==================== design 1
### Track usage over the die, design 1

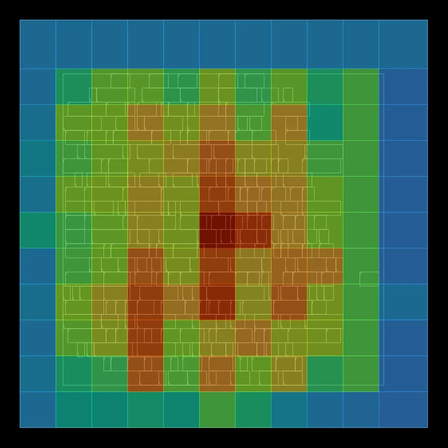
--- src/rtl/uart_rx_os.sv ---
// rtl/uart_rx_os.sv - 16x-oversampling 8N1 UART receiver with integrated baud-tick generator
//
// Ports:
//   clk          system clock
//   rst          synchronous active-high reset
//   dvsr         baud divisor; one oversample tick every dvsr+1 clk cycles
//   rx           asynchronous serial line, idle high
//   dout         last received data word (LSB received first)
//   rx_done_tick one-cycle strobe; dout/frame_err valid from this cycle on
//   frame_err    stop bit of the last frame sampled low; held until next done tick
module uart_rx_os #(
    parameter int DBIT    = 8,
    parameter int SB_TICK = 16
) (
    input  logic            clk,
    input  logic            rst,
    input  logic [10:0]     dvsr,
    input  logic            rx,
    output logic [DBIT-1:0] dout,
    output logic            rx_done_tick,
    output logic            frame_err
);

    localparam int NW = (DBIT > 1) ? $clog2(DBIT) : 1;

    typedef enum logic [1:0] {IDLE, START, DATA, STOP} state_t;

    state_t          state_q, state_d;
    logic [10:0]     cnt_q, cnt_d;
    logic            tick;
    logic            sync1_q, rx_s_q, rx_prev_q;
    logic [3:0]      s_q, s_d;
    logic [NW-1:0]   n_q, n_d;
    logic [DBIT-1:0] b_q, b_d;
    logic [DBIT-1:0] dout_q, dout_d;
    logic            done_q, done_d;
    logic            ferr_q, ferr_d;

    // Free-running oversample tick; '>=' lets a reduced divisor wrap on the
    // next cycle instead of counting all the way round.
    always_comb begin
        tick  = (cnt_q >= dvsr);
        cnt_d = tick ? 11'd0 : cnt_q + 11'd1;
    end

    always_comb begin
        state_d = state_q;
        s_d     = s_q;
        n_d     = n_q;
        b_d     = b_q;
        dout_d  = dout_q;
        ferr_d  = ferr_q;
        done_d  = 1'b0;
        case (state_q)
            IDLE: begin
                // Edge, not level: a line stuck low cannot start a new frame.
                if (!rx_s_q && rx_prev_q) begin
                    state_d = START;
                    s_d     = 4'd0;
                end
            end
            START: begin
                if (tick) begin
                    if (s_q == 4'd7) begin
                        if (!rx_s_q) begin
                            state_d = DATA;
                            s_d     = 4'd0;
                            n_d     = '0;
                        end else begin
                            state_d = IDLE;
                        end
                    end else begin
                        s_d = s_q + 4'd1;
                    end
                end
            end
            DATA: begin
                if (tick) begin
                    if (s_q == 4'd15) begin
                        s_d = 4'd0;
                        b_d = {rx_s_q, b_q[DBIT-1:1]};
                        if (n_q == NW'(DBIT - 1)) begin
                            state_d = STOP;
                        end else begin
                            n_d = n_q + NW'(1);
                        end
                    end else begin
                        s_d = s_q + 4'd1;
                    end
                end
            end
            STOP: begin
                if (tick) begin
                    if (s_q == 4'(SB_TICK - 1)) begin
                        state_d = IDLE;
                        done_d  = 1'b1;
                        dout_d  = b_q;
                        ferr_d  = ~rx_s_q;
                    end else begin
                        s_d = s_q + 4'd1;
                    end
                end
            end
            default: state_d = IDLE;
        endcase
    end

    always_ff @(posedge clk) begin
        if (rst) begin
            state_q   <= IDLE;
            cnt_q     <= 11'd0;
            sync1_q   <= 1'b1;
            rx_s_q    <= 1'b1;
            rx_prev_q <= 1'b1;
            s_q       <= 4'd0;
            n_q       <= '0;
            b_q       <= '0;
            dout_q    <= '0;
            done_q    <= 1'b0;
            ferr_q    <= 1'b0;
        end else begin
            state_q   <= state_d;
            cnt_q     <= cnt_d;
            sync1_q   <= rx;
            rx_s_q    <= sync1_q;
            rx_prev_q <= rx_s_q;
            s_q       <= s_d;
            n_q       <= n_d;
            b_q       <= b_d;
            dout_q    <= dout_d;
            done_q    <= done_d;
            ferr_q    <= ferr_d;
        end
    end

    assign dout         = dout_q;
    assign rx_done_tick = done_q;
    assign frame_err    = ferr_q;

endmodule
--- config.mk ---
export PLATFORM = sky130hd
export DESIGN_NAME = uart_rx_os
export DESIGN_NICKNAME = d
export VERILOG_FILES = /design/src/rtl/uart_rx_os.sv
export SDC_FILE = /design/constraint.sdc
export NUM_CORES = 1
export LEC_CHECK = 0
export CAP_MARGIN = 20
export CORE_MARGIN = 8
export CORE_UTILIZATION = 53
export CTS_CLUSTER_SIZE = 14
export DETAILED_ROUTE_END_ITERATION = 7
export PLACE_DENSITY = 0.84
export RECOVER_POWER = 25
export SLEW_MARGIN = 5
export SYNTH_ARGS = -nofsm -noshare
export SYNTH_HDL_FRONTEND = slang
export SYNTH_SLANG_ARGS = --single-unit
--- constraint.sdc ---
create_clock -name clk -period 5.05 [get_ports clk]
set_input_delay 1.515 -clock clk [delete_from_list [all_inputs] [get_ports clk]]
set_output_delay 1.515 -clock clk [all_outputs]
set_load 0.005 [all_outputs]
==> flow_metrics.py <==
# Auto-generated metrics
metrics = {
    "outcome": {
        "status": "finished clean",
    },
    "logic_synthesis": {
        "ys_top_logic_family": "simple AND/OR/NAND/NOR gates",
        "aoi_share": 0.126,
        "mux_area_frac": 0.0826,
        "avgSynthCellArea_um2": 9.04,
        "synth.most_common_cell": "dfxtp_1",
    },
    "global_route": {
        "grt_util_met2": 0.230,
        "grt_antenna_before_repair": 0,
        "track_usage": 0.136,
        "grt_pass1_vias": 1544,
    },
    "setup_path": {
        "crit_family": "buffers and inverters",
        "critical_path_buf_inv_count": 3,
    },
    "placed_design": {
        "hpwlAfterDp_um": 2960,
        "dp_cells": 291,
    },
    "die": {
        "coreArea_um2": 3690,
    },
    "hold_path": {
        "hp-start": "sync1_q",
    },
    "clock_network": {
        "cts_sinks": 41,
    },
    "timing": {
        "tightest_slew_ns": 1.32,
        "layout_min_cycle_time_ns": 3.39,
        "relSlewSlack": 0.123,
        "clock_skew_ns": 0.00362,
    },
    "final_layout": {
        "comb_area_frac": 0.468,
        "fillCellCount": 296,
        "regArea_um2": 821,
    },
    "detailed_routing": {
        "wl_met3_um": 100,
        "wl_met1_um": 1910,
    },
}
## Picture notes: 'Track usage over the die' of design 1
met1 Usage GRT: 0.164
Post-Route Utilization: 0.658
wire per inst: 13.8 µm


==================== design 2
### A small window of the routed layout, design 2

Region (66, 9) to (86, 29) µm. Cells in gray, sequential cells in the stronger gray; small squares are vias.
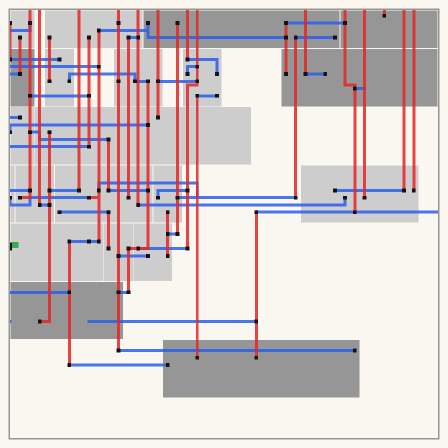
### Where the registers sit, design 2

Scale: 4 px per µm. Other sequential cells in the stronger gray, the rest of the logic in the fainter gray.
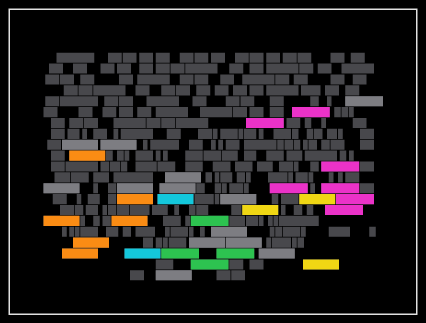
### Routed clock nets over the placement, design 2

Scale: 3 px per µm.
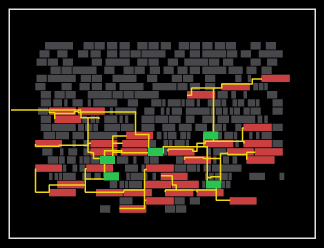
<file path="src/rtl/led_pkg.sv">
// Shared types and helpers for the scrolling seven-segment driver:
// active-low hex decode, blank pattern and the debounce state encoding.
package led_pkg;

  localparam logic [6:0] SEG_BLANK = 7'h7F;

  typedef enum logic [1:0] {
    IDLE,
    WAIT_HIGH,
    HELD,
    WAIT_LOW
  } deb_state_e;

  // Segment order is a..g from bit 6 down to bit 0; a lit segment is 0.
  function automatic logic [6:0] hex_to_seg(input logic [3:0] hex);
    logic [6:0] seg;
    case (hex)
      4'h0:    seg = 7'b0000001;
      4'h1:    seg = 7'b1001111;
      4'h2:    seg = 7'b0010010;
      4'h3:    seg = 7'b0000110;
      4'h4:    seg = 7'b1001100;
      4'h5:    seg = 7'b0100100;
      4'h6:    seg = 7'b0100000;
      4'h7:    seg = 7'b0001111;
      4'h8:    seg = 7'b0000000;
      4'h9:    seg = 7'b0000100;
      4'hA:    seg = 7'b0001000;
      4'hB:    seg = 7'b1100000;
      4'hC:    seg = 7'b0110001;
      4'hD:    seg = 7'b1000010;
      4'hE:    seg = 7'b0110000;
      default: seg = 7'b0111000;
    endcase
    return seg;
  endfunction

endpackage

</file>
<file path="src/rtl/button_debouncer.sv">
// Two-flop synchroniser plus a four-state debounce FSM; emits one press
// pulse per accepted rising edge of the button, however long it is held.
module button_debouncer
  import led_pkg::*;
#(
  parameter int DEBOUNCE_CYCLES = 8
) (
  input  logic clk,
  input  logic rst_n,
  input  logic button,
  output logic press
);

  localparam int CW = (DEBOUNCE_CYCLES > 1) ? $clog2(DEBOUNCE_CYCLES) : 1;

  logic          sync1_q, sync2_q;
  deb_state_e    state_q, state_d;
  logic [CW-1:0] cnt_q, cnt_d;
  logic          cnt_done;

  assign cnt_done = (cnt_q == CW'(DEBOUNCE_CYCLES - 1));

  // NOTE: sequential state uses <= so every flop samples pre-edge values.
  always_ff @(posedge clk or negedge rst_n) begin
    if (!rst_n) begin
      sync1_q <= 1'b0;
      sync2_q <= 1'b0;
      state_q <= IDLE;
      cnt_q   <= '0;
    end else begin
      sync1_q <= button;
      sync2_q <= sync1_q;
      state_q <= state_d;
      cnt_q   <= cnt_d;
    end
  end

  // The pulse is decoded from registered state so it lands in the cycle
  // before the WAIT_HIGH -> HELD edge.
  always_comb begin
    // NOTE: defaults first keep every branch fully assigned (no latches).
    state_d = state_q;
    cnt_d   = cnt_q;
    press   = 1'b0;
    unique case (state_q)
      IDLE: begin
        if (sync2_q) begin
          state_d = WAIT_HIGH;
          cnt_d   = '0;
        end
      end
      WAIT_HIGH: begin
        if (!sync2_q) begin
          state_d = IDLE;
        end else if (cnt_done) begin
          state_d = HELD;
          press   = 1'b1;
        end else begin
          cnt_d = cnt_q + 1'b1;
        end
      end
      HELD: begin
        if (!sync2_q) begin
          state_d = WAIT_LOW;
          cnt_d   = '0;
        end
      end
      WAIT_LOW: begin
        if (sync2_q) begin
          state_d = HELD;
        end else if (cnt_done) begin
          state_d = IDLE;
        end else begin
          cnt_d = cnt_q + 1'b1;
        end
      end
      default: state_d = IDLE;
    endcase
  end

endmodule

</file>
<file path="src/rtl/scrolling_led_driver.sv">
// Multiplexed seven-segment driver showing a DIGITS-wide window onto a
// MSG_LEN-nibble message, scrolled by button presses or an auto timer.
module scrolling_led_driver
  import led_pkg::*;
#(
  parameter int DIGITS          = 4,
  parameter int MSG_LEN         = 16,
  parameter int REFRESH_DIV     = 16,
  parameter int DEBOUNCE_CYCLES = 8,
  parameter int AUTO_PERIOD     = 64
) (
  input  logic                       clk,
  input  logic                       reset,
  input  logic                       button,
  input  logic                       auto_en,
  input  logic [4*MSG_LEN-1:0]       msg,
  output logic [DIGITS-1:0]          an,
  output logic [6:0]                 seg,
  output logic                       dp,
  output logic [$clog2(MSG_LEN)-1:0] pos
);

  localparam int PW = $clog2(MSG_LEN);
  localparam int DW = (DIGITS > 1) ? $clog2(DIGITS) : 1;
  localparam int SW = $clog2(REFRESH_DIV);
  localparam int AW = $clog2(AUTO_PERIOD);

  logic [SW-1:0]     slot_q, slot_d;
  logic [DW-1:0]     digit_q, digit_d;
  logic [AW-1:0]     auto_q, auto_d;
  logic [PW-1:0]     pos_q, pos_d;
  logic [DIGITS-1:0] an_q, an_d;
  logic [6:0]        seg_q, seg_d;
  logic              dp_q, dp_d;

  logic          press, tick, step, slot_wrap;
  logic [PW:0]   k_sum, k_mod;
  logic [PW-1:0] k;
  logic [3:0]    nibble;

  button_debouncer #(
    .DEBOUNCE_CYCLES(DEBOUNCE_CYCLES)
  ) u_debouncer (
    .clk   (clk),
    .rst_n (reset),
    .button(button),
    .press (press)
  );

  assign slot_wrap = (slot_q == SW'(REFRESH_DIV - 1));
  assign tick      = auto_en && (auto_q == AW'(AUTO_PERIOD - 1));
  assign step      = press | tick;

  // One extra bit holds pos + offset before folding back into 0..MSG_LEN-1.
  assign k_sum  = {1'b0, pos_q} + (PW+1)'(DIGITS - 1) - (PW+1)'(digit_q);
  assign k_mod  = (k_sum >= (PW+1)'(MSG_LEN)) ? k_sum - (PW+1)'(MSG_LEN) : k_sum;
  assign k      = k_mod[PW-1:0];
  assign nibble = msg[{k, 2'b00} +: 4];

  always_comb begin
    slot_d  = slot_wrap ? '0 : slot_q + 1'b1;
    digit_d = digit_q;
    if (slot_wrap) begin
      digit_d = (digit_q == DW'(DIGITS - 1)) ? '0 : digit_q + 1'b1;
    end

    auto_d = '0;
    if (auto_en && !tick) begin
      auto_d = auto_q + 1'b1;
    end

    pos_d = pos_q;
    if (step) begin
      pos_d = (pos_q == PW'(MSG_LEN - 1)) ? '0 : pos_q + 1'b1;
    end

    // Anodes go dark for the first cycle of every slot to hide switching ghosts.
    an_d = slot_wrap ? '1 : ~(DIGITS'(1) << digit_q);

    // Content is latched once per slot, so a pos change shows from the next slot.
    seg_d = seg_q;
    dp_d  = dp_q;
    if (slot_q == '0) begin
      seg_d = hex_to_seg(nibble);
      dp_d  = (k != PW'(MSG_LEN - 1));
    end
  end

  always_ff @(posedge clk or negedge reset) begin
    if (!reset) begin
      slot_q  <= '0;
      digit_q <= '0;
      auto_q  <= '0;
      pos_q   <= '0;
      an_q    <= '1;
      seg_q   <= SEG_BLANK;
      dp_q    <= 1'b1;
    end else begin
      slot_q  <= slot_d;
      digit_q <= digit_d;
      auto_q  <= auto_d;
      pos_q   <= pos_d;
      an_q    <= an_d;
      seg_q   <= seg_d;
      dp_q    <= dp_d;
    end
  end

  assign an  = an_q;
  assign seg = seg_q;
  assign dp  = dp_q;
  assign pos = pos_q;

endmodule

</file>
<file path="config.mk">
export PLATFORM = sky130hd
export DESIGN_NAME = scrolling_led_driver
export DESIGN_NICKNAME = d
export VERILOG_FILES = /design/src/rtl/led_pkg.sv /design/src/rtl/button_debouncer.sv /design/src/rtl/scrolling_led_driver.sv
export SDC_FILE = /design/constraint.sdc
export NUM_CORES = 1
export LEC_CHECK = 0
export CORE_ASPECT_RATIO = 0.7
export CORE_MARGIN = 8
export CORE_UTILIZATION = 46
export CTS_CLUSTER_DIAMETER = 150
export CTS_CLUSTER_SIZE = 10
export DETAILED_ROUTE_END_ITERATION = 12
export GPL_TIMING_DRIVEN = 0
export PLACE_DENSITY = 0.8
export REMOVE_ABC_BUFFERS = 1
export SLEW_MARGIN = 40
export SYNTH_ARGS = -nofsm -noshare
export SYNTH_HDL_FRONTEND = slang
export SYNTH_SLANG_ARGS = --single-unit
</file>
<file path="constraint.sdc">
create_clock -name clk -period 5.76 [get_ports clk]
set_input_delay 1.152 -clock clk [delete_from_list [all_inputs] [get_ports clk]]
set_output_delay 1.152 -clock clk [all_outputs]
set_load 0.01 [all_outputs]
</file>
==> flow_metrics.py <==
# Auto-generated metrics
metrics = {
    "timing": {
        "finalClockPeriodUsage": 0.665,
        "final.setup.tns_ns": 0,
        "max_freq_mhz": 261,
        "layout_min_cycle_time_ns": 3.83,
    },
    "final_layout": {
        "comb_area_frac": 0.409,
        "lay_top_cells": "82 x clkdlybuf4s50_1, 23 x dfrtp_1, 21 x nand2_1",
        "logic_area_um2": 1360,
        "largest_class": "combinational gates",
        "area_growth_syn_to_layout_pct": 41.4,
    },
    "setup_path": {
        "reg2reg_slack_ns": 1.93,
        "reg2reg_from": "digit_q[1]",
    },
    "power": {
        "switching_share": 0.272,
        "peakVddDrop_uv": 115,
        "powerDensity_nw_per_um2": 195,
        "p_total_mw": 0.650,
        "pg_comb_mw": 0.187,
    },
    "global_route": {
        "grt_max_degree": 20,
        "grt_pass1_wl_um": 9720,
    },
    "detailed_routing": {
        "wire_per_inst_um": 17.4,
        "wl_met1_um": 2680,
        "wl_met3_um": 304,
        "dr.pass1.iters": 4,
    },
    "logic_synthesis": {
        "yosysWarnings": 0,
        "ys_top_logic_family": "multiplexers",
        "async_reset_ff_frac": 1.00,
        "synth.area.top_cells": "dfrtp_1 24%, mux4_2 14%, dfstp_2 13%, ha_1 10%, mux2i_1 4.7%",
        "synthCells": 198,
    },
    "clock_network": {
        "post_cts_buffers": 0,
        "post_cts_resized": 0,
        "cts_sinks": 35,
        "cts_tree": "done",
        "clock_path_buffers": 2,
    },
    "die": {
        "coreArea_um2": 4860,
        "tapCellCount": 69,
        "dieWidth_um": 101,
        "ios": 84,
        "rows": 21,
        "chip_area_um2": 7700,
    },
    "hold_path": {
        "hold_depth": 0,
    },
    "placed_design": {
        "routabilityCongestion": 0.792,
    },
    "outcome": {
        "status": "finished clean",
    },
}
## Picture notes: 'A small window of the routed layout' of design 2
- M3: green
- M2: red
- M1: blue
- cells with their middle in the window: 18
- sequential cells in the window: 4
- most frequent: nand2_1 (4), o21ai_0 (3), dfrtp_1 (3)
- netlist names of flops here include: u_debouncer.cnt_q (2)

## Picture notes: 'Where the registers sit' of design 2
- u_debouncer.cnt_q: yellow (sequential cells 3)
- auto_q: orange (sequential cells 6)
- an: green (sequential cells 4; where bottom middle)
- seg: magenta (sequential cells 7; where right middle)
- digit_q: cyan (sequential cells 2)
- not colored: 13
Seq/total area: 0.268
Post-Route Utilization: 0.685

## Picture notes: 'Routed clock nets over the placement' of design 2
- clock wires: yellow (length 462 µm)
- clock-net drivers: green (count 5)
- flip-flops: red (count 35)
- routed clock nets: 6
clock power share: 0.263
Skew-Pair Late Insertion Delay: 0.28 ns
Clock group: 0.171 mW
Worst Clk Skew: 0.00387 ns


==================== design 3
### Routed clock nets over the placement, design 3

Scale: 2 px per µm.
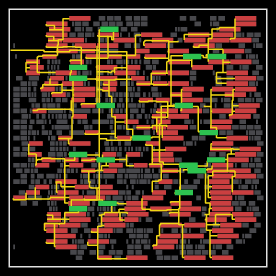
**src/rtl/instr_fetch_stage.sv**
```systemverilog
// Instruction fetch stage: program counter, word fetch to instruction memory, prefetch FIFO
// of {instr, pc} handed to decode. A redirect flushes the FIFO and restarts fetch.
module instr_fetch_stage #(
  parameter logic [31:0] RESET_PC = 32'h0000_0000,
  parameter int          DEPTH    = 2
) (
  input  logic        clk,
  input  logic        reset,
  output logic        imem_req,
  output logic [31:0] imem_addr,
  input  logic        imem_gnt,
  input  logic [31:0] imem_rdata,
  input  logic        redirect,
  input  logic [31:0] redirect_pc,
  output logic        id_valid,
  input  logic        id_ready,
  output logic [31:0] id_instr,
  output logic [31:0] id_pc
);

  // Handshakes: a transfer happens in a cycle where valid and ready are both high
  // (imem_req/imem_gnt, id_valid/id_ready). A request is held stable until granted
  // unless a redirect or reset withdraws it; imem_rdata is valid the cycle after a grant.

  localparam int PW = $clog2(DEPTH);
  localparam int CW = PW + 1;
  localparam logic [CW:0] DEPTH_C = (CW+1)'(DEPTH);

  logic [31:0]   pc_q;
  logic [31:0]   out_pc_q;
  logic          outstanding_q;
  logic          kill_q;
  logic [PW-1:0] rd_ptr;
  logic [PW-1:0] wr_ptr;
  logic [CW-1:0] count;
  logic [31:0]   fifo_instr [DEPTH];
  logic [31:0]   fifo_pc    [DEPTH];

  logic          accept;
  logic          deq;
  logic          wr_en;
  logic [CW:0]   occ;

  // Occupancy as seen next cycle: buffered words plus the one in flight, minus the one leaving.
  assign occ      = {1'b0, count} + {{CW{1'b0}}, outstanding_q} - {{CW{1'b0}}, deq};
  assign imem_req = reset & ~redirect & (occ < DEPTH_C);
  assign imem_addr = pc_q;
  assign accept   = imem_req & imem_gnt;

  assign id_valid = (count != '0);
  assign deq      = id_valid & id_ready;
  assign id_instr = id_valid ? fifo_instr[rd_ptr] : 32'h0;
  assign id_pc    = id_valid ? fifo_pc[rd_ptr]    : 32'h0;

  // A response arriving alongside a redirect belongs to the old stream and is dropped.
  assign wr_en = outstanding_q & ~kill_q & ~redirect;

  always_ff @(posedge clk) begin
    if (!reset) begin
      pc_q          <= RESET_PC;
      out_pc_q      <= RESET_PC;
      outstanding_q <= 1'b0;
      kill_q        <= 1'b0;
      rd_ptr        <= '0;
      wr_ptr        <= '0;
      count         <= '0;
    end else if (redirect) begin
      pc_q          <= {redirect_pc[31:2], 2'b00};
      outstanding_q <= accept;
      kill_q        <= accept;
      rd_ptr        <= '0;
      wr_ptr        <= '0;
      count         <= '0;
    end else begin
      outstanding_q <= accept;
      kill_q        <= 1'b0;
      if (accept) begin
        pc_q     <= pc_q + 32'd4;
        out_pc_q <= pc_q;
      end
      if (wr_en) wr_ptr <= wr_ptr + 1'b1;
      if (deq)   rd_ptr <= rd_ptr + 1'b1;
      case ({wr_en, deq})
        2'b10:   count <= count + 1'b1;
        2'b01:   count <= count - 1'b1;
        default: count <= count;
      endcase
    end
  end

  // Storage needs no reset: entries are only read while count marks them valid.
  always_ff @(posedge clk) begin
    if (reset && !redirect && wr_en) begin
      fifo_instr[wr_ptr] <= imem_rdata;
      fifo_pc[wr_ptr]    <= out_pc_q;
    end
  end

endmodule

```
**config.mk**
```make
export PLATFORM = sky130hd
export DESIGN_NAME = instr_fetch_stage
export DESIGN_NICKNAME = d
export VERILOG_FILES = /design/src/rtl/instr_fetch_stage.sv
export SDC_FILE = /design/constraint.sdc
export NUM_CORES = 1
export LEC_CHECK = 0
export CORE_MARGIN = 1
export CORE_UTILIZATION = 50
export CTS_BUF_LIST = sky130_fd_sc_hd__clkbuf_16
export CTS_CLUSTER_DIAMETER = 60
export CTS_CLUSTER_SIZE = 30
export DETAILED_ROUTE_END_ITERATION = 8
export PLACE_DENSITY = 0.82
export SLEW_MARGIN = 20
export SYNTH_ARGS = -nofsm -noshare
export SYNTH_HDL_FRONTEND = slang
export SYNTH_SLANG_ARGS = --single-unit
```
**constraint.sdc**
```tcl
create_clock -name clk -period 7.6 [get_ports clk]
set_clock_uncertainty 0.15 [all_clocks]
set_input_delay 0.76 -clock clk [delete_from_list [all_inputs] [get_ports clk]]
set_output_delay 0.76 -clock clk [all_outputs]
set_load 0.02 [all_outputs]
```
==> flow_metrics.py <==
# Auto-generated metrics
metrics = {
    "outcome": {
        "status": "finished clean",
    },
    "timing": {
        "rsz0062_at_grt": "no",
        "final_max_slew_viol_count": 0,
    },
    "detailed_routing": {
        "drt_iter0_drc": 450,
    },
    "final_layout": {
        "comb_cells": 429,
        "clock_buffers": 18,
        "lay_top_cells": "160 x clkdlybuf4s50_1, 124 x edfxtp_1, 88 x nand2_1",
        "lay_top_count": "clkdlybuf4s50_1",
        "largest_registers": "fifo_instr (64), fifo_pc (60)",
        "fin_area_um2": 10300,
    },
    "hold_path": {
        "hold_class": "reg2reg",
        "hp-start": "out_pc_q[2]",
    },
    "placed_design": {
        "hpwlAfterDp_um": 11500,
    },
    "global_route": {
        "grt_max_degree": 63,
    },
    "setup_path": {
        "worstPathRequired_ns": 6.69,
    },
    "power": {
        "internal_power_mw": 1.69,
        "switching_share": 0.216,
    },
    "logic_synthesis": {
        "avgSynthCellArea_um2": 12.0,
    },
}
About 'Routed clock nets over the placement' of design 3:
- clock wires: yellow (length 1950 µm)
- flip-flops: red (count 191)
- clock-net drivers: green (count 17)
- routed clock nets: 18
clock power share: 0.408
Clock group: 0.879 mW
Skew-Pair Late Insertion Delay: 0.43 ns


==================== design 4
### Where the registers sit, design 4

Scale: 4 px per µm. Other sequential cells in the stronger gray, the rest of the logic in the fainter gray.
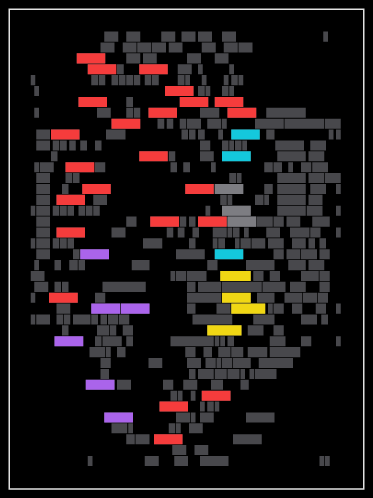
### Track usage over the die, design 4

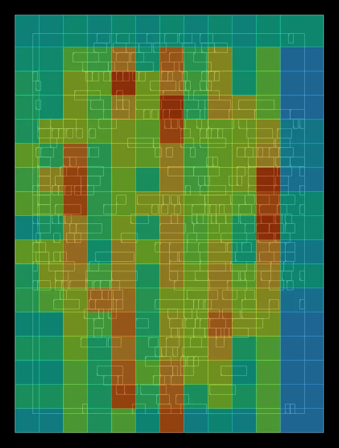
$ cat src/rtl/cpu_control_unit.sv
// Purpose : shared-bus sequencer; fetches from a sync-read ROM, decodes, issues one-hot load/drive selects.
// Latency : MOV 3 cycles, ALU 5, LDI 5, HALT 2; enables are Moore outputs of state/dst/src.
// Backpressure: none; the datapath absorbs one bus transfer per cycle, run is sampled only in IDLE.
//
// Ports:
//   clk, rst           rising-edge clock, synchronous active-high reset
//   run                start request, honoured only in IDLE
//   instr              ROM read data, valid the cycle after address is presented
//   address            ROM address (always the program counter)
//   code               instruction register; ALU op on [22:20], immediate on [15:0]
//   r_en_OH            one-hot register load enables (R0..R7, G, A)
//   tri_controller_OH  one-hot bus driver selects (R0..R7, G, immediate)
//   busy, halted       status: busy outside IDLE/HALTED, halted in HALTED
module cpu_control_unit #(
   parameter int ADDR_W  = 6,
   parameter int CODE_W  = 23,
   parameter int NUM_GPR = 8,
   parameter int G_IDX   = 9,
   parameter int A_IDX   = 10,
   parameter int IMM_IDX = 10
) (
   input  logic              clk,
   input  logic              rst,
   input  logic              run,
   input  logic [CODE_W-1:0] instr,
   output logic [ADDR_W-1:0] address,
   output logic [CODE_W-1:0] code,
   output logic [19:0]       r_en_OH,
   output logic [19:0]       tri_controller_OH,
   output logic              busy,
   output logic              halted
);

   localparam int RW = $clog2(NUM_GPR);

   localparam logic [3:0] S_IDLE     = 4'd0;
   localparam logic [3:0] S_FETCH    = 4'd1;
   localparam logic [3:0] S_DECODE   = 4'd2;
   localparam logic [3:0] S_MOV_X    = 4'd3;
   localparam logic [3:0] S_ALU_A    = 4'd4;
   localparam logic [3:0] S_ALU_G    = 4'd5;
   localparam logic [3:0] S_ALU_WB   = 4'd6;
   localparam logic [3:0] S_LDI_ADDR = 4'd7;
   localparam logic [3:0] S_LDI_DATA = 4'd8;
   localparam logic [3:0] S_LDI_WB   = 4'd9;
   localparam logic [3:0] S_HALTED   = 4'd10;

   localparam logic [1:0] C_LDI = 2'b00;
   localparam logic [1:0] C_MOV = 2'b01;
   localparam logic [1:0] C_ALU = 2'b10;

   logic [3:0]        state;
   logic [3:0]        state_nxt;
   logic [ADDR_W-1:0] pc;
   logic [CODE_W-1:0] ir;
   logic [RW-1:0]     dst;
   logic [RW-1:0]     src;

   // FETCH only presents pc; the ROM word is on instr during DECODE,
   // so the class is decoded straight from instr rather than from ir.
   always_comb begin
      state_nxt = state;
      case (state)
         S_IDLE:     if (run) state_nxt = S_FETCH;
         S_FETCH:    state_nxt = S_DECODE;
         S_DECODE: begin
            case (instr[19:18])
               C_LDI:   state_nxt = S_LDI_ADDR;
               C_MOV:   state_nxt = S_MOV_X;
               C_ALU:   state_nxt = S_ALU_A;
               default: state_nxt = S_HALTED;
            endcase
         end
         S_MOV_X:    state_nxt = S_FETCH;
         S_ALU_A:    state_nxt = S_ALU_G;
         S_ALU_G:    state_nxt = S_ALU_WB;
         S_ALU_WB:   state_nxt = S_FETCH;
         S_LDI_ADDR: state_nxt = S_LDI_DATA;
         S_LDI_DATA: state_nxt = S_LDI_WB;
         S_LDI_WB:   state_nxt = S_FETCH;
         S_HALTED:   state_nxt = S_HALTED;
         default:    state_nxt = S_IDLE;
      endcase
   end

   always_ff @(posedge clk) begin
      if (rst) begin
         state <= S_IDLE;
         pc    <= '0;
         ir    <= '0;
         dst   <= '0;
         src   <= '0;
      end else begin
         state <= state_nxt;
         if (state == S_DECODE) begin
            ir  <= instr;
            dst <= instr[3 +: RW];
            src <= instr[0 +: RW];
            pc  <= pc + ADDR_W'(1);
         end
         // Second LDI word: only the immediate half of ir is replaced so
         // the first word's alu_op stays visible on code.
         if (state == S_LDI_DATA) begin
            ir[15:0] <= instr[15:0];
            pc       <= pc + ADDR_W'(1);
         end
      end
   end

   always_comb begin
      r_en_OH           = '0;
      tri_controller_OH = '0;
      case (state)
         S_MOV_X: begin
            tri_controller_OH[src] = 1'b1;
            r_en_OH[dst]           = 1'b1;
         end
         S_ALU_A: begin
            tri_controller_OH[dst] = 1'b1;
            r_en_OH[A_IDX]         = 1'b1;
         end
         S_ALU_G: begin
            tri_controller_OH[src] = 1'b1;
            r_en_OH[G_IDX]         = 1'b1;
         end
         S_ALU_WB: begin
            tri_controller_OH[G_IDX] = 1'b1;
            r_en_OH[dst]             = 1'b1;
         end
         S_LDI_WB: begin
            tri_controller_OH[IMM_IDX] = 1'b1;
            r_en_OH[dst]               = 1'b1;
         end
         default: begin
            r_en_OH           = '0;
            tri_controller_OH = '0;
         end
      endcase
   end

   assign address = pc;
   assign code    = ir;
   assign busy    = (state != S_IDLE) && (state != S_HALTED);
   assign halted  = (state == S_HALTED);

endmodule

$ cat config.mk
export PLATFORM = sky130hd
export DESIGN_NAME = cpu_control_unit
export DESIGN_NICKNAME = d
export VERILOG_FILES = /design/src/rtl/cpu_control_unit.sv
export SDC_FILE = /design/constraint.sdc
export NUM_CORES = 1
export LEC_CHECK = 0
export CAP_MARGIN = 20
export CORE_ASPECT_RATIO = 1.4
export CORE_MARGIN = 5
export CORE_UTILIZATION = 24
export CTS_BUF_LIST = sky130_fd_sc_hd__clkbuf_2 sky130_fd_sc_hd__clkbuf_4 sky130_fd_sc_hd__clkbuf_8
export DETAILED_ROUTE_END_ITERATION = 7
export PLACE_DENSITY = 0.59
export SETUP_SLACK_MARGIN = 0.2
export SKIP_CTS_REPAIR_TIMING = 1
export SYNTH_ARGS = -nofsm -noshare
export SYNTH_HDL_FRONTEND = slang
export SYNTH_SLANG_ARGS = --single-unit
$ cat constraint.sdc
create_clock -name clk -period 2.2 [get_ports clk]
set_input_delay 0.44 -clock clk [delete_from_list [all_inputs] [get_ports clk]]
set_output_delay 0.44 -clock clk [all_outputs]
set_load 0.03 [all_outputs]
==> flow_metrics.py <==
# Auto-generated metrics
metrics = {
    "final_layout": {
        "fillCellCount": 849,
        "lay_top_cells": "54 x clkdlybuf4s50_1, 36 x dfxtp_1, 34 x a21oi_1",
        "lay_top_count": "clkdlybuf4s50_1",
    },
    "timing": {
        "layout_min_cycle_time_ns": 2.16,
        "tightest_slew_ns": 0.530,
        "finalSetupViolations": 0,
    },
    "power": {
        "p_total_mw": 2.04,
        "switching_share": 0.300,
        "power_leakage_nw": 1.21,
    },
    "logic_synthesis": {
        "ys_cells": 253,
        "ys_top_logic_family": "simple AND/OR/NAND/NOR gates",
        "aoi_share": 0.196,
    },
    "detailed_routing": {
        "dr.pass1.iters": 4,
        "vias_per_cell": 4.67,
    },
    "setup_path": {
        "cp_num_cells": 6,
        "path_cells": "and4bb_2 -> a31oi_4 -> buf_6 -> buf_6 -> nor3_2 -> buf_4",
        "worst_r2r_path_depth": 5,
        "cp-endpoint": "r_en_OH[0]",
    },
    "clock_network": {
        "clock_path_buffers": 2,
        "clock_latency_ns": 0.29,
    },
    "hold_path": {
        "hold_depth": 2,
    },
    "outcome": {
        "status": "finished clean",
    },
    "placed_design": {
        "dpl_cell_area_um2": 3060,
    },
}
About 'Where the registers sit' of design 4:
- state: yellow (sequential cells 4)
- src: cyan (sequential cells 3)
- code: red (sequential cells 23)
- address: purple (sequential cells 6)
- not colored: 3
register area: 790 µm²
Seq power: 0.775 mW
Post-Route Utilization: 0.406
Seq/total area: 0.230

About 'Track usage over the die' of design 4:
GRT busiest layer: met2
met1 Usage GRT: 0.131
grt met2 use: 0.209
GRT Total Usage: 0.118
met3 usage in global routing: 0.0247


==================== design 5
### A small window of the routed layout, design 5

Region (95, 60) to (115, 80) µm. Cells in gray, sequential cells in the stronger gray; small squares are vias.
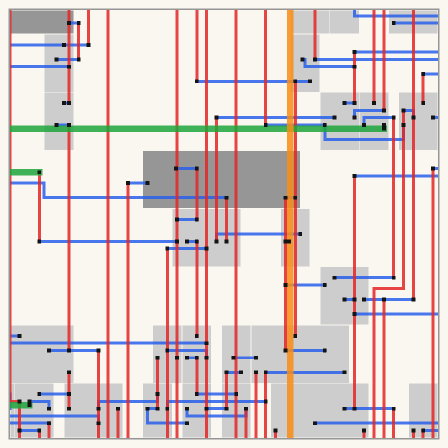
### Track usage over the die, design 5

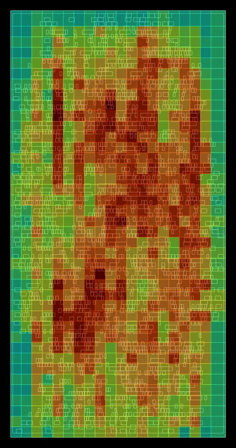
==> src/rtl/axi_dma_burst_splitter.sv <==
// Splits one DMA command into AXI-legal burst requests, capping each burst by
// MAX_BURST_LEN, the 4 KB boundary on both source and destination, and burst type.
module axi_dma_burst_splitter #(
  parameter int ADDR_WD       = 32,
  parameter int DATA_WD       = 32,
  parameter int MAX_BURST_LEN = 16,
  parameter int LEN_WD        = 16
) (
  input  logic               clk_i,
  input  logic               rst_i,
  input  logic               cmd_valid_i,
  input  logic [ADDR_WD-1:0] cmd_src_addr_i,
  input  logic [ADDR_WD-1:0] cmd_dst_addr_i,
  input  logic [1:0]         cmd_burst_i,
  input  logic [LEN_WD-1:0]  cmd_len_i,
  input  logic [2:0]         cmd_size_i,
  output logic               cmd_ready_o,
  output logic               cmd_err_o,
  output logic               req_valid_o,
  output logic [ADDR_WD-1:0] req_src_addr_o,
  output logic [ADDR_WD-1:0] req_dst_addr_o,
  output logic [7:0]         req_len_o,
  output logic [2:0]         req_size_o,
  output logic [1:0]         req_burst_o,
  output logic               req_last_o,
  input  logic               req_ready_i
);

  localparam int MAX_SIZE = $clog2(DATA_WD / 8);
  localparam int N_WD     = LEN_WD + 1;

  localparam logic [1:0] BURST_FIXED = 2'd0;
  localparam logic [1:0] BURST_INCR  = 2'd1;
  localparam logic [1:0] BURST_WRAP  = 2'd2;
  localparam logic [1:0] BURST_RSVD  = 2'd3;

  typedef enum logic {
    IDLE,
    EMIT
  } state_e;

  state_e             state_q, state_d;
  logic [ADDR_WD-1:0] src_q, src_d;
  logic [ADDR_WD-1:0] dst_q, dst_d;
  logic [LEN_WD-1:0]  rem_q, rem_d;
  logic [2:0]         size_q, size_d;
  logic [1:0]         burst_q, burst_d;
  logic               err_q, err_d;

  function automatic logic [N_WD-1:0] minOf(input logic [N_WD-1:0] a, input logic [N_WD-1:0] b);
    return (a < b) ? a : b;
  endfunction

  // Legality of the command presented on the handshake cycle.
  logic [ADDR_WD-1:0] alignMask;
  logic               misaligned;
  logic               wrapLenOk;
  logic               cmdIllegal;

  always_comb begin
    alignMask  = (ADDR_WD'(1) << cmd_size_i) - ADDR_WD'(1);
    misaligned = ((cmd_src_addr_i & alignMask) != '0) || ((cmd_dst_addr_i & alignMask) != '0);
    wrapLenOk  = ((cmd_len_i == LEN_WD'(2)) || (cmd_len_i == LEN_WD'(4)) ||
                  (cmd_len_i == LEN_WD'(8)) || (cmd_len_i == LEN_WD'(16))) &&
                 (cmd_len_i <= LEN_WD'(MAX_BURST_LEN));
    cmdIllegal = (cmd_len_i == '0) ||
                 (cmd_size_i > 3'(MAX_SIZE)) ||
                 (cmd_burst_i == BURST_RSVD) ||
                 ((cmd_burst_i != BURST_FIXED) && misaligned) ||
                 ((cmd_burst_i == BURST_WRAP) && !wrapLenOk);
  end

  // Beat count of the current burst, derived purely from registered state.
  logic [12:0]     srcDist, dstDist;
  logic [N_WD-1:0] srcBeats, dstBeats, remExt, beats;
  logic            lastBurst;

  always_comb begin
    srcDist  = 13'd4096 - {1'b0, src_q[11:0]};
    dstDist  = 13'd4096 - {1'b0, dst_q[11:0]};
    srcBeats = N_WD'(srcDist >> size_q);
    dstBeats = N_WD'(dstDist >> size_q);
    remExt   = {1'b0, rem_q};
    beats    = remExt;
    case (burst_q)
      BURST_INCR:  beats = minOf(minOf(remExt, N_WD'(MAX_BURST_LEN)), minOf(srcBeats, dstBeats));
      BURST_FIXED: beats = minOf(minOf(remExt, N_WD'(MAX_BURST_LEN)), N_WD'(16));
      default:     beats = remExt;
    endcase
    lastBurst = (beats == remExt);
  end

  // Outputs are forced quiet while reset is held so nothing leaks mid-reset.
  logic emitting;

  always_comb begin
    emitting       = (state_q == EMIT) && !rst_i;
    cmd_ready_o    = (state_q == IDLE) && !rst_i;
    cmd_err_o      = err_q;
    req_valid_o    = emitting;
    req_src_addr_o = emitting ? src_q : '0;
    req_dst_addr_o = emitting ? dst_q : '0;
    req_len_o      = emitting ? 8'(beats - N_WD'(1)) : 8'd0;
    req_size_o     = emitting ? size_q : 3'd0;
    req_burst_o    = emitting ? burst_q : 2'd0;
    req_last_o     = emitting && lastBurst;
  end

  always_comb begin
    state_d = state_q;
    src_d   = src_q;
    dst_d   = dst_q;
    rem_d   = rem_q;
    size_d  = size_q;
    burst_d = burst_q;
    err_d   = 1'b0;
    case (state_q)
      IDLE: begin
        if (cmd_valid_i) begin
          if (cmdIllegal) begin
            err_d = 1'b1;
          end else begin
            src_d   = cmd_src_addr_i;
            dst_d   = cmd_dst_addr_i;
            rem_d   = cmd_len_i;
            size_d  = cmd_size_i;
            burst_d = cmd_burst_i;
            state_d = EMIT;
          end
        end
      end
      EMIT: begin
        if (req_ready_i) begin
          rem_d = rem_q - beats[LEN_WD-1:0];
          if (burst_q == BURST_INCR) begin
            src_d = src_q + (ADDR_WD'(beats) << size_q);
            dst_d = dst_q + (ADDR_WD'(beats) << size_q);
          end
          if (lastBurst) begin
            state_d = IDLE;
          end
        end
      end
      default: state_d = IDLE;
    endcase
  end

  always_ff @(posedge clk_i) begin
    if (rst_i) begin
      state_q <= IDLE;
      src_q   <= '0;
      dst_q   <= '0;
      rem_q   <= '0;
      size_q  <= '0;
      burst_q <= '0;
      err_q   <= 1'b0;
    end else begin
      state_q <= state_d;
      src_q   <= src_d;
      dst_q   <= dst_d;
      rem_q   <= rem_d;
      size_q  <= size_d;
      burst_q <= burst_d;
      err_q   <= err_d;
    end
  end

endmodule
==> config.mk <==
export PLATFORM = sky130hd
export DESIGN_NAME = axi_dma_burst_splitter
export DESIGN_NICKNAME = d
export VERILOG_FILES = /design/src/rtl/axi_dma_burst_splitter.sv
export SDC_FILE = /design/constraint.sdc
export NUM_CORES = 1
export LEC_CHECK = 0
export ABC_AREA = 1
export ABC_CLOCK_PERIOD_IN_PS = 10100
export CORE_ASPECT_RATIO = 2
export CORE_UTILIZATION = 30
export DETAILED_ROUTE_END_ITERATION = 8
export PLACE_DENSITY_LB_ADDON = 0.12
export SLEW_MARGIN = 20
export SYNTH_ARGS = -nofsm -noshare
export SYNTH_HDL_FRONTEND = slang
export SYNTH_SLANG_ARGS = --single-unit
==> constraint.sdc <==
create_clock -name clk_i -period 10.1 [get_ports clk_i]
set_clock_uncertainty 0.05 [all_clocks]
set_input_delay 1.01 -clock clk_i [delete_from_list [all_inputs] [get_ports clk_i]]
set_output_delay 1.01 -clock clk_i [all_outputs]
set_load 0.01 [all_outputs]
==> flow_metrics.py <==
# Auto-generated metrics
metrics = {
    "outcome": {
        "status": "finished clean",
    },
    "timing": {
        "tightest_slew_ns": 1.01,
        "rsz0062_at_grt": "no",
    },
    "setup_path": {
        "slowest_delay_ns": 0.53,
        "reg2reg_slack_ns": 1.06,
        "critical_path_buf_inv_count": 4,
        "worstPathRequired_ns": 10.27,
    },
    "die": {
        "chip_area_um2": 39300,
    },
    "final_layout": {
        "lay_top_count": "nand2_1",
        "clk_share": 0.0209,
        "buffers": 183,
    },
    "detailed_routing": {
        "dr.pass1.iters": 7,
        "vias": 13760,
        "vias_per_cell": 5.18,
    },
    "power": {
        "maxPowerGroup": "combinational logic",
        "p_clk_frac": 0.280,
        "p_seq_mw": 0.359,
        "p_total_mw": 1.28,
    },
    "global_route": {
        "grt_max_degree": 94,
    },
    "logic_synthesis": {
        "largest_area_cell": "nand2_1",
        "ys_cells": 2066,
        "avgSynthCellArea_um2": 5.58,
        "ys_sh_xor": 0.0334,
    },
    "clock_network": {
        "numCtsBuffers": 9,
        "clock_path_buffers": 2,
        "htreeDepth": 3,
    },
    "hold_path": {
        "hold_class": "reg2reg",
        "min_to": "dst_q[31]",
    },
    "placed_design": {
        "hpwlAfterDp_um": 41200,
    },
}
## Picture notes: 'A small window of the routed layout' of design 5
- M1: blue
- M4: orange
- M3: green
- M2: red
- sequential cells in the window: 1
- cells with their middle in the window: 21
- netlist names of flops here include: rem_q (1)
- most frequent: inv_1 (5)

## Picture notes: 'Track usage over the die' of design 5
met1 Usage GRT: 0.245
GRT busiest layer: met2
grt met2 use: 0.504
met3 usage in global routing: 0.0244


==================== design 6
**config.mk**
```make
export PLATFORM = sky130hd
export DESIGN_NAME = morse_sequencer_flat
export DESIGN_NICKNAME = d
export VERILOG_FILES = /design/src/rtl/morse_sequencer_if.sv /design/src/rtl/morse_sequencer.sv /design/src/flat_wrapper.sv
export SDC_FILE = /design/constraint.sdc
export NUM_CORES = 1
export LEC_CHECK = 0
export ABC_AREA = 1
export CELL_PAD_IN_SITES_DETAIL_PLACEMENT = 0
export CELL_PAD_IN_SITES_GLOBAL_PLACEMENT = 1
export CORE_MARGIN = 2
export CORE_UTILIZATION = 46
export CTS_CLUSTER_SIZE = 40
export DETAILED_ROUTE_END_ITERATION = 6
export PLACE_DENSITY = 0.8
export SLEW_MARGIN = 30
export SYNTH_ARGS = -nofsm -noshare
export SYNTH_HDL_FRONTEND = slang
export SYNTH_SLANG_ARGS = --single-unit
```
**constraint.sdc**
```tcl
create_clock -name i_Clock -period 5.5 [get_ports i_Clock]
set_clock_uncertainty 0.1 [all_clocks]
set_input_delay 0.55 -clock i_Clock [delete_from_list [all_inputs] [get_ports i_Clock]]
set_output_delay 0.55 -clock i_Clock [all_outputs]
set_load 0.01 [all_outputs]
```
**src/rtl/morse_sequencer_if.sv**
```systemverilog
// Start/Done handshake and key output between the lookup/controller and the Morse keyer.
// i_Abort exists only when MORSE_SEQ_ABORT_EN is defined.
interface morse_sequencer_if #(
    parameter int MAX_LEN = 8,
    parameter int LEN_W   = 4
);
    logic               i_Start;
    logic [MAX_LEN-1:0] i_Morse_Pattern;
    logic [LEN_W-1:0]   i_Morse_Length;
`ifdef MORSE_SEQ_ABORT_EN
    logic               i_Abort;
`endif
    logic               o_LED;
    logic               o_Busy;
    logic               o_Done;

    modport master (
`ifdef MORSE_SEQ_ABORT_EN
        output i_Abort,
`endif
        output i_Start, i_Morse_Pattern, i_Morse_Length,
        input  o_LED, o_Busy, o_Done
    );

    modport slave (
`ifdef MORSE_SEQ_ABORT_EN
        input  i_Abort,
`endif
        input  i_Start, i_Morse_Pattern, i_Morse_Length,
        output o_LED, o_Busy, o_Done
    );
endinterface

```
**src/rtl/morse_sequencer.sv**
```systemverilog
// Morse keyer: plays a latched MSB-first dot/dash pattern on o_LED with unit-based timing.
// Optional MORSE_SEQ_ABORT_EN adds an abort input that returns the keyer to IDLE.
//
// state | meaning
// IDLE  | waiting for i_Start with a non-zero length
// ON    | LED lit for the current symbol (dot or dash)
// OFF   | inter-symbol gap
// TAIL  | character gap after the last symbol
// DONE  | o_Done high until i_Start is seen low
module morse_sequencer #(
    parameter int UNIT_CYCLES    = 6250000,
    parameter int MAX_LEN        = 8,
    parameter int LEN_W          = 4,
    parameter int DASH_UNITS     = 3,
    parameter int GAP_UNITS      = 1,
    parameter int CHAR_GAP_UNITS = 3,
    parameter int CNT_W          = 25
) (
    input  logic                 i_Clock,
    input  logic                 i_Reset_n,
    morse_sequencer_if.slave     bus
);
    typedef enum logic [2:0] {
        S_IDLE = 3'd0,
        S_ON   = 3'd1,
        S_OFF  = 3'd2,
        S_TAIL = 3'd3,
        S_DONE = 3'd4
    } state_t;

    localparam logic [CNT_W-1:0] DOT_LD  = CNT_W'(UNIT_CYCLES - 1);
    localparam logic [CNT_W-1:0] DASH_LD = CNT_W'(DASH_UNITS * UNIT_CYCLES - 1);
    localparam logic [CNT_W-1:0] GAP_LD  = CNT_W'(GAP_UNITS * UNIT_CYCLES - 1);
    localparam logic [CNT_W-1:0] TAIL_LD = CNT_W'(CHAR_GAP_UNITS * UNIT_CYCLES - 1);
    localparam logic [LEN_W-1:0] LEN_MAX = LEN_W'(MAX_LEN);

    state_t             state_q, state_d;
    logic [CNT_W-1:0]   cnt_q, cnt_d;
    logic [LEN_W-1:0]   idx_q, idx_d;
    logic [LEN_W-1:0]   len_q, len_d;
    logic [MAX_LEN-1:0] pat_q, pat_d;
    logic               led_q, led_d;
    logic               busy_q, busy_d;
    logic               done_q, done_d;

    logic               abort;
    logic [LEN_W-1:0]   len_clamped;
    logic [MAX_LEN-1:0] pat_shift;

`ifdef MORSE_SEQ_ABORT_EN
    assign abort = bus.i_Abort;
`else
    assign abort = 1'b0;
`endif

    assign len_clamped = (bus.i_Morse_Length > LEN_MAX) ? LEN_MAX : bus.i_Morse_Length;
    // The current symbol is always the MSB of pat_q; it shifts left as each symbol completes.
    assign pat_shift   = pat_q << 1;

    always_ff @(posedge i_Clock or negedge i_Reset_n) begin
        if (!i_Reset_n) begin
            state_q <= S_IDLE;
            cnt_q   <= '0;
            idx_q   <= '0;
            len_q   <= '0;
            pat_q   <= '0;
            led_q   <= 1'b0;
            busy_q  <= 1'b0;
            done_q  <= 1'b0;
        end else begin
            state_q <= state_d;
            cnt_q   <= cnt_d;
            idx_q   <= idx_d;
            len_q   <= len_d;
            pat_q   <= pat_d;
            led_q   <= led_d;
            busy_q  <= busy_d;
            done_q  <= done_d;
        end
    end

    always_comb begin
        state_d = state_q;
        cnt_d   = cnt_q;
        idx_d   = idx_q;
        len_d   = len_q;
        pat_d   = pat_q;
        case (state_q)
            S_IDLE: begin
                if (!abort && bus.i_Start && (bus.i_Morse_Length != '0)) begin
                    state_d = S_ON;
                    pat_d   = bus.i_Morse_Pattern;
                    len_d   = len_clamped;
                    idx_d   = '0;
                    cnt_d   = bus.i_Morse_Pattern[MAX_LEN-1] ? DASH_LD : DOT_LD;
                end
            end
            S_ON: begin
                if (cnt_q == '0) begin
                    if (idx_q == len_q - LEN_W'(1)) begin
                        state_d = S_TAIL;
                        cnt_d   = TAIL_LD;
                    end else begin
                        state_d = S_OFF;
                        cnt_d   = GAP_LD;
                    end
                end else begin
                    cnt_d = cnt_q - CNT_W'(1);
                end
            end
            S_OFF: begin
                if (cnt_q == '0) begin
                    state_d = S_ON;
                    idx_d   = idx_q + LEN_W'(1);
                    pat_d   = pat_shift;
                    cnt_d   = pat_shift[MAX_LEN-1] ? DASH_LD : DOT_LD;
                end else begin
                    cnt_d = cnt_q - CNT_W'(1);
                end
            end
            S_TAIL: begin
                if (cnt_q == '0) begin
                    state_d = S_DONE;
                end else begin
                    cnt_d = cnt_q - CNT_W'(1);
                end
            end
            S_DONE: begin
                if (!bus.i_Start) begin
                    state_d = S_IDLE;
                    idx_d   = '0;
                end
            end
            default: begin
                state_d = S_IDLE;
                cnt_d   = '0;
                idx_d   = '0;
            end
        endcase
        // Abort overrides every transition once a character has been accepted.
        if (abort && (state_q != S_IDLE)) begin
            state_d = S_IDLE;
            cnt_d   = '0;
            idx_d   = '0;
        end
    end

    always_comb begin
        led_d  = (state_d == S_ON);
        busy_d = (state_d == S_ON) || (state_d == S_OFF) || (state_d == S_TAIL);
        done_d = (state_d == S_DONE);
    end

    assign bus.o_LED  = led_q;
    assign bus.o_Busy = busy_q;
    assign bus.o_Done = done_q;
endmodule

```
**src/flat_wrapper.sv**
```systemverilog
// flat-port wrapper written by rule: the top's interface ports become plain ports
module morse_sequencer_flat 
#(
    parameter int UNIT_CYCLES    = 6250000,
    parameter int MAX_LEN        = 8,
    parameter int LEN_W          = 4,
    parameter int DASH_UNITS     = 3,
    parameter int GAP_UNITS      = 1,
    parameter int CHAR_GAP_UNITS = 3,
    parameter int CNT_W          = 25
)
  (i_Clock, i_Reset_n, bus_i_Start, bus_i_Morse_Pattern, bus_i_Morse_Length, bus_o_LED, bus_o_Busy, bus_o_Done);
  morse_sequencer_if #(.MAX_LEN(MAX_LEN), .LEN_W(LEN_W)) bus_i ();
  input  logic i_Clock;
  input  logic i_Reset_n;
  input wire logic [$bits(bus_i.i_Start)-1:0] bus_i_Start;
  input wire logic [$bits(bus_i.i_Morse_Pattern)-1:0] bus_i_Morse_Pattern;
  input wire logic [$bits(bus_i.i_Morse_Length)-1:0] bus_i_Morse_Length;
  output wire logic [$bits(bus_i.o_LED)-1:0] bus_o_LED;
  output wire logic [$bits(bus_i.o_Busy)-1:0] bus_o_Busy;
  output wire logic [$bits(bus_i.o_Done)-1:0] bus_o_Done;
  assign bus_i.i_Start = bus_i_Start;
  assign bus_i.i_Morse_Pattern = bus_i_Morse_Pattern;
  assign bus_i.i_Morse_Length = bus_i_Morse_Length;
  assign bus_o_LED = bus_i.o_LED;
  assign bus_o_Busy = bus_i.o_Busy;
  assign bus_o_Done = bus_i.o_Done;
  morse_sequencer #(.UNIT_CYCLES(UNIT_CYCLES), .MAX_LEN(MAX_LEN), .LEN_W(LEN_W), .DASH_UNITS(DASH_UNITS), .GAP_UNITS(GAP_UNITS), .CHAR_GAP_UNITS(CHAR_GAP_UNITS), .CNT_W(CNT_W)) u_core (.i_Clock(i_Clock), .i_Reset_n(i_Reset_n), .bus(bus_i));
endmodule
```
==> flow_metrics.py <==
# Auto-generated metrics
metrics = {
    "power": {
        "power_frac_comb": 0.409,
        "peakVddDrop_uv": 217,
        "internal_power_mw": 0.780,
        "switching_share": 0.429,
        "power_leakage_nw": 1.65,
        "pg_comb_mw": 0.559,
    },
    "timing": {
        "final.setup.tns_ns": 0,
        "final_max_slew_viol_count": 0,
    },
    "detailed_routing": {
        "wl_met1_um": 3720,
        "wl_met2_um": 3410,
        "vias": 2766,
        "wl_met3_um": 189,
        "final_antenna_net_count": 0,
    },
    "global_route": {
        "grt_pass1_wl_um": 12500,
        "grt_util_met3": 0.0321,
        "grt_pass1_vias": 2663,
        "grt_use_met1": 0.298,
        "grt_antenna_before_repair": 0,
    },
    "setup_path": {
        "r2r_end": "u_core.cnt_q[8]",
        "cp_num_cells": 10,
        "cpMostUsedCell": "nand2_1",
        "end_kind": "flop",
        "path_cells": "clkdlybuf4s50_1 -> nor2_1 -> nand2_1 -> nand2_1 -> nand2_1 -> o21ai_2 -> nor2_2 -> nand2_1 -> inv_1 -> nor2_1",
    },
    "logic_synthesis": {
        "ys_ff": 46,
        "avgSynthCellArea_um2": 6.78,
        "simple_gate_share": 0.375,
        "ys_sh_xor": 0.0318,
        "largest_area_cell": "dfrtp_1",
    },
    "final_layout": {
        "fin_area_um2": 3360,
        "largest_register_ffs": 25,
        "fillCellCount": 649,
        "stdcell_count": 543,
        "buffers": 17,
        "buffer_area_frac": 0.0499,
    },
    "clock_network": {
        "clock_tree.root_cell": "clkbuf_8",
        "cts_hold_buf": 0,
        "cts_sinks": 46,
    },
    "die": {
        "initCoreUtil": 0.477,
        "rows": 29,
        "ios": 18,
    },
    "outcome": {
        "status": "finished clean",
    },
}
### Routed clock nets over the placement, design 6

Scale: 3 px per µm.
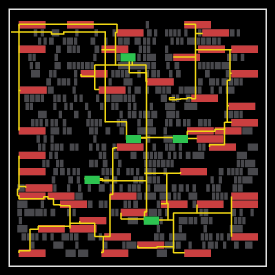
- clock-net drivers: green (count 5)
- flip-flops: red (count 46)
- clock wires: yellow (length 675 µm)
- flops lie: all over the die
Skew-Pair Late Insertion Delay: 0.31 ns
Clock group: 0.260 mW

### Where the registers sit, design 6

Scale: 6 px per µm. Other sequential cells in the stronger gray, the rest of the logic in the fainter gray.
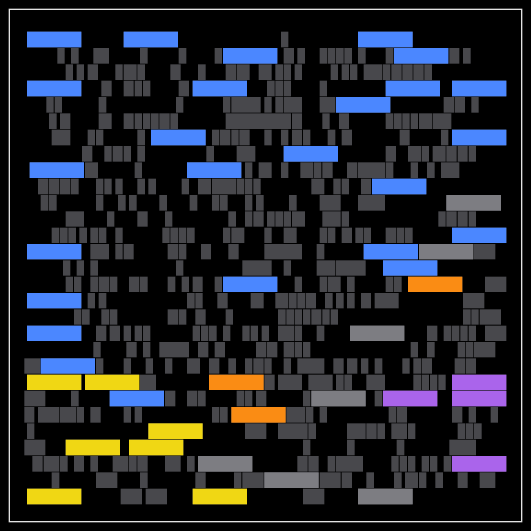
- u_core.pat_q: yellow (sequential cells 7; where bottom left)
- u_core.cnt_q: blue (sequential cells 25)
- u_core.state_q: orange (sequential cells 3)
- u_core.len_q: purple (sequential cells 4; where bottom right)
- not colored: 7
Seq/total area: 0.343
Seq power: 0.548 mW
Post-Route Utilization: 0.529
register area: 1150 µm²

### Routed metal, one color a layer, design 6

Scale: 4 px per µm.
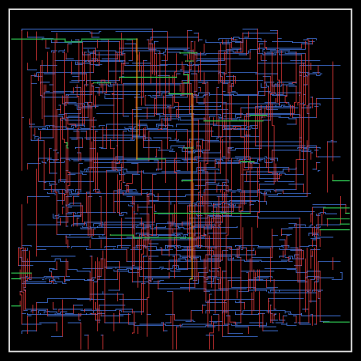
- M2: red (wire length 3410 µm)
- M4: orange (wire length 76.2 µm)
- M1: blue (wire length 3720 µm)
- M3: green (wire length 190 µm)
GRT Total Usage: 0.216
Post-Route WL: 7390 µm
wire per inst: 13.6 µm


==================== design 7
### Where the registers sit, design 7

Scale: 3 px per µm. Other sequential cells in the stronger gray, the rest of the logic in the fainter gray.
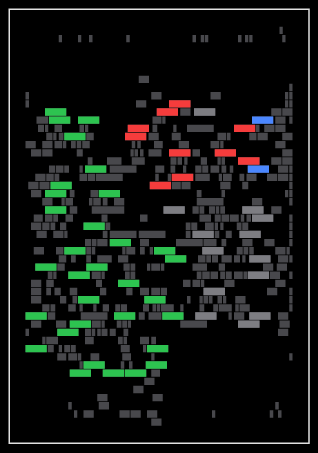
`src/rtl/vga_scan_driver.sv`:
```
// vga_scan_driver: free-running VGA raster timing with registered colour, syncs, frame tick and frame counter.
module vga_scan_driver #(
  parameter int unsigned H_ACTIVE = 640,
  parameter int unsigned H_FP     = 16,
  parameter int unsigned H_SYNC   = 96,
  parameter int unsigned H_BP     = 48,
  parameter int unsigned V_ACTIVE = 480,
  parameter int unsigned V_FP     = 10,
  parameter int unsigned V_SYNC   = 2,
  parameter int unsigned V_BP     = 33,
  parameter logic [11:0] GREY     = 12'h555,
  parameter logic [11:0] BG       = 12'hFFF
) (
  input  logic        PixelClk,
  input  logic        rst,
  input  logic        inGrey,
  input  logic        inWhite,
  output logic [31:0] vgaX,
  output logic [31:0] vgaY,
  output logic        FrameClk,
  output logic        hsync,
  output logic        vsync,
  output logic [11:0] rgb,
  output logic [31:0] frameCount
);
  localparam int unsigned H_TOTAL = H_ACTIVE + H_FP + H_SYNC + H_BP;
  localparam int unsigned V_TOTAL = V_ACTIVE + V_FP + V_SYNC + V_BP;
  localparam int HW = $clog2(H_TOTAL);
  localparam int VW = $clog2(V_TOTAL);
  logic [HW-1:0] h_q, h_d;
  logic [VW-1:0] v_q, v_d;
  logic h_wrap, v_wrap, video_on, hs_d, vs_d;
  logic [11:0] rgb_d;
  assign vgaX     = 32'(h_q);
  assign vgaY     = 32'(v_q);
  assign h_wrap   = vgaX == H_TOTAL - 1;
  assign v_wrap   = vgaY == V_TOTAL - 1;
  assign h_d      = h_wrap ? '0 : h_q + HW'(1);
  assign v_d      = h_wrap ? (v_wrap ? '0 : v_q + VW'(1)) : v_q;
  assign video_on = (vgaX < H_ACTIVE) && (vgaY < V_ACTIVE);
  assign rgb_d    = !video_on ? 12'h000 : inWhite ? BG : inGrey ? GREY : BG;
  // Syncs are active-low inside their pulse windows.
  assign hs_d     = !((vgaX >= H_ACTIVE + H_FP) && (vgaX < H_ACTIVE + H_FP + H_SYNC));
  assign vs_d     = !((vgaY >= V_ACTIVE + V_FP) && (vgaY < V_ACTIVE + V_FP + V_SYNC));
  always_ff @(posedge PixelClk) begin
    if (rst) begin
      h_q        <= '0;
      v_q        <= '0;
      rgb        <= 12'h000;
      hsync      <= 1'b1;
      vsync      <= 1'b1;
      FrameClk   <= 1'b0;
      frameCount <= '0;
    end else begin
      h_q        <= h_d;
      v_q        <= v_d;
      rgb        <= rgb_d;
      hsync      <= hs_d;
      vsync      <= vs_d;
      FrameClk   <= vgaY == V_ACTIVE;
      frameCount <= frameCount + 32'(h_wrap && v_wrap);
    end
  end
endmodule

```
`config.mk`:
```
export PLATFORM = sky130hd
export DESIGN_NAME = vga_scan_driver
export DESIGN_NICKNAME = d
export VERILOG_FILES = /design/src/rtl/vga_scan_driver.sv
export SDC_FILE = /design/constraint.sdc
export NUM_CORES = 1
export LEC_CHECK = 0
export CAP_MARGIN = 20
export CORE_ASPECT_RATIO = 1.5
export CORE_MARGIN = 5
export CORE_UTILIZATION = 25
export DETAILED_ROUTE_END_ITERATION = 10
export GPL_TIMING_DRIVEN = 1
export PLACE_DENSITY = 0.5
export SLEW_MARGIN = 10
export SYNTH_ARGS = -nofsm -noshare
export SYNTH_HDL_FRONTEND = slang
export SYNTH_SLANG_ARGS = --single-unit
```
`constraint.sdc`:
```
create_clock -name PixelClk -period 4.5 [get_ports PixelClk]
set_input_delay 0.9 -clock PixelClk [delete_from_list [all_inputs] [get_ports PixelClk]]
set_output_delay 0.9 -clock PixelClk [all_outputs]
set_load 0.02 [all_outputs]
```
==> flow_metrics.py <==
# Auto-generated metrics
metrics = {
    "die": {
        "initCoreUtil": 0.252,
        "dieWidth_um": 99.5,
        "chip_area_um2": 14300,
    },
    "timing": {
        "final.setup.tns_ns": 0,
        "layout_min_cycle_time_ns": 3.70,
        "finalSetupViolations": 0,
        "relSlewSlack": 0.549,
    },
    "global_route": {
        "grt_max_degree": 45,
    },
    "detailed_routing": {
        "wl_met2_um": 3550,
    },
    "final_layout": {
        "fin_area_um2": 3910,
        "clock_buffers": 14,
        "stdcell_count": 570,
        "antenna_cells": 0,
        "largest_class": "combinational gates",
    },
    "logic_synthesis": {
        "yosys.area.top_type_share": 0.380,
        "ys_sh_xor": 0.0671,
        "synthAdderAreaFrac": 0.0250,
        "synth.most_common_cell": "dfxtp_1",
    },
    "power": {
        "seqPwrFrac": 0.398,
        "p_clk_frac": 0.539,
        "switching_share": 0.222,
        "internal_power_mw": 1.00,
    },
    "setup_path": {
        "cp-startpoint": "h_q[4]",
        "end_kind": "flop",
        "path_class": "reg2reg",
        "reg2reg_slack_ns": 0.80,
    },
    "clock_network": {
        "clock_path_buffers": 2,
        "numCtsBuffers": 9,
    },
    "flow_run": {
        "cap_viol_max_count": 0,
    },
    "placed_design": {
        "dp_cells": 554,
        "place_ws_ns": 0.799,
        "hpwlAfterDp_um": 5390,
    },
    "hold_path": {
        "hold_depth": 1,
    },
    "outcome": {
        "status": "finished clean",
    },
}
Notes on 'Where the registers sit' of design 7 above:
- frameCount: green (sequential cells 32)
- rgb: blue (sequential cells 2)
- h_q: red (sequential cells 10)
- not colored: 13
register area: 1140 µm²
Seq power: 0.513 mW
Post-Route Utilization: 0.328
Seq/total area: 0.292


==================== design 8
## config.mk

```make
export PLATFORM = sky130hd
export DESIGN_NAME = fetch_sequencer
export DESIGN_NICKNAME = d
export VERILOG_FILES = /design/src/rtl/fetch_sequencer.sv
export SDC_FILE = /design/constraint.sdc
export NUM_CORES = 1
export LEC_CHECK = 0
export ABC_AREA = 1
export CORE_ASPECT_RATIO = 0.6
export CORE_MARGIN = 5
export CORE_UTILIZATION = 47
export DETAILED_ROUTE_END_ITERATION = 7
export GPL_TIMING_DRIVEN = 1
export PLACE_DENSITY_LB_ADDON = 0.08
export SETUP_SLACK_MARGIN = 0.02
export SYNTH_ARGS = -nofsm -noshare
export SYNTH_HDL_FRONTEND = slang
export SYNTH_SLANG_ARGS = --single-unit
```

## constraint.sdc

```tcl
create_clock -name clock -period 2.2 [get_ports clock]
set_clock_uncertainty 0.1 [all_clocks]
set_input_delay 0.44 -clock clock [delete_from_list [all_inputs] [get_ports clock]]
set_output_delay 0.44 -clock clock [all_outputs]
set_load 0.05 [all_outputs]
```

## src/rtl/fetch_sequencer.sv

```systemverilog
// Instruction fetch/issue controller: holds the pc, fetches 32-bit words over req/ack,
// presents op/argument fields to the datapath and executes jump, branch and halt itself.
//
// state | meaning
// IDLE  | after reset, waiting for run
// FETCH | mem_req high at pc, waiting for mem_ack or timeout
// EXEC  | one cycle: issue strobe for datapath ops, or control-flow action
// WAIT  | remaining exec_cyc-1 cycles of a datapath op
// HALT  | stopped by HALT op or fetch timeout, waiting for run
module fetch_sequencer #(
  parameter int w        = 8,
  parameter int op_w     = 3,
  parameter int addr_w   = 8,
  parameter int exec_cyc = 2,
  parameter int timeout  = 16
) (
  input  logic              clock,
  input  logic              reset,
  input  logic              run,
  output logic [addr_w-1:0] mem_addr,
  output logic              mem_req,
  input  logic              mem_ack,
  input  logic [31:0]       mem_data,
  output logic [op_w-1:0]   i0,
  output logic [w-1:0]      i1,
  output logic [w-1:0]      i2,
  output logic [w-1:0]      i3,
  output logic              exec_en,
  input  logic              alu_status,
  output logic [addr_w-1:0] pc,
  output logic              busy,
  output logic              halted,
  output logic              fault
);

  typedef enum logic [2:0] {IDLE, FETCH, EXEC, WAIT, HALT} state_t;

  localparam logic [op_w-1:0] OP_DP_LO = op_w'(1);
  localparam logic [op_w-1:0] OP_DP_HI = op_w'(4);
  localparam logic [op_w-1:0] OP_BRS   = op_w'(5);
  localparam logic [op_w-1:0] OP_JMP   = op_w'(6);
  localparam logic [op_w-1:0] OP_HALT  = op_w'(7);

  state_t            state, state_n;
  logic [addr_w-1:0] pc_n;
  logic [7:0]        tcnt, tcnt_n;
  logic [3:0]        wcnt, wcnt_n;
  logic              fault_n;
  logic              load_instr;
  logic              is_dp;

  // Op-byte bits above the op field carry no meaning for this controller.
  logic unused_op_bits;
  assign unused_op_bits = ^mem_data[31:24+op_w];

  assign mem_addr = pc;
  assign is_dp    = (i0 >= OP_DP_LO) && (i0 <= OP_DP_HI);

  always_ff @(posedge clock or posedge reset) begin
    if (reset) begin
      state <= IDLE;
      pc    <= '0;
      i0    <= '0;
      i1    <= '0;
      i2    <= '0;
      i3    <= '0;
      tcnt  <= '0;
      wcnt  <= '0;
      fault <= 1'b0;
    end else begin
      state <= state_n;
      pc    <= pc_n;
      tcnt  <= tcnt_n;
      wcnt  <= wcnt_n;
      fault <= fault_n;
      if (load_instr) begin
        i0 <= mem_data[24 +: op_w];
        i1 <= mem_data[16 +: w];
        i2 <= mem_data[8 +: w];
        i3 <= mem_data[0 +: w];
      end
    end
  end

  always_comb begin
    state_n    = state;
    pc_n       = pc;
    tcnt_n     = tcnt;
    wcnt_n     = wcnt;
    fault_n    = fault;
    load_instr = 1'b0;
    mem_req    = 1'b0;
    busy       = 1'b0;
    halted     = 1'b0;
    exec_en    = 1'b0;

    case (state)
      IDLE: begin
        if (run) begin
          tcnt_n  = '0;
          state_n = FETCH;
        end
      end

      FETCH: begin
        mem_req = 1'b1;
        busy    = 1'b1;
        if (mem_ack) begin
          load_instr = 1'b1;
          pc_n       = pc + addr_w'(1);
          tcnt_n     = '0;
          state_n    = EXEC;
        end else if (tcnt == 8'(timeout - 1)) begin
          fault_n = 1'b1;
          tcnt_n  = '0;
          state_n = HALT;
        end else begin
          tcnt_n = tcnt + 8'd1;
        end
      end

      EXEC: begin
        busy    = 1'b1;
        state_n = FETCH;
        if (is_dp) begin
          exec_en = 1'b1;
          if (exec_cyc > 1) begin
            wcnt_n  = 4'(exec_cyc - 2);
            state_n = WAIT;
          end
        end else if (i0 == OP_BRS) begin
          if (alu_status) pc_n = i1[addr_w-1:0];
        end else if (i0 == OP_JMP) begin
          pc_n = i1[addr_w-1:0];
        end else if (i0 == OP_HALT) begin
          state_n = HALT;
        end
      end

      WAIT: begin
        busy = 1'b1;
        if (wcnt == 4'd0) state_n = FETCH;
        else              wcnt_n  = wcnt - 4'd1;
      end

      HALT: begin
        halted = 1'b1;
        if (run) begin
          pc_n    = '0;
          fault_n = 1'b0;
          tcnt_n  = '0;
          state_n = FETCH;
        end
      end

      default: state_n = IDLE;
    endcase
  end

endmodule

```

### A small window of the routed layout, design 8

Region (71, 7) to (91, 27) µm. Cells in gray, sequential cells in the stronger gray; small squares are vias.
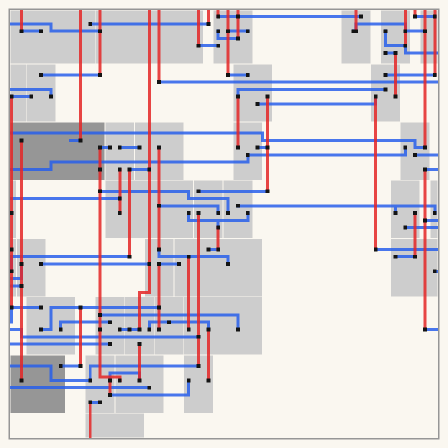
- M1: blue
- M2: red
- most frequent: nand2_1 (8), nor2_1 (6), inv_2 (3)
- cells with their middle in the window: 28
- sequential cells in the window: 0

==> flow_metrics.py <==
# Auto-generated metrics
metrics = {
    "timing": {
        "rsz0062_at_grt": "no",
        "timing.final.ws_setup_ns": 0.0689,
        "relSlewSlack": 0.640,
        "finalClockPeriodUsage": 0.969,
        "final_max_slew_viol_count": 0,
    },
    "logic_synthesis": {
        "largest_area_cell": "dfrtp_1",
        "ff_type": "dfrtp_1",
        "synth.most_common_cell": "nand2_1",
        "floorplan.nets": 395,
        "synthAdderAreaFrac": 0.0140,
        "aoi_share": 0.0522,
    },
    "detailed_routing": {
        "wl_um": 6530,
    },
    "outcome": {
        "status": "finished clean",
    },
    "final_layout": {
        "sh_seq_area": 0.349,
        "utilization": 0.657,
        "area_growth_syn_to_layout_pct": 36.2,
    },
    "setup_path": {
        "cp_num_cells": 1,
        "path_class": "reg2out",
        "cp-endpoint": "mem_addr[3]",
    },
    "global_route": {
        "grt_util_met2": 0.284,
        "grt-ovfl-total": 0,
    },
    "hold_path": {
        "min_to": "i3[2]",
    },
}

==================== design 9
## src/rtl/fifo_wptr_full.sv

```systemverilog
// ---------------------------------------------------------------------------
// fifo_wptr_full
//
// Write-domain half of an asynchronous FIFO. It holds the binary write
// pointer, which addresses the dual-port memory, and the Gray-coded copy that
// is exported to the read domain. It brings the read-domain Gray pointer in
// through a two-flop synchroniser. From these it derives the registered full
// flag, the almost-full flag, a conservative fill level and a sticky overflow
// flag.
//
// Parameters
//   ADDR_WIDTH   : memory address width; depth = 2**ADDR_WIDTH (>= 2)
//   AFULL_THRESH : fill level at or above which walmost_full asserts
//                  (1 .. 2**ADDR_WIDTH)
//
// Ports
//   wclk         in   write-domain clock
//   wrst         in   synchronous active-high reset, dominates all inputs
//   winc         in   write request from the producer
//   rptr_gray    in   Gray read pointer, asynchronous to wclk
//   wovf_clr     in   clears the sticky overflow flag (a new set wins)
//   waddr        out  memory write address, taken straight from the pointer
//   wptr_gray    out  registered Gray write pointer for the read domain
//   wfull        out  FIFO full; also gates memory writes
//   walmost_full out  fill level >= AFULL_THRESH
//   wlevel       out  write-side fill count, 0 .. 2**ADDR_WIDTH
//   woverflow    out  sticky: a write was attempted while full
// ---------------------------------------------------------------------------
module fifo_wptr_full #(
  parameter int ADDR_WIDTH   = 4,
  parameter int AFULL_THRESH = 12
) (
  input  logic                  wclk,
  input  logic                  wrst,
  input  logic                  winc,
  input  logic [ADDR_WIDTH:0]   rptr_gray,
  input  logic                  wovf_clr,
  output logic [ADDR_WIDTH-1:0] waddr,
  output logic [ADDR_WIDTH:0]   wptr_gray,
  output logic                  wfull,
  output logic                  walmost_full,
  output logic [ADDR_WIDTH:0]   wlevel,
  output logic                  woverflow
);

  localparam int AW = ADDR_WIDTH;

  // Threshold resized to the level width so the compare is width-matched.
  localparam logic [AW:0] L_THRESH = (AW+1)'(AFULL_THRESH);

  // Gray -> binary: each binary bit is the XOR of all Gray bits above and
  // including it (prefix XOR starting at the MSB).
  function automatic logic [AW:0] gray2bin(input logic [AW:0] g);
    logic [AW:0] b;
    b[AW] = g[AW];
    for (int i = AW - 1; i >= 0; i--) begin
      b[i] = b[i+1] ^ g[i];
    end
    return b;
  endfunction

  function automatic logic [AW:0] bin2gray(input logic [AW:0] b);
    return (b >> 1) ^ b;
  endfunction

  // State registers
  logic [AW:0] r_wbin;
  logic [AW:0] r_wgray;
  logic [AW:0] r_wq1;
  logic [AW:0] r_wq2;
  logic        r_wfull;
  logic        r_walmost;
  logic [AW:0] r_wlevel;
  logic        r_wovf;

  // Combinational next-state terms
  logic        w_push;
  logic [AW:0] w_bin_next;
  logic [AW:0] w_gray_next;
  logic [AW:0] w_rbin;
  logic [AW:0] w_level_next;
  logic [AW:0] w_full_pattern;
  logic        w_full_next;
  logic        w_ovf_next;

  // ---- stage: next-pointer and flag computation ----
  always_comb begin
    w_push      = winc & ~r_wfull;
    w_bin_next  = r_wbin + {{AW{1'b0}}, w_push};
    w_gray_next = bin2gray(w_bin_next);

    // The write pointer is exactly one full lap ahead of the read pointer
    // when its two Gray MSBs are inverted and the rest match.
    w_full_pattern = {~r_wq2[AW:AW-1], r_wq2[AW-2:0]};
    w_full_next    = (w_gray_next == w_full_pattern);

    // Modulo-2**(AW+1) difference. The synchronised read pointer lags, so
    // the level can only be overstated, never understated.
    w_rbin       = gray2bin(r_wq2);
    w_level_next = w_bin_next - w_rbin;

    // A new overflow event takes precedence over a clear in the same cycle.
    w_ovf_next = r_wovf;
    if (winc && r_wfull) begin
      w_ovf_next = 1'b1;
    end else if (wovf_clr) begin
      w_ovf_next = 1'b0;
    end
  end

  // ---- stage: registered pointers, synchroniser and flags ----
  always_ff @(posedge wclk) begin
    if (wrst) begin
      r_wbin    <= '0;
      r_wgray   <= '0;
      r_wq1     <= '0;
      r_wq2     <= '0;
      r_wfull   <= 1'b0;
      r_walmost <= 1'b0;
      r_wlevel  <= '0;
      r_wovf    <= 1'b0;
    end else begin
      r_wbin    <= w_bin_next;
      r_wgray   <= w_gray_next;
      // Plain two-flop chain; nothing may sit between the stages.
      r_wq1     <= rptr_gray;
      r_wq2     <= r_wq1;
      r_wfull   <= w_full_next;
      r_walmost <= (w_level_next >= L_THRESH);
      r_wlevel  <= w_level_next;
      r_wovf    <= w_ovf_next;
    end
  end

  // ---- stage: outputs ----
  // The memory writes on the same edge that advances the pointer, so the
  // address comes straight from the current binary pointer.
  assign waddr        = r_wbin[AW-1:0];
  assign wptr_gray    = r_wgray;
  assign wfull        = r_wfull;
  assign walmost_full = r_walmost;
  assign wlevel       = r_wlevel;
  assign woverflow    = r_wovf;

endmodule

```

## config.mk

```make
export PLATFORM = sky130hd
export DESIGN_NAME = fifo_wptr_full
export DESIGN_NICKNAME = d
export VERILOG_FILES = /design/src/rtl/fifo_wptr_full.sv
export SDC_FILE = /design/constraint.sdc
export NUM_CORES = 1
export LEC_CHECK = 0
export ABC_AREA = 1
export CAP_MARGIN = 0
export CORE_UTILIZATION = 50
export DETAILED_ROUTE_END_ITERATION = 10
export GPL_TIMING_DRIVEN = 0
export PLACE_DENSITY = 0.87
export REMOVE_ABC_BUFFERS = 1
export SKIP_LAST_GASP = 1
export SYNTH_ARGS = -nofsm -noshare
export SYNTH_HDL_FRONTEND = slang
export SYNTH_SLANG_ARGS = --single-unit
```

## constraint.sdc

```tcl
create_clock -name wclk -period 5 [get_ports wclk]
set_input_delay 0.5 -clock wclk [delete_from_list [all_inputs] [get_ports wclk]]
set_output_delay 0.5 -clock wclk [all_outputs]
set_load 0.02 [all_outputs]
```

### Routed clock nets over the placement, design 9

Scale: 6 px per µm.
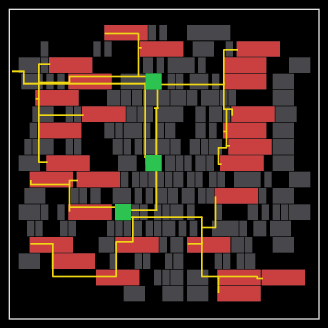
- clock-net drivers: green (count 3)
- clock wires: yellow (length 269 µm)
- flip-flops: red (count 27)
- routed clock nets: 4
- flops lie: all over the die
Clock group: 0.0918 mW
Skew-Pair Late Insertion Delay: 0.32 ns

==> flow_metrics.py <==
# Auto-generated metrics
metrics = {
    "detailed_routing": {
        "wl_met2_um": 1090,
        "wl_met1_um": 928,
        "dr.max_layer_used": "met4",
    },
    "clock_network": {
        "htreeDepth": 1,
        "post_cts_resized": 0,
    },
    "setup_path": {
        "path_class": "in2reg",
    },
    "placed_design": {
        "port_buffers": 25,
    },
    "final_layout": {
        "lay_top_cells": "35 x nand2_1, 27 x dfxtp_1, 25 x inv_1, 25 x clkdlybuf4s50_1, 24 x nor2_1",
        "layout-drive-gt1-share": 0.0741,
        "area_growth_syn_to_layout_pct": 24.1,
        "sh_seq_area": 0.357,
    },
    "logic_synthesis": {
        "yosys.area.top_type_share": 0.444,
        "synth-edff-count": 0,
        "aoi_share": 0.0308,
    },
    "power": {
        "internal_power_mw": 0.319,
        "p_clk_frac": 0.203,
        "power_leakage_nw": 0.728,
    },
    "timing": {
        "timing.final.ws_setup_ns": 2.40,
    },
    "global_route": {
        "grt_use_met1": 0.191,
    },
    "die": {
        "rows": 17,
    },
    "outcome": {
        "status": "finished clean",
    },
}

==================== design 10
$ cat src/rtl/imem_loader.sv
// rtl/imem_loader.sv - framed byte-stream loader for the instruction memory write port
//
// Accepts frames of: 0xA5, 4-byte LE byte address, 2-byte LE word count N,
// 4*N LE data bytes, 1 XOR checksum byte over the data bytes. Each assembled
// word is written to the instruction memory with a one-cycle strobe.
//
// Ports:
//   clk, rst_n          clock, asynchronous active-low reset
//   s_valid/s_data      input byte stream; s_ready is the accept handshake
//   mem_we              one-cycle word write strobe
//   mem_waddr/mem_wdata registered word address and data (hold when idle)
//   busy                frame in progress
//   done                one-cycle pulse on a frame with a good checksum
//   error               sticky error, cleared when the next header is accepted
module imem_loader #(
  parameter int DEPTH = 1000,
  parameter int AW    = 30
) (
  input  logic          clk,
  input  logic          rst_n,
  input  logic          s_valid,
  input  logic [7:0]    s_data,
  output logic          s_ready,
  output logic          mem_we,
  output logic [AW-1:0] mem_waddr,
  output logic [31:0]   mem_wdata,
  output logic          busy,
  output logic          done,
  output logic          error
);

  typedef enum logic [2:0] {IDLE, ADDR, COUNT, DATA, WRITE, CSUM} state_t;

  state_t          state, next_state;
  logic [1:0]      bcnt;
  logic [31:0]     addr;
  logic [15:0]     count;
  logic [15:0]     remaining;
  logic [AW-1:0]   word_addr;
  logic [31:0]     shreg;
  logic [7:0]      csum;

  logic            take;
  logic            hdr_ok;
  logic            count_last;
  logic            bad_frame;
  logic            err_set;
  logic            done_set;
  logic [15:0]     n_full;
  logic [32:0]     span;
  logic [31:0]     word_next;

  assign s_ready = (state != WRITE);
  assign busy    = (state != IDLE);
  assign mem_we  = (state == WRITE);
  assign take    = s_valid && s_ready;

  // Count bytes arrive low byte first; n_full is the complete N while its
  // high byte is on s_data, so the frame checks can resolve in that cycle.
  assign n_full     = {s_data, count[15:8]};
  // 33-bit sum so a huge address plus count cannot wrap into range.
  assign span       = 33'(addr[31:2]) + 33'(n_full);
  assign count_last = (state == COUNT) && take && bcnt[0];
  assign bad_frame  = (addr[1:0] != 2'b00) || (span > 33'(DEPTH));
  assign word_next  = {s_data, shreg[31:8]};

  always_ff @(posedge clk or negedge rst_n) begin
    if (!rst_n) state <= IDLE;
    else        state <= next_state;
  end

  always_comb begin
    next_state = state;
    hdr_ok     = 1'b0;
    err_set    = 1'b0;
    done_set   = 1'b0;
    case (state)
      IDLE: begin
        if (take && s_data == 8'hA5) begin
          hdr_ok     = 1'b1;
          next_state = ADDR;
        end
      end
      ADDR: begin
        if (take && bcnt == 2'd3) next_state = COUNT;
      end
      COUNT: begin
        if (count_last) begin
          if (bad_frame) begin
            err_set    = 1'b1;
            next_state = IDLE;
          end else if (n_full == 16'd0) begin
            next_state = CSUM;
          end else begin
            next_state = DATA;
          end
        end
      end
      DATA: begin
        if (take && bcnt == 2'd3) next_state = WRITE;
      end
      WRITE: begin
        // remaining still holds the pre-decrement count here
        next_state = (remaining != 16'd1) ? DATA : CSUM;
      end
      CSUM: begin
        if (take) begin
          if (s_data == csum) done_set = 1'b1;
          else                err_set  = 1'b1;
          next_state = IDLE;
        end
      end
      default: next_state = IDLE;
    endcase
  end

  always_ff @(posedge clk or negedge rst_n) begin
    if (!rst_n) begin
      bcnt      <= 2'd0;
      addr      <= 32'd0;
      count     <= 16'd0;
      remaining <= 16'd0;
      word_addr <= '0;
      shreg     <= 32'd0;
      csum      <= 8'd0;
      mem_waddr <= '0;
      mem_wdata <= 32'd0;
      done      <= 1'b0;
      error     <= 1'b0;
    end else begin
      done <= done_set;
      if (hdr_ok)       error <= 1'b0;
      else if (err_set) error <= 1'b1;

      if (hdr_ok) begin
        bcnt <= 2'd0;
        csum <= 8'd0;
      end

      if (take && state == ADDR) begin
        addr <= {s_data, addr[31:8]};
        bcnt <= bcnt + 2'd1;
      end

      if (take && state == COUNT) begin
        count <= {s_data, count[15:8]};
        bcnt  <= bcnt[0] ? 2'd0 : 2'd1;
      end

      if (count_last) begin
        remaining <= n_full;
        word_addr <= addr[AW+1:2];
      end

      if (take && state == DATA) begin
        shreg <= word_next;
        csum  <= csum ^ s_data;
        bcnt  <= bcnt + 2'd1;
        if (bcnt == 2'd3) begin
          mem_waddr <= word_addr;
          mem_wdata <= word_next;
        end
      end

      if (state == WRITE) begin
        word_addr <= word_addr + AW'(1);
        remaining <= remaining - 16'd1;
      end
    end
  end

endmodule

$ cat config.mk
export PLATFORM = sky130hd
export DESIGN_NAME = imem_loader
export DESIGN_NICKNAME = d
export VERILOG_FILES = /design/src/rtl/imem_loader.sv
export SDC_FILE = /design/constraint.sdc
export NUM_CORES = 1
export LEC_CHECK = 0
export ABC_AREA = 1
export CORE_ASPECT_RATIO = 1.75
export CORE_MARGIN = 2
export CORE_UTILIZATION = 35
export DETAILED_ROUTE_END_ITERATION = 10
export PLACE_DENSITY = 0.61
export SYNTH_ARGS = -nofsm -noshare
export SYNTH_HDL_FRONTEND = slang
export SYNTH_SLANG_ARGS = --single-unit
$ cat constraint.sdc
create_clock -name clk -period 2.25 [get_ports clk]
set_input_delay 0.3375 -clock clk [delete_from_list [all_inputs] [get_ports clk]]
set_output_delay 0.3375 -clock clk [all_outputs]
set_load 0.02 [all_outputs]
### A small window of the routed layout, design 10

Region (90, 47) to (110, 67) µm. Cells in gray, sequential cells in the stronger gray; small squares are vias.
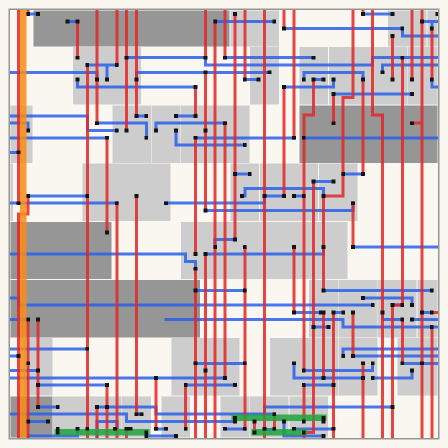
- M3: green
- M4: orange
- M1: blue
- M2: red
- netlist names of flops here include: word_addr (3), addr (1)
- most frequent: nand2_1 (5), o21ai_0 (5)
- cells with their middle in the window: 34
- sequential cells in the window: 4

### Routed metal, one color a layer, design 10

Scale: 2 px per µm.
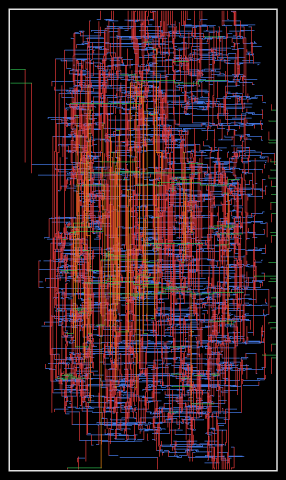
- M4: orange (wire length 2480 µm)
- M2: red (wire length 18000 µm)
- M3: green (wire length 923 µm)
- M1: blue (wire length 12400 µm)
vias: 9322
Post-Route WL: 33800 µm
wire per inst: 18.1 µm
GRT Total Usage: 0.226

==> flow_metrics.py <==
# Auto-generated metrics
metrics = {
    "outcome": {
        "status": "finished with violations",
        "violations": "setup timing",
    },
    "die": {
        "dieWidth_um": 133,
    },
    "placed_design": {
        "routabilityCongestion": 0.976,
        "port_buffers": 77,
    },
    "logic_synthesis": {
        "yosysWarnings": 0,
        "synth_cell_types": 48,
        "floorplan.nets": 1338,
        "synth-edff-count": 0,
        "ys_seq_share": 0.458,
        "synthCells": 1306,
    },
    "timing": {
        "finalSetupViolations": 4,
        "final_max_slew_viol_count": 0,
        "tightest_slew_ns": 0.603,
        "relSlewSlack": 0.595,
        "timing.final.ws_setup_ns": -0.294,
    },
    "setup_path": {
        "r2r_end": "error",
        "path_cells": "ha_2 -> fa_2 -> nand3_2 -> nand3_4 -> nand2_2 -> nand2_4 -> nand2_2 -> nand2_1 -> nand2_2 -> nand2_1 -> nor2_1 -> nand2_1 -> nor2_1 -> nand2_1 -> nor2_4 -> nand3_2 -> nand2_2 -> nand3_1 -> nand2_1 -> inv_1",
    },
    "power": {
        "switchingPower_mw": 7.92,
        "powerDensity_nw_per_um2": 1380,
    },
    "final_layout": {
        "fillCellCount": 2836,
        "largest_registers": "addr (32), mem_wdata (32)",
    },
}

==================== design 11
===== src/rtl/barrel_fetch.sv =====
// barrel_fetch: fetch stage of an N-thread barrel processor with a per-thread PC file and F/D register.
// Define BARREL_THREAD_MASK_EN to add thread_en_i, which idles individual threads.
module barrel_fetch #(
  parameter int                       ADDRESS_WIDTH = 32,
  parameter int                       DATA_WIDTH    = 32,
  parameter int                       BITS_THREADS  = 3,
  parameter logic [ADDRESS_WIDTH-1:0] RESET_PC      = '0
) (
  input  logic                     clk,
  input  logic                     rst_n,
  input  logic                     stall_f_i,
  input  logic                     flush_d_i,
  input  logic                     redirect_i,
  input  logic [BITS_THREADS-1:0]  redirect_tid_i,
  input  logic [ADDRESS_WIDTH-1:0] redirect_pc_i,
`ifdef BARREL_THREAD_MASK_EN
  input  logic [(1<<BITS_THREADS)-1:0] thread_en_i,
`endif
  output logic [ADDRESS_WIDTH-1:0] imem_addr_o,
  input  logic [DATA_WIDTH-1:0]    imem_rdata_i,
  output logic [DATA_WIDTH-1:0]    instr_d_o,
  output logic [ADDRESS_WIDTH-1:0] pc_d_o,
  output logic [ADDRESS_WIDTH-1:0] pc_plus4_d_o,
  output logic [BITS_THREADS-1:0]  tid_d_o,
  output logic                     valid_d_o
);

  localparam int                       N       = 1 << BITS_THREADS;
  localparam logic [ADDRESS_WIDTH-1:0] PC_STEP = ADDRESS_WIDTH'(4);

  logic [ADDRESS_WIDTH-1:0] pc_file_q [N];
  logic [ADDRESS_WIDTH-1:0] pc_file_d [N];
  logic [BITS_THREADS-1:0]  tid_f_q, tid_f_d;

  logic [DATA_WIDTH-1:0]    instr_q, instr_d;
  logic [ADDRESS_WIDTH-1:0] pc_q, pc_d;
  logic [ADDRESS_WIDTH-1:0] pc_plus4_q, pc_plus4_d;
  logic [BITS_THREADS-1:0]  tid_q, tid_d;
  logic                     valid_q, valid_d;

  logic [ADDRESS_WIDTH-1:0] cur_pc;
  logic [ADDRESS_WIDTH-1:0] cur_pc_plus4;
  logic                     slot_en;
  logic                     redirect_hit;

`ifdef BARREL_THREAD_MASK_EN
  assign slot_en = thread_en_i[tid_f_q];
`else
  assign slot_en = 1'b1;
`endif

  assign cur_pc       = pc_file_q[tid_f_q];
  assign cur_pc_plus4 = cur_pc + PC_STEP;
  // A redirect aimed at the thread being fetched right now kills this slot.
  assign redirect_hit = redirect_i && (redirect_tid_i == tid_f_q);
  assign imem_addr_o  = cur_pc;

  always_comb begin
    // NOTE: every signal gets a default first so no path through this block infers a latch.
    pc_file_d  = pc_file_q;
    tid_f_d    = tid_f_q;
    instr_d    = instr_q;
    pc_d       = pc_q;
    pc_plus4_d = pc_plus4_q;
    tid_d      = tid_q;
    valid_d    = valid_q;

    if (!stall_f_i) begin
      tid_f_d = tid_f_q + BITS_THREADS'(1);
      if (slot_en) pc_file_d[tid_f_q] = cur_pc_plus4;
    end
    // Written after the +4 update so a redirect always wins, stalled or not.
    if (redirect_i) pc_file_d[redirect_tid_i] = redirect_pc_i;

    if (flush_d_i) begin
      instr_d    = '0;
      pc_d       = '0;
      pc_plus4_d = '0;
      tid_d      = '0;
      valid_d    = 1'b0;
    end else if (!stall_f_i) begin
      instr_d    = imem_rdata_i;
      pc_d       = cur_pc;
      pc_plus4_d = cur_pc_plus4;
      tid_d      = tid_f_q;
      valid_d    = slot_en && !redirect_hit;
    end
  end

  // NOTE: state updates use non-blocking assignments so every flop samples pre-edge values.
  always_ff @(posedge clk or negedge rst_n) begin
    if (!rst_n) begin
      // NOTE: the PC file is small control state that must restart at RESET_PC, so it is reset
      // entry by entry; bulk data memories would normally be left unreset.
      for (int i = 0; i < N; i++) pc_file_q[i] <= RESET_PC;
      tid_f_q    <= '0;
      instr_q    <= '0;
      pc_q       <= '0;
      pc_plus4_q <= '0;
      tid_q      <= '0;
      valid_q    <= 1'b0;
    end else begin
      pc_file_q  <= pc_file_d;
      tid_f_q    <= tid_f_d;
      instr_q    <= instr_d;
      pc_q       <= pc_d;
      pc_plus4_q <= pc_plus4_d;
      tid_q      <= tid_d;
      valid_q    <= valid_d;
    end
  end

  assign instr_d_o    = instr_q;
  assign pc_d_o       = pc_q;
  assign pc_plus4_d_o = pc_plus4_q;
  assign tid_d_o      = tid_q;
  assign valid_d_o    = valid_q;

endmodule


===== config.mk =====
export PLATFORM = sky130hd
export DESIGN_NAME = barrel_fetch
export DESIGN_NICKNAME = d
export VERILOG_FILES = /design/src/rtl/barrel_fetch.sv
export SDC_FILE = /design/constraint.sdc
export NUM_CORES = 1
export LEC_CHECK = 0
export ABC_CLOCK_PERIOD_IN_PS = 7100
export CORE_MARGIN = 3
export CORE_UTILIZATION = 45
export CTS_BUF_LIST = sky130_fd_sc_hd__clkbuf_16
export DETAILED_ROUTE_END_ITERATION = 12
export DONT_BUFFER_PORTS = 1
export GPL_TIMING_DRIVEN = 0
export PLACE_DENSITY_LB_ADDON = 0.15
export SYNTH_ARGS = -nofsm -noshare
export SYNTH_HDL_FRONTEND = slang
export SYNTH_SLANG_ARGS = --single-unit

===== constraint.sdc =====
create_clock -name clk -period 7.1 [get_ports clk]
set_input_delay 2.13 -clock clk [delete_from_list [all_inputs] [get_ports clk]]
set_output_delay 2.13 -clock clk [all_outputs]
set_load 0.02 [all_outputs]

### A small window of the routed layout, design 11

Region (147, 42) to (167, 62) µm. Cells in gray, sequential cells in the stronger gray; small squares are vias.
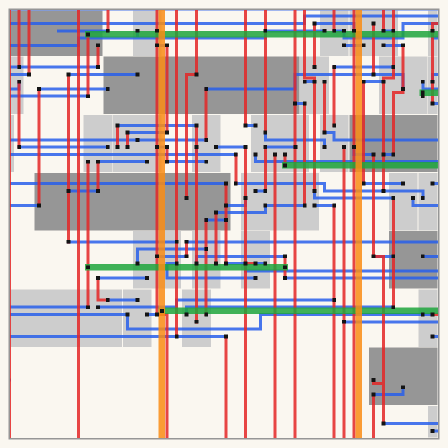
- M3: green
- M4: orange
- M2: red
- M1: blue
- most frequent: nand2_1 (9), a31oi_1 (4), nor2_1 (3)
- netlist names of flops here include: pc_file_q (2)
- sequential cells in the window: 2
- cells with their middle in the window: 22

==> flow_metrics.py <==
# Auto-generated metrics
metrics = {
    "final_layout": {
        "comb_cells": 1563,
        "layout-drive-gt1-share": 0.0689,
        "nets": 2243,
        "lay_top_cells": "375 x nor2_1, 366 x nand2_1, 357 x dfrtp_1",
        "sh_seq_area": 0.438,
    },
    "timing": {
        "final_max_slew_viol_count": 8,
    },
    "setup_path": {
        "r2r_end": "pc_file_q[122]",
        "crit_family": "buffers and inverters",
        "path_class": "reg2out",
    },
    "global_route": {
        "grt_util_met3": 0.0749,
        "grt_max_degree": 358,
    },
    "logic_synthesis": {
        "ys_sh_xor": 0.0159,
        "ff_type": "dfrtp_1",
        "floorplan.nets": 2201,
        "synth.most_common_cell": "nor2_1",
        "synth-edff-count": 0,
    },
    "hold_path": {
        "hold_class": "reg2reg",
    },
    "detailed_routing": {
        "wire_per_inst_um": 27.9,
        "dr.max_layer_used": "met5",
    },
    "power": {
        "pg_comb_mw": 5.64,
        "internal_power_mw": 5.73,
        "p_seq_mw": 3.62,
    },
    "die": {
        "tapCellCount": 525,
        "chip_area_um2": 43700,
    },
    "clock_network": {
        "numCtsBuffers": 40,
    },
    "placed_design": {
        "hpwlAfterDp_um": 51700,
    },
    "outcome": {
        "status": "finished with violations",
        "violations": "capacitance limit, slew limit",
    },
    "flow_run": {
        "cap_viol_max_count": 1,
    },
}
### The metal 4 layer, design 11

Scale: 2 px per µm. Cells faint in the background.
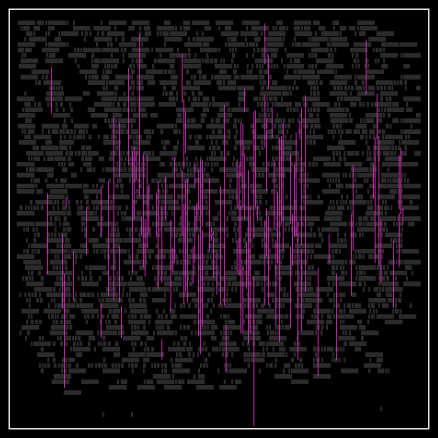
- main direction: vertical
- share of all routed wire: 5.6%
- longest straight run: 102 µm
- nets with wire on the layer: 71
Post-Route WL: 75900 µm
vias: 17.3k


==================== design 12
### Where the registers sit, design 12

Scale: 4 px per µm. Other sequential cells in the stronger gray, the rest of the logic in the fainter gray.
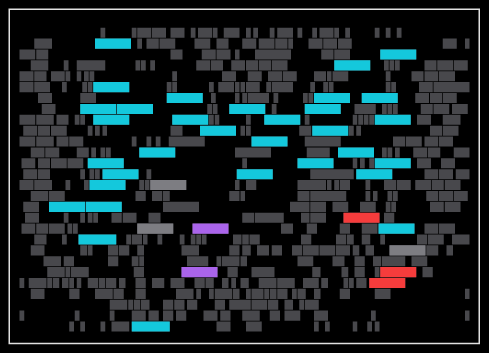
### Routed metal, one color a layer, design 12

Scale: 3 px per µm.
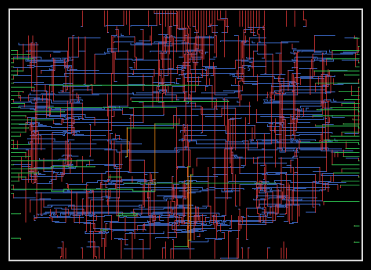
### Routed clock nets over the placement, design 12

Scale: 2 px per µm.
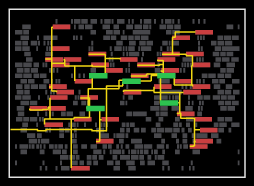
==> config.mk <==
export PLATFORM = sky130hd
export DESIGN_NAME = lsu_split_ctrl
export DESIGN_NICKNAME = d
export VERILOG_FILES = /design/src/rtl/lsu_split_ctrl_pkg.sv /design/src/rtl/lsu_split_ctrl_be_gen.sv /design/src/rtl/lsu_split_ctrl.sv
export SDC_FILE = /design/constraint.sdc
export NUM_CORES = 1
export LEC_CHECK = 0
export CORE_ASPECT_RATIO = 0.7
export CORE_MARGIN = 2
export CORE_UTILIZATION = 30
export CTS_CLUSTER_SIZE = 24
export DETAILED_ROUTE_END_ITERATION = 16
export PLACE_DENSITY_LB_ADDON = 0.1
export SKIP_CTS_REPAIR_TIMING = 1
export SYNTH_ARGS = -nofsm -noshare
export SYNTH_HDL_FRONTEND = slang
export SYNTH_SLANG_ARGS = --single-unit
export TNS_END_PERCENT = 1
==> constraint.sdc <==
create_clock -name clk_i -period 1.75 [get_ports clk_i]
set_input_delay 0.35 -clock clk_i [delete_from_list [all_inputs] [get_ports clk_i]]
set_output_delay 0.35 -clock clk_i [all_outputs]
set_load 0.03 [all_outputs]
==> src/rtl/lsu_split_ctrl_pkg.sv <==
// Shared types for the LSU split controller: FSM state encoding, access
// type encoding and a word-alignment helper.
package lsu_split_ctrl_pkg;

  // Access sequencer states. Phase 2 states only occur for misaligned accesses.
  typedef enum logic [2:0] {
    IDLE    = 3'd0,
    GNT1    = 3'd1,
    RVALID1 = 3'd2,
    GNT2    = 3'd3,
    RVALID2 = 3'd4
  } lsu_split_state_e;

  // Access size as presented by the decoder; 2'b11 is also treated as byte.
  typedef enum logic [1:0] {
    LSU_WORD = 2'b00,
    LSU_HALF = 2'b01,
    LSU_BYTE = 2'b10
  } lsu_type_e;

  // The data bus only ever sees word-aligned addresses.
  function automatic logic [31:0] word_align(input logic [31:0] addr);
    return {addr[31:2], 2'b00};
  endfunction

endpackage

==> src/rtl/lsu_split_ctrl_be_gen.sv <==
// Byte-enable generator: maps access type, byte offset and split phase to
// the bus byte enables, and flags accesses that need a second transaction.
module lsu_split_ctrl_be_gen
  import lsu_split_ctrl_pkg::*;
(
  input  logic [1:0] type_i,
  input  logic [1:0] off_i,
  input  logic       phase_i,
  output logic [3:0] be_o,
  output logic       misaligned_o
);

  // Phase 1 covers the bytes from the offset up to the word end; phase 2
  // covers the bytes that spilled into the next word.
  always_comb begin
    be_o         = 4'b0000;
    misaligned_o = 1'b0;
    if (type_i == LSU_WORD) begin
      misaligned_o = (off_i != 2'd0);
      if (phase_i) begin
        be_o = 4'b1111 >> (3'd4 - {1'b0, off_i});
      end else begin
        be_o = 4'b1111 << off_i;
      end
    end else if (type_i == LSU_HALF) begin
      misaligned_o = (off_i == 2'd3);
      if (off_i == 2'd3) begin
        be_o = phase_i ? 4'b0001 : 4'b1000;
      end else begin
        be_o = 4'b0011 << off_i;
      end
    end else begin
      be_o = 4'b0001 << off_i;
    end
  end

endmodule

==> src/rtl/lsu_split_ctrl.sv <==
// LSU split controller: sequences EX-stage data-bus accesses, splitting
// misaligned word/half accesses into two aligned transactions, with an
// optional grant/response watchdog (GntTimeout > 0).
// Optional feature macro: LSU_SPLIT_PERF_EN builds a saturating counter of
// accepted misaligned requests; without it perf_misaligned_cnt_o is 0.
module lsu_split_ctrl
  import lsu_split_ctrl_pkg::*;
#(
  parameter int unsigned GntTimeout = 0
) (
  input  logic        clk_i,
  input  logic        rst_i,
  input  logic        lsu_req_i,
  input  logic        lsu_we_i,
  input  logic [1:0]  lsu_type_i,
  input  logic [31:0] adder_result_ex_i,
  output logic        data_req_o,
  output logic [31:0] data_addr_o,
  output logic [3:0]  data_be_o,
  output logic        data_we_o,
  input  logic        data_gnt_i,
  input  logic        data_rvalid_i,
  input  logic        data_err_i,
  output logic        lsu_addr_incr_req_o,
  output logic [31:0] addr_last_o,
  output logic        split_phase_o,
  output logic        busy_o,
  output logic        lsu_resp_valid_o,
  output logic        lsu_err_o,
  output logic [31:0] perf_misaligned_cnt_o
);

  lsu_split_state_e state_q, state_d;
  logic        we_q;
  logic [1:0]  type_q;
  logic        misal_q;
  logic [31:0] addr_last_q;
  logic        gap_q;

  logic        accept;
  logic        wd_expired;
  logic [3:0]  be_new, be_lat;
  logic        misal_new, misal_lat;
  logic        phase_lat;

  // Byte enables for a request being issued straight from IDLE.
  lsu_split_ctrl_be_gen u_be_new (
    .type_i       (lsu_type_i),
    .off_i        (adder_result_ex_i[1:0]),
    .phase_i      (1'b0),
    .be_o         (be_new),
    .misaligned_o (misal_new)
  );

  assign phase_lat = (state_q == GNT2);

  // Byte enables for the latched access while waiting for grant.
  lsu_split_ctrl_be_gen u_be_lat (
    .type_i       (type_q),
    .off_i        (addr_last_q[1:0]),
    .phase_i      (phase_lat),
    .be_o         (be_lat),
    .misaligned_o (misal_lat)
  );

  // Next-state and bus outputs; a watchdog abort drops the request and
  // reports an error, but a response that arrives in time always wins.
  always_comb begin
    state_d             = state_q;
    accept              = 1'b0;
    data_req_o          = 1'b0;
    data_addr_o         = 32'h0;
    data_be_o           = 4'b0000;
    data_we_o           = 1'b0;
    lsu_addr_incr_req_o = 1'b0;
    lsu_resp_valid_o    = 1'b0;
    lsu_err_o           = 1'b0;
    unique case (state_q)
      IDLE: begin
        // The cycle right after a response never accepts a new request.
        if (lsu_req_i && !gap_q) begin
          accept      = 1'b1;
          data_req_o  = 1'b1;
          data_addr_o = word_align(adder_result_ex_i);
          data_be_o   = be_new;
          data_we_o   = lsu_we_i;
          // A grant on the zero-cycle issue already completes the handshake.
          state_d     = data_gnt_i ? RVALID1 : GNT1;
        end
      end
      GNT1: begin
        if (wd_expired) begin
          lsu_resp_valid_o = 1'b1;
          lsu_err_o        = 1'b1;
          state_d          = IDLE;
        end else begin
          data_req_o  = 1'b1;
          data_addr_o = word_align(addr_last_q);
          data_be_o   = be_lat;
          data_we_o   = we_q;
          if (data_gnt_i) begin
            state_d = RVALID1;
          end
        end
      end
      RVALID1: begin
        if (data_rvalid_i) begin
          if (data_err_i || !misal_q) begin
            lsu_resp_valid_o = 1'b1;
            lsu_err_o        = data_err_i;
            state_d          = IDLE;
          end else begin
            state_d = GNT2;
          end
        end else if (wd_expired) begin
          lsu_resp_valid_o = 1'b1;
          lsu_err_o        = 1'b1;
          state_d          = IDLE;
        end
      end
      GNT2: begin
        lsu_addr_incr_req_o = 1'b1;
        if (wd_expired) begin
          lsu_resp_valid_o = 1'b1;
          lsu_err_o        = 1'b1;
          state_d          = IDLE;
        end else begin
          // The ALU is forced to produce addr_last + 4 in this phase.
          data_req_o  = 1'b1;
          data_addr_o = word_align(adder_result_ex_i);
          data_be_o   = be_lat;
          data_we_o   = we_q;
          if (data_gnt_i) begin
            state_d = RVALID2;
          end
        end
      end
      RVALID2: begin
        lsu_addr_incr_req_o = 1'b1;
        if (data_rvalid_i) begin
          lsu_resp_valid_o = 1'b1;
          lsu_err_o        = data_err_i;
          state_d          = IDLE;
        end else if (wd_expired) begin
          lsu_resp_valid_o = 1'b1;
          lsu_err_o        = 1'b1;
          state_d          = IDLE;
        end
      end
      default: begin
        state_d = IDLE;
      end
    endcase
  end

  // State register plus the access attributes captured at acceptance.
  always_ff @(posedge clk_i or posedge rst_i) begin
    if (rst_i) begin
      state_q     <= IDLE;
      we_q        <= 1'b0;
      type_q      <= 2'b00;
      misal_q     <= 1'b0;
      addr_last_q <= 32'h0;
      gap_q       <= 1'b0;
    end else begin
      state_q <= state_d;
      gap_q   <= lsu_resp_valid_o;
      if (accept) begin
        we_q        <= lsu_we_i;
        type_q      <= lsu_type_i;
        misal_q     <= misal_new;
        addr_last_q <= adder_result_ex_i;
      end
    end
  end

  generate
    if (GntTimeout > 0) begin : g_wd
      localparam int unsigned CntW = $clog2(GntTimeout + 1);
      logic [CntW-1:0] wd_cnt_q;

      assign wd_expired = (wd_cnt_q == CntW'(GntTimeout));

      // Cycles spent in the current wait state; restarts on every transition.
      always_ff @(posedge clk_i or posedge rst_i) begin
        if (rst_i) begin
          wd_cnt_q <= '0;
        end else if (state_d != state_q) begin
          wd_cnt_q <= '0;
        end else if (state_q != IDLE) begin
          wd_cnt_q <= wd_cnt_q + 1'b1;
        end
      end
    end else begin : g_no_wd
      assign wd_expired = 1'b0;
    end
  endgenerate

`ifdef LSU_SPLIT_PERF_EN
  logic [31:0] perf_cnt_q;

  // Saturating count of accepted misaligned requests.
  always_ff @(posedge clk_i or posedge rst_i) begin
    if (rst_i) begin
      perf_cnt_q <= 32'h0;
    end else if (accept && misal_new && (perf_cnt_q != 32'hFFFF_FFFF)) begin
      perf_cnt_q <= perf_cnt_q + 32'd1;
    end
  end

  assign perf_misaligned_cnt_o = perf_cnt_q;
`else
  assign perf_misaligned_cnt_o = 32'h0;
`endif

  // misal_lat duplicates misal_q; kept only to make the latched BE path total.
  logic unused_misal_lat;
  assign unused_misal_lat = misal_lat;

  assign addr_last_o   = addr_last_q;
  assign split_phase_o = (state_q == RVALID2);
  assign busy_o        = (state_q != IDLE) || lsu_req_i;

endmodule

==> flow_metrics.py <==
# Auto-generated metrics
metrics = {
    "setup_path": {
        "crit_family": "buffers and inverters",
        "critPathArrivalTime_ns": 1.73,
        "worst_r2r_path_depth": 6,
        "critical_path_buf_inv_count": 4,
        "cp-startpoint": "state_q[1]",
        "path_cells": "buf_6 -> nor2_4 -> nand2_2 -> a21oi_4 -> buf_12 -> buf_8 -> a22o_1 -> buf_6",
    },
    "global_route": {
        "grt_pass1_wl_um": 12200,
        "grt_util_met3": 0.0453,
    },
    "timing": {
        "timing.final.ws_setup_ns": -0.329,
        "final.setup.tns_ns": -11.41,
        "finalSetupViolations": 40,
        "rsz0062_at_grt": "yes",
    },
    "outcome": {
        "status": "finished with violations",
        "violations": "setup timing",
    },
    "logic_synthesis": {
        "yosysWarnings": 0,
        "ys_area_um2": 2690,
        "ys_seq_share": 0.372,
        "synth.most_common_cell": "nand2_1",
        "async_reset_ff_frac": 1.00,
        "syn_area_um2": 2690,
        "simple_gate_share": 0.220,
    },
    "final_layout": {
        "nets": 514,
        "comb_cells": 252,
        "sh_seq_area": 0.227,
        "clock_buffers": 6,
        "comb_area_frac": 0.329,
        "stdcell_count": 583,
        "largest_register_ffs": 32,
        "largest_class": "buffers",
    },
    "clock_network": {
        "cts_sinks": 40,
        "clock_path_buffers": 2,
    },
    "detailed_routing": {
        "final_antenna_net_count": 0,
    },
    "die": {
        "rows": 28,
    },
    "power": {
        "power_leakage_nw": 2.27,
    },
    "placed_design": {
        "routabilityCongestion": 0.804,
    },
}
## Picture notes: 'Where the registers sit' of design 12
- type_q: purple (sequential cells 2)
- state_q: red (sequential cells 3)
- addr_last_o: cyan (sequential cells 32)
- not colored: 3
Post-Route Utilization: 0.515
Seq power: 1.78 mW

## Picture notes: 'Routed metal, one color a layer' of design 12
- M4: orange (wire length 80.2 µm)
- M1: blue (wire length 4040 µm)
- M2: red (wire length 3550 µm)
- M3: green (wire length 731 µm)
GRT Total Usage: 0.156
wire per inst: 14.4 µm
vias: 2582

## Picture notes: 'Routed clock nets over the placement' of design 12
- clock-net drivers: green (count 5)
- flip-flops: red (count 40)
- clock wires: yellow (length 561 µm)
- routed clock nets: 6
Worst Clk Skew: 0.00498 ns
Clock group: 1.02 mW
clock power share: 0.111


==================== design 13
### Routed metal, one color a layer, design 13

Scale: 2 px per µm.
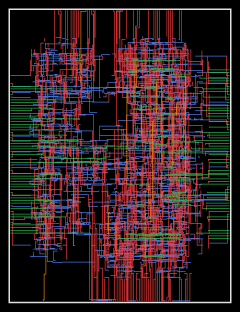
### Track usage over the die, design 13

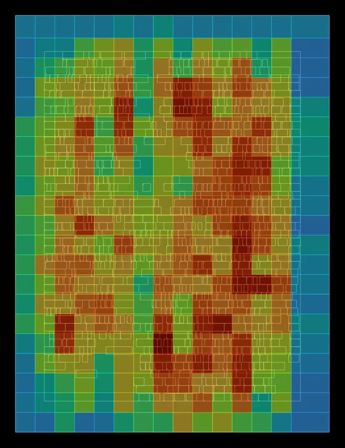
===== src/rtl/fetch_stage.sv =====
// -----------------------------------------------------------------------------
// fetch_stage
//   Instruction-fetch stage of the 5-stage pipelined RV32I core. Owns the fetch
//   PC and issues requests on a ready-based instruction-memory port. Applies
//   stall and branch/jump redirect control, and feeds InstrF/PCF/PC_Plus4F into
//   the F/D pipeline register. Handles variable memory latency: an instruction
//   returned under stall is parked in hold_q, and a request made stale by a
//   redirect is drained before the new target is requested.
//
// Ports
//   clk, rst     clock (rising edge), synchronous active-high reset
//   StallF       hazard-unit stall (F/D register not enabled while high)
//   PCSrcE       redirect request from EX (taken branch/jump)
//   PCTargetE    redirect target, bits [1:0] ignored
//   IMemReq      request valid, held until IMemReady
//   IMemAddr     word-aligned request address
//   IMemReady    response this cycle, completes the current request
//   IMemRData    instruction data, valid when IMemReq & IMemReady
//   InstrF       fetched instruction or NOP_INSTR
//   PCF          PC of InstrF
//   PC_Plus4F    PCF + 4 (mod 2^32)
//   FetchValidF  InstrF is a real instruction
//   FetchWaitF   stage is waiting on memory
// -----------------------------------------------------------------------------
module fetch_stage #(
  parameter logic [31:0] RESET_PC  = 32'h1000_0000,
  parameter logic [31:0] NOP_INSTR = 32'h0000_0033
) (
  input  logic        clk,
  input  logic        rst,
  input  logic        StallF,
  input  logic        PCSrcE,
  input  logic [31:0] PCTargetE,
  output logic        IMemReq,
  output logic [31:0] IMemAddr,
  input  logic        IMemReady,
  input  logic [31:0] IMemRData,
  output logic [31:0] InstrF,
  output logic [31:0] PCF,
  output logic [31:0] PC_Plus4F,
  output logic        FetchValidF,
  output logic        FetchWaitF
);

  typedef enum logic [1:0] {
    FETCH = 2'd0,
    HOLD  = 2'd1,
    DROP  = 2'd2
  } state_t;

  state_t      state;
  logic [31:0] pc_q;
  logic [31:0] redirect_q;
  logic [31:0] hold_q;

  logic [31:0] target;
  logic [31:0] pc_plus4;

  assign target   = PCTargetE & 32'hFFFF_FFFC;
  assign pc_plus4 = pc_q + 32'd4;

  // ---------------------------------------------------------------------------
  // State and PC update
  // ---------------------------------------------------------------------------
  always_ff @(posedge clk) begin
    if (rst) begin
      state      <= FETCH;
      pc_q       <= RESET_PC;
      redirect_q <= RESET_PC;
      hold_q     <= NOP_INSTR;
    end else begin
      case (state)
        FETCH: begin
          if (PCSrcE) begin
            if (IMemReady) begin
              // Response coincides with the redirect: discard it and
              // request the target next cycle.
              pc_q <= target;
            end else begin
              // The outstanding request cannot be withdrawn; remember the
              // target and drain the stale response first.
              redirect_q <= target;
              state      <= DROP;
            end
          end else if (IMemReady) begin
            if (!StallF) begin
              pc_q <= pc_plus4;
            end else begin
              hold_q <= IMemRData;
              state  <= HOLD;
            end
          end
        end

        HOLD: begin
          if (PCSrcE) begin
            pc_q  <= target;
            state <= FETCH;
          end else if (!StallF) begin
            pc_q  <= pc_plus4;
            state <= FETCH;
          end
        end

        DROP: begin
          if (IMemReady) begin
            // A redirect arriving with the stale response is the newest one.
            pc_q  <= PCSrcE ? target : redirect_q;
            state <= FETCH;
          end else if (PCSrcE) begin
            redirect_q <= target;
          end
        end

        default: begin
          state <= FETCH;
        end
      endcase
    end
  end

  // ---------------------------------------------------------------------------
  // Outputs: combinational from state, hold_q and the memory response
  // ---------------------------------------------------------------------------
  always_comb begin
    IMemReq     = 1'b0;
    IMemAddr    = pc_q;
    InstrF      = NOP_INSTR;
    FetchValidF = 1'b0;
    FetchWaitF  = 1'b0;
    PCF         = pc_q;
    PC_Plus4F   = pc_plus4;

    if (!rst) begin
      case (state)
        FETCH: begin
          IMemReq = 1'b1;
          if (IMemReady) begin
            if (!PCSrcE) begin
              InstrF      = IMemRData;
              FetchValidF = 1'b1;
            end
          end else begin
            FetchWaitF = 1'b1;
          end
        end

        HOLD: begin
          InstrF      = hold_q;
          FetchValidF = 1'b1;
        end

        DROP: begin
          IMemReq    = 1'b1;
          FetchWaitF = 1'b1;
        end

        default: begin
          IMemReq = 1'b0;
        end
      endcase
    end
  end

endmodule


===== config.mk =====
export PLATFORM = sky130hd
export DESIGN_NAME = fetch_stage
export DESIGN_NICKNAME = d
export VERILOG_FILES = /design/src/rtl/fetch_stage.sv
export SDC_FILE = /design/constraint.sdc
export NUM_CORES = 1
export LEC_CHECK = 0
export CORE_ASPECT_RATIO = 1.4
export CORE_MARGIN = 10
export CORE_UTILIZATION = 49
export CTS_CLUSTER_SIZE = 8
export DETAILED_ROUTE_END_ITERATION = 12
export PLACE_DENSITY = 0.91
export SYNTH_ARGS = -nofsm -noshare
export SYNTH_HDL_FRONTEND = slang
export SYNTH_SLANG_ARGS = --single-unit

===== constraint.sdc =====
create_clock -name clk -period 4.5 [get_ports clk]
set_clock_uncertainty 0.15 [all_clocks]
set_input_delay 0.675 -clock clk [delete_from_list [all_inputs] [get_ports clk]]
set_output_delay 0.675 -clock clk [all_outputs]
set_load 0.05 [all_outputs]

==> flow_metrics.py <==
# Auto-generated metrics
metrics = {
    "flow_run": {
        "warnings": 28,
    },
    "logic_synthesis": {
        "largest_area_cell": "dfxtp_1",
        "synthAdderAreaFrac": 0.00225,
        "avgSynthCellArea_um2": 7.25,
        "ys_top_logic_family": "simple AND/OR/NAND/NOR gates",
        "top_cells_by_count": "175 x nand2_1, 98 x dfxtp_1, 83 x a21oi_1",
        "aoi_share": 0.226,
        "yosysWarnings": 0,
    },
    "clock_network": {
        "cts_tree": "done",
        "htreeDepth": 3,
        "clock_path_buffers": 2,
        "clock_latency_ns": 0.34,
    },
    "power": {
        "switching_share": 0.351,
        "power_leakage_nw": 2.83,
        "peakVddDrop_uv": 209,
        "switchingPower_mw": 0.845,
        "power_frac_comb": 0.300,
    },
    "final_layout": {
        "non_clock_inverter_count": 6,
        "stdcell_count": 1035,
        "lay_top_cells": "175 x nand2_1, 158 x clkdlybuf4s50_1, 98 x dfxtp_1",
        "clock_buffers": 14,
        "clk_share": 0.0339,
    },
    "timing": {
        "hold_viol": 0,
        "hold_slack_ns": 0.301,
        "rsz0062_at_grt": "no",
        "relSlewSlack": 0.207,
        "finalClockPeriodUsage": 0.895,
        "timing.final.ws_setup_ns": 0.471,
    },
    "die": {
        "die_h_um": 146,
        "tapCellCount": 141,
        "dieWidth_um": 110,
    },
    "detailed_routing": {
        "wl_met3_um": 2310,
        "dr.max_layer_used": "met4",
        "wl_met1_um": 6770,
        "vias_per_cell": 5.91,
    },
    "setup_path": {
        "cp-startpoint": "IMemAddr[2]",
        "reg2reg_slack_ns": 1.56,
        "end_kind": "primary output",
        "slowest_delay_ns": 0.83,
    },
    "hold_path": {
        "min_to": "redirect_q[24]",
    },
    "global_route": {
        "grt_pass1_wl_um": 29600,
    },
    "placed_design": {
        "place_ws_ns": 0.732,
    },
    "outcome": {
        "status": "finished clean",
    },
}
## Picture notes: 'Routed metal, one color a layer' of design 13
- M4: orange (wire length 567 µm)
- M2: red (wire length 9500 µm)
- M3: green (wire length 2310 µm)
- M1: blue (wire length 6770 µm)
GRT Total Usage: 0.227
wire per inst: 18.5 µm

## Picture notes: 'Track usage over the die' of design 13
met1 Usage GRT: 0.241
Post-Route Utilization: 0.716
grt met2 use: 0.385


==================== design 14
### Track usage over the die, design 14

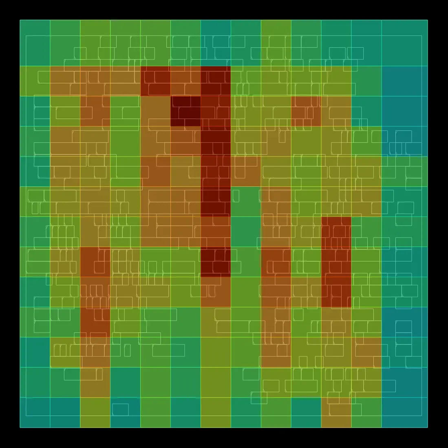
### Where the registers sit, design 14

Scale: 4 px per µm. Other sequential cells in the stronger gray, the rest of the logic in the fainter gray.
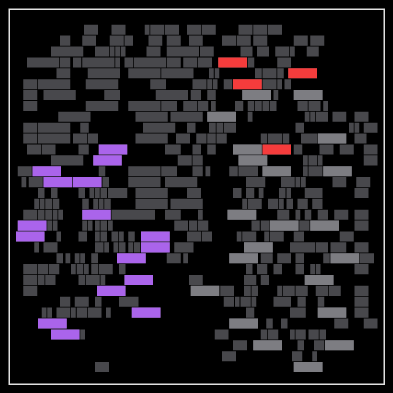
<file path="src/rtl/grn_node_lut_if.sv">
// Signal bundle between the GRN network controller and one grn_node_lut.
// Knockout ports exist only when GRN_NODE_KNOCKOUT_EN is defined.
interface grn_node_lut_if #(
  parameter int NUM_IN = 4,
  parameter int LANES  = 4,
  parameter int CNT_W  = 16
);
  logic                    cfg_we;
  logic [NUM_IN-1:0]       cfg_addr;
  logic                    cfg_bit;
  logic                    reset_nos;
  logic [LANES-1:0]        init_state;
  logic                    start_s0;
  logic                    start_s1;
  logic [LANES*NUM_IN-1:0] in_s0;
  logic [LANES*NUM_IN-1:0] in_s1;
  logic [LANES-1:0]        s0;
  logic [LANES-1:0]        s1;
  logic [LANES-1:0]        match;
  logic [CNT_W-1:0]        fast_steps;
`ifdef GRN_NODE_KNOCKOUT_EN
  logic [LANES-1:0]        ko_en;
  logic [LANES-1:0]        ko_val;
`endif

  modport master (
    output cfg_we, cfg_addr, cfg_bit, reset_nos, init_state,
           start_s0, start_s1, in_s0, in_s1,
`ifdef GRN_NODE_KNOCKOUT_EN
    output ko_en, ko_val,
`endif
    input  s0, s1, match, fast_steps
  );

  modport slave (
    input  cfg_we, cfg_addr, cfg_bit, reset_nos, init_state,
           start_s0, start_s1, in_s0, in_s1,
`ifdef GRN_NODE_KNOCKOUT_EN
    input  ko_en, ko_val,
`endif
    output s0, s1, match, fast_steps
  );
endinterface

</file>
<file path="src/rtl/grn_node_lut.sv">
// GRN node: programmable truth-table rule, slow/fast trajectory copies per lane.
// Optional knockout override enabled by defining GRN_NODE_KNOCKOUT_EN.
module grn_node_lut #(
  parameter int NUM_IN   = 4,
  parameter int LANES    = 4,
  parameter int SLOW_DIV = 2,
  parameter int CNT_W    = 16
) (
  input  logic            clk,
  input  logic            rst,
  grn_node_lut_if.slave   bus
);

  localparam int DEPTH = 1 << NUM_IN;
  localparam int PH_W  = (SLOW_DIV > 1) ? $clog2(SLOW_DIV) : 1;
  localparam logic [PH_W-1:0] PH_LAST = PH_W'(SLOW_DIV - 1);

  logic [DEPTH-1:0] lut;
  logic [LANES-1:0] s0_q, s1_q;
  logic [LANES-1:0] next_s0, next_s1;
  logic [PH_W-1:0]  phase;
  logic [CNT_W-1:0] fast_steps_q;

  // NOTE: every variable written here gets a default first so no latch is inferred.
  always_comb begin
    next_s0 = '0;
    next_s1 = '0;
    for (int l = 0; l < LANES; l++) begin
      next_s0[l] = lut[bus.in_s0[l*NUM_IN +: NUM_IN]];
      next_s1[l] = lut[bus.in_s1[l*NUM_IN +: NUM_IN]];
`ifdef GRN_NODE_KNOCKOUT_EN
      if (bus.ko_en[l]) begin
        next_s0[l] = bus.ko_val[l];
        next_s1[l] = bus.ko_val[l];
      end
`endif
    end
  end

  // NOTE: state uses non-blocking assignments so every flop samples pre-edge values;
  // this is also what makes a same-cycle evaluation see the old LUT contents.
  // NOTE: the LUT is a small flop array, not a RAM, so it can and must clear on rst.
  always_ff @(posedge clk) begin
    if (rst) begin
      lut          <= '0;
      s0_q         <= '0;
      s1_q         <= '0;
      phase        <= '0;
      fast_steps_q <= '0;
    end else begin
      if (bus.cfg_we) lut[bus.cfg_addr] <= bus.cfg_bit;

      if (bus.reset_nos) begin
        s0_q         <= bus.init_state;
        s1_q         <= bus.init_state;
        phase        <= '0;
        fast_steps_q <= '0;
      end else begin
        if (bus.start_s0) begin
          if (phase == '0) s0_q <= next_s0;
          phase <= (phase == PH_LAST) ? '0 : phase + PH_W'(1);
        end
        if (bus.start_s1) begin
          s1_q <= next_s1;
          if (fast_steps_q != '1) fast_steps_q <= fast_steps_q + CNT_W'(1);
        end
      end
    end
  end

  assign bus.s0         = s0_q;
  assign bus.s1         = s1_q;
  assign bus.match      = ~(s0_q ^ s1_q);
  assign bus.fast_steps = fast_steps_q;

endmodule

</file>
<file path="src/flat_wrapper.sv">
// flat-port wrapper written by rule: the top's interface ports become plain ports
module grn_node_lut_flat 
#(
  parameter int NUM_IN   = 4,
  parameter int LANES    = 4,
  parameter int SLOW_DIV = 2,
  parameter int CNT_W    = 16
)
  (clk, rst, bus_cfg_we, bus_cfg_addr, bus_cfg_bit, bus_reset_nos, bus_init_state, bus_start_s0, bus_start_s1, bus_in_s0, bus_in_s1, bus_s0, bus_s1, bus_match, bus_fast_steps);
  grn_node_lut_if #(.NUM_IN(NUM_IN), .LANES(LANES), .CNT_W(CNT_W)) bus_i ();
  input  logic clk;
  input  logic rst;
  input wire logic [$bits(bus_i.cfg_we)-1:0] bus_cfg_we;
  input wire logic [$bits(bus_i.cfg_addr)-1:0] bus_cfg_addr;
  input wire logic [$bits(bus_i.cfg_bit)-1:0] bus_cfg_bit;
  input wire logic [$bits(bus_i.reset_nos)-1:0] bus_reset_nos;
  input wire logic [$bits(bus_i.init_state)-1:0] bus_init_state;
  input wire logic [$bits(bus_i.start_s0)-1:0] bus_start_s0;
  input wire logic [$bits(bus_i.start_s1)-1:0] bus_start_s1;
  input wire logic [$bits(bus_i.in_s0)-1:0] bus_in_s0;
  input wire logic [$bits(bus_i.in_s1)-1:0] bus_in_s1;
  output wire logic [$bits(bus_i.s0)-1:0] bus_s0;
  output wire logic [$bits(bus_i.s1)-1:0] bus_s1;
  output wire logic [$bits(bus_i.match)-1:0] bus_match;
  output wire logic [$bits(bus_i.fast_steps)-1:0] bus_fast_steps;
  assign bus_i.cfg_we = bus_cfg_we;
  assign bus_i.cfg_addr = bus_cfg_addr;
  assign bus_i.cfg_bit = bus_cfg_bit;
  assign bus_i.reset_nos = bus_reset_nos;
  assign bus_i.init_state = bus_init_state;
  assign bus_i.start_s0 = bus_start_s0;
  assign bus_i.start_s1 = bus_start_s1;
  assign bus_i.in_s0 = bus_in_s0;
  assign bus_i.in_s1 = bus_in_s1;
  assign bus_s0 = bus_i.s0;
  assign bus_s1 = bus_i.s1;
  assign bus_match = bus_i.match;
  assign bus_fast_steps = bus_i.fast_steps;
  grn_node_lut #(.NUM_IN(NUM_IN), .LANES(LANES), .SLOW_DIV(SLOW_DIV), .CNT_W(CNT_W)) u_core (.clk(clk), .rst(rst), .bus(bus_i));
endmodule
</file>
<file path="config.mk">
export PLATFORM = sky130hd
export DESIGN_NAME = grn_node_lut_flat
export DESIGN_NICKNAME = d
export VERILOG_FILES = /design/src/rtl/grn_node_lut_if.sv /design/src/rtl/grn_node_lut.sv /design/src/flat_wrapper.sv
export SDC_FILE = /design/constraint.sdc
export NUM_CORES = 1
export LEC_CHECK = 0
export CAP_MARGIN = 30
export CORE_UTILIZATION = 35
export DETAILED_ROUTE_END_ITERATION = 6
export GPL_TIMING_DRIVEN = 0
export SYNTH_ARGS = -nofsm -noshare
export SYNTH_HDL_FRONTEND = slang
export SYNTH_SLANG_ARGS = --single-unit
</file>
<file path="constraint.sdc">
create_clock -name clk -period 4.25 [get_ports clk]
set_input_delay 1.275 -clock clk [delete_from_list [all_inputs] [get_ports clk]]
set_output_delay 1.275 -clock clk [all_outputs]
set_load 0.05 [all_outputs]
</file>
==> flow_metrics.py <==
# Auto-generated metrics
metrics = {
    "outcome": {
        "status": "finished clean",
    },
    "logic_synthesis": {
        "yosys.area.top_type_share": 0.281,
        "ys_cells": 305,
        "ys_ff": 41,
        "syn_area_um2": 2920,
        "largest_area_cell": "dfxtp_1",
        "ys_sh_xor": 0.0150,
    },
    "timing": {
        "max_freq_mhz": 338,
    },
    "global_route": {
        "grt_util_met2": 0.332,
    },
    "power": {
        "internal_power_mw": 0.659,
        "power_frac_comb": 0.226,
    },
    "hold_path": {
        "hold_class": "reg2reg",
        "hp-start": "u_core.bus.fast_steps[1]",
    },
    "final_layout": {
        "non_clock_inverter_count": 11,
        "buffer_area_frac": 0.190,
        "comb_area_frac": 0.524,
    },
    "die": {
        "ios": 75,
        "rows": 32,
        "die_h_um": 93.3,
        "dieWidth_um": 93.3,
        "initCoreUtil": 0.370,
    },
    "clock_network": {
        "clk_pin_slew_worst_paths_ns": 0.08,
    },
    "detailed_routing": {
        "wl_met1_um": 3670,
        "wl_met2_um": 4020,
        "vias": 2774,
        "drcViolationCount": 0,
    },
    "setup_path": {
        "worst_r2r_path_depth": 4,
    },
}
Notes on 'Track usage over the die' of design 14 above:
wire per inst: 17.3 µm
GRT busiest layer: met2
met1 Usage GRT: 0.271
met3 usage in global routing: 0.0341
Post-Route Utilization: 0.486

Notes on 'Where the registers sit' of design 14 above:
- u_core.lut: purple (sequential cells 16)
- u_core.bus.s0: red (sequential cells 4)
- not colored: 21
Seq/total area: 0.214
register area: 821 µm²
Seq power: 0.406 mW



==> gallery <==
Routed metal, one color a layer.
Plate I
Scale: 3 px per µm.
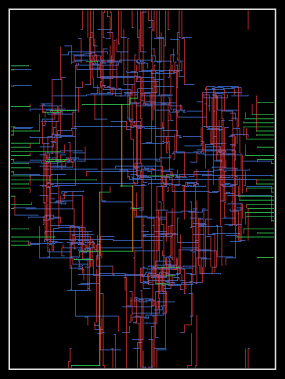
Plate II
Scale: 8 px per µm.
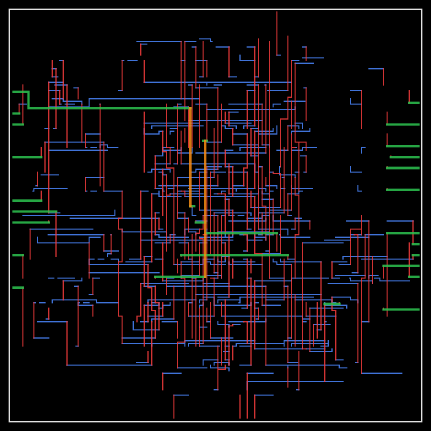
Plate III
Scale: 3 px per µm.
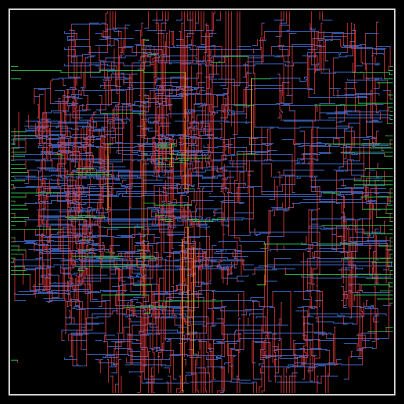
Plate IV
Scale: 2 px per µm.
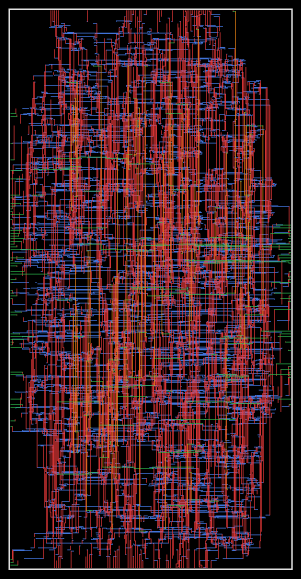
Plate V
Scale: 3 px per µm.
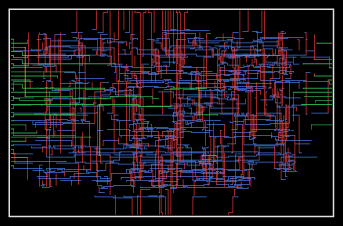
Plate VI
Scale: 4 px per µm.
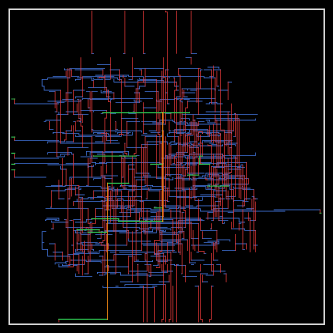
- most wire: Plate IV
- largest die: Plate IV
design 1 -> Plate VI
design 8 -> Plate V
design 3 -> Plate III
design 5 -> Plate IV
design 9 -> Plate II
design 4 -> Plate I


==> layout pictures side by side <==
Track usage over the die.
(a)
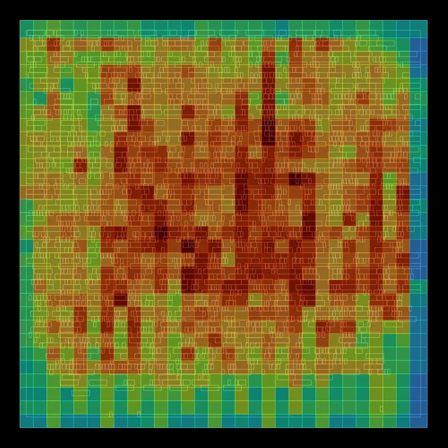
(b)
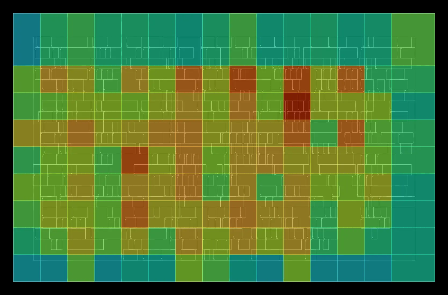
(c)
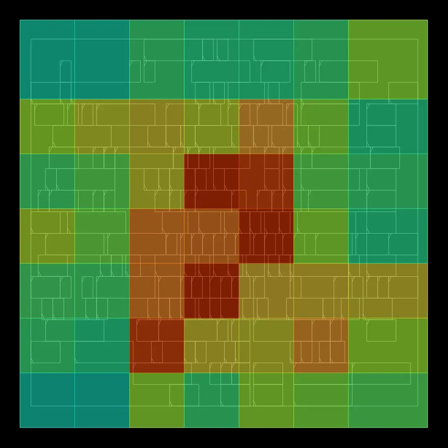
(d)
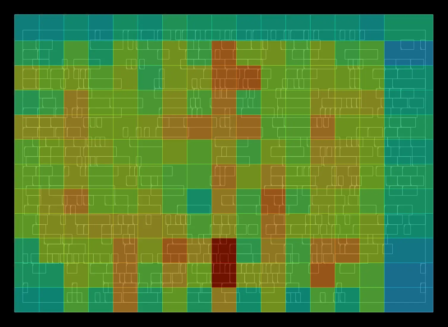
(e)
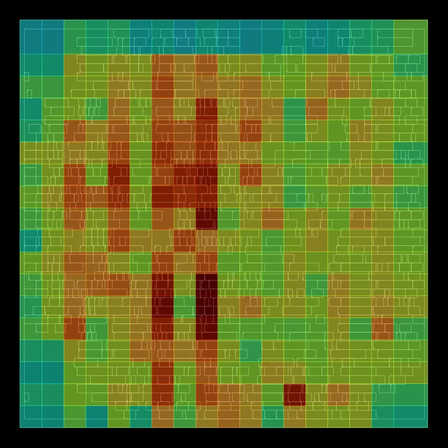
(f)
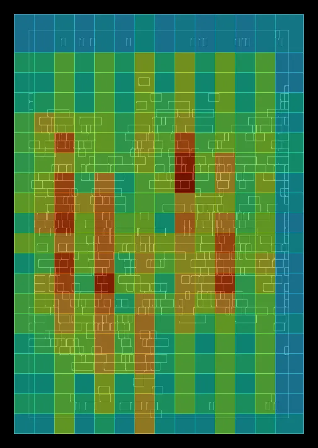
Design 7 is (f).
Design 9 is (c).
Design 3 is (e).
Design 11 is (a).
Design 8 is (b).
Design 12 is (d).

Power figures rest on the tool's default switching activity, not on a simulated workload.
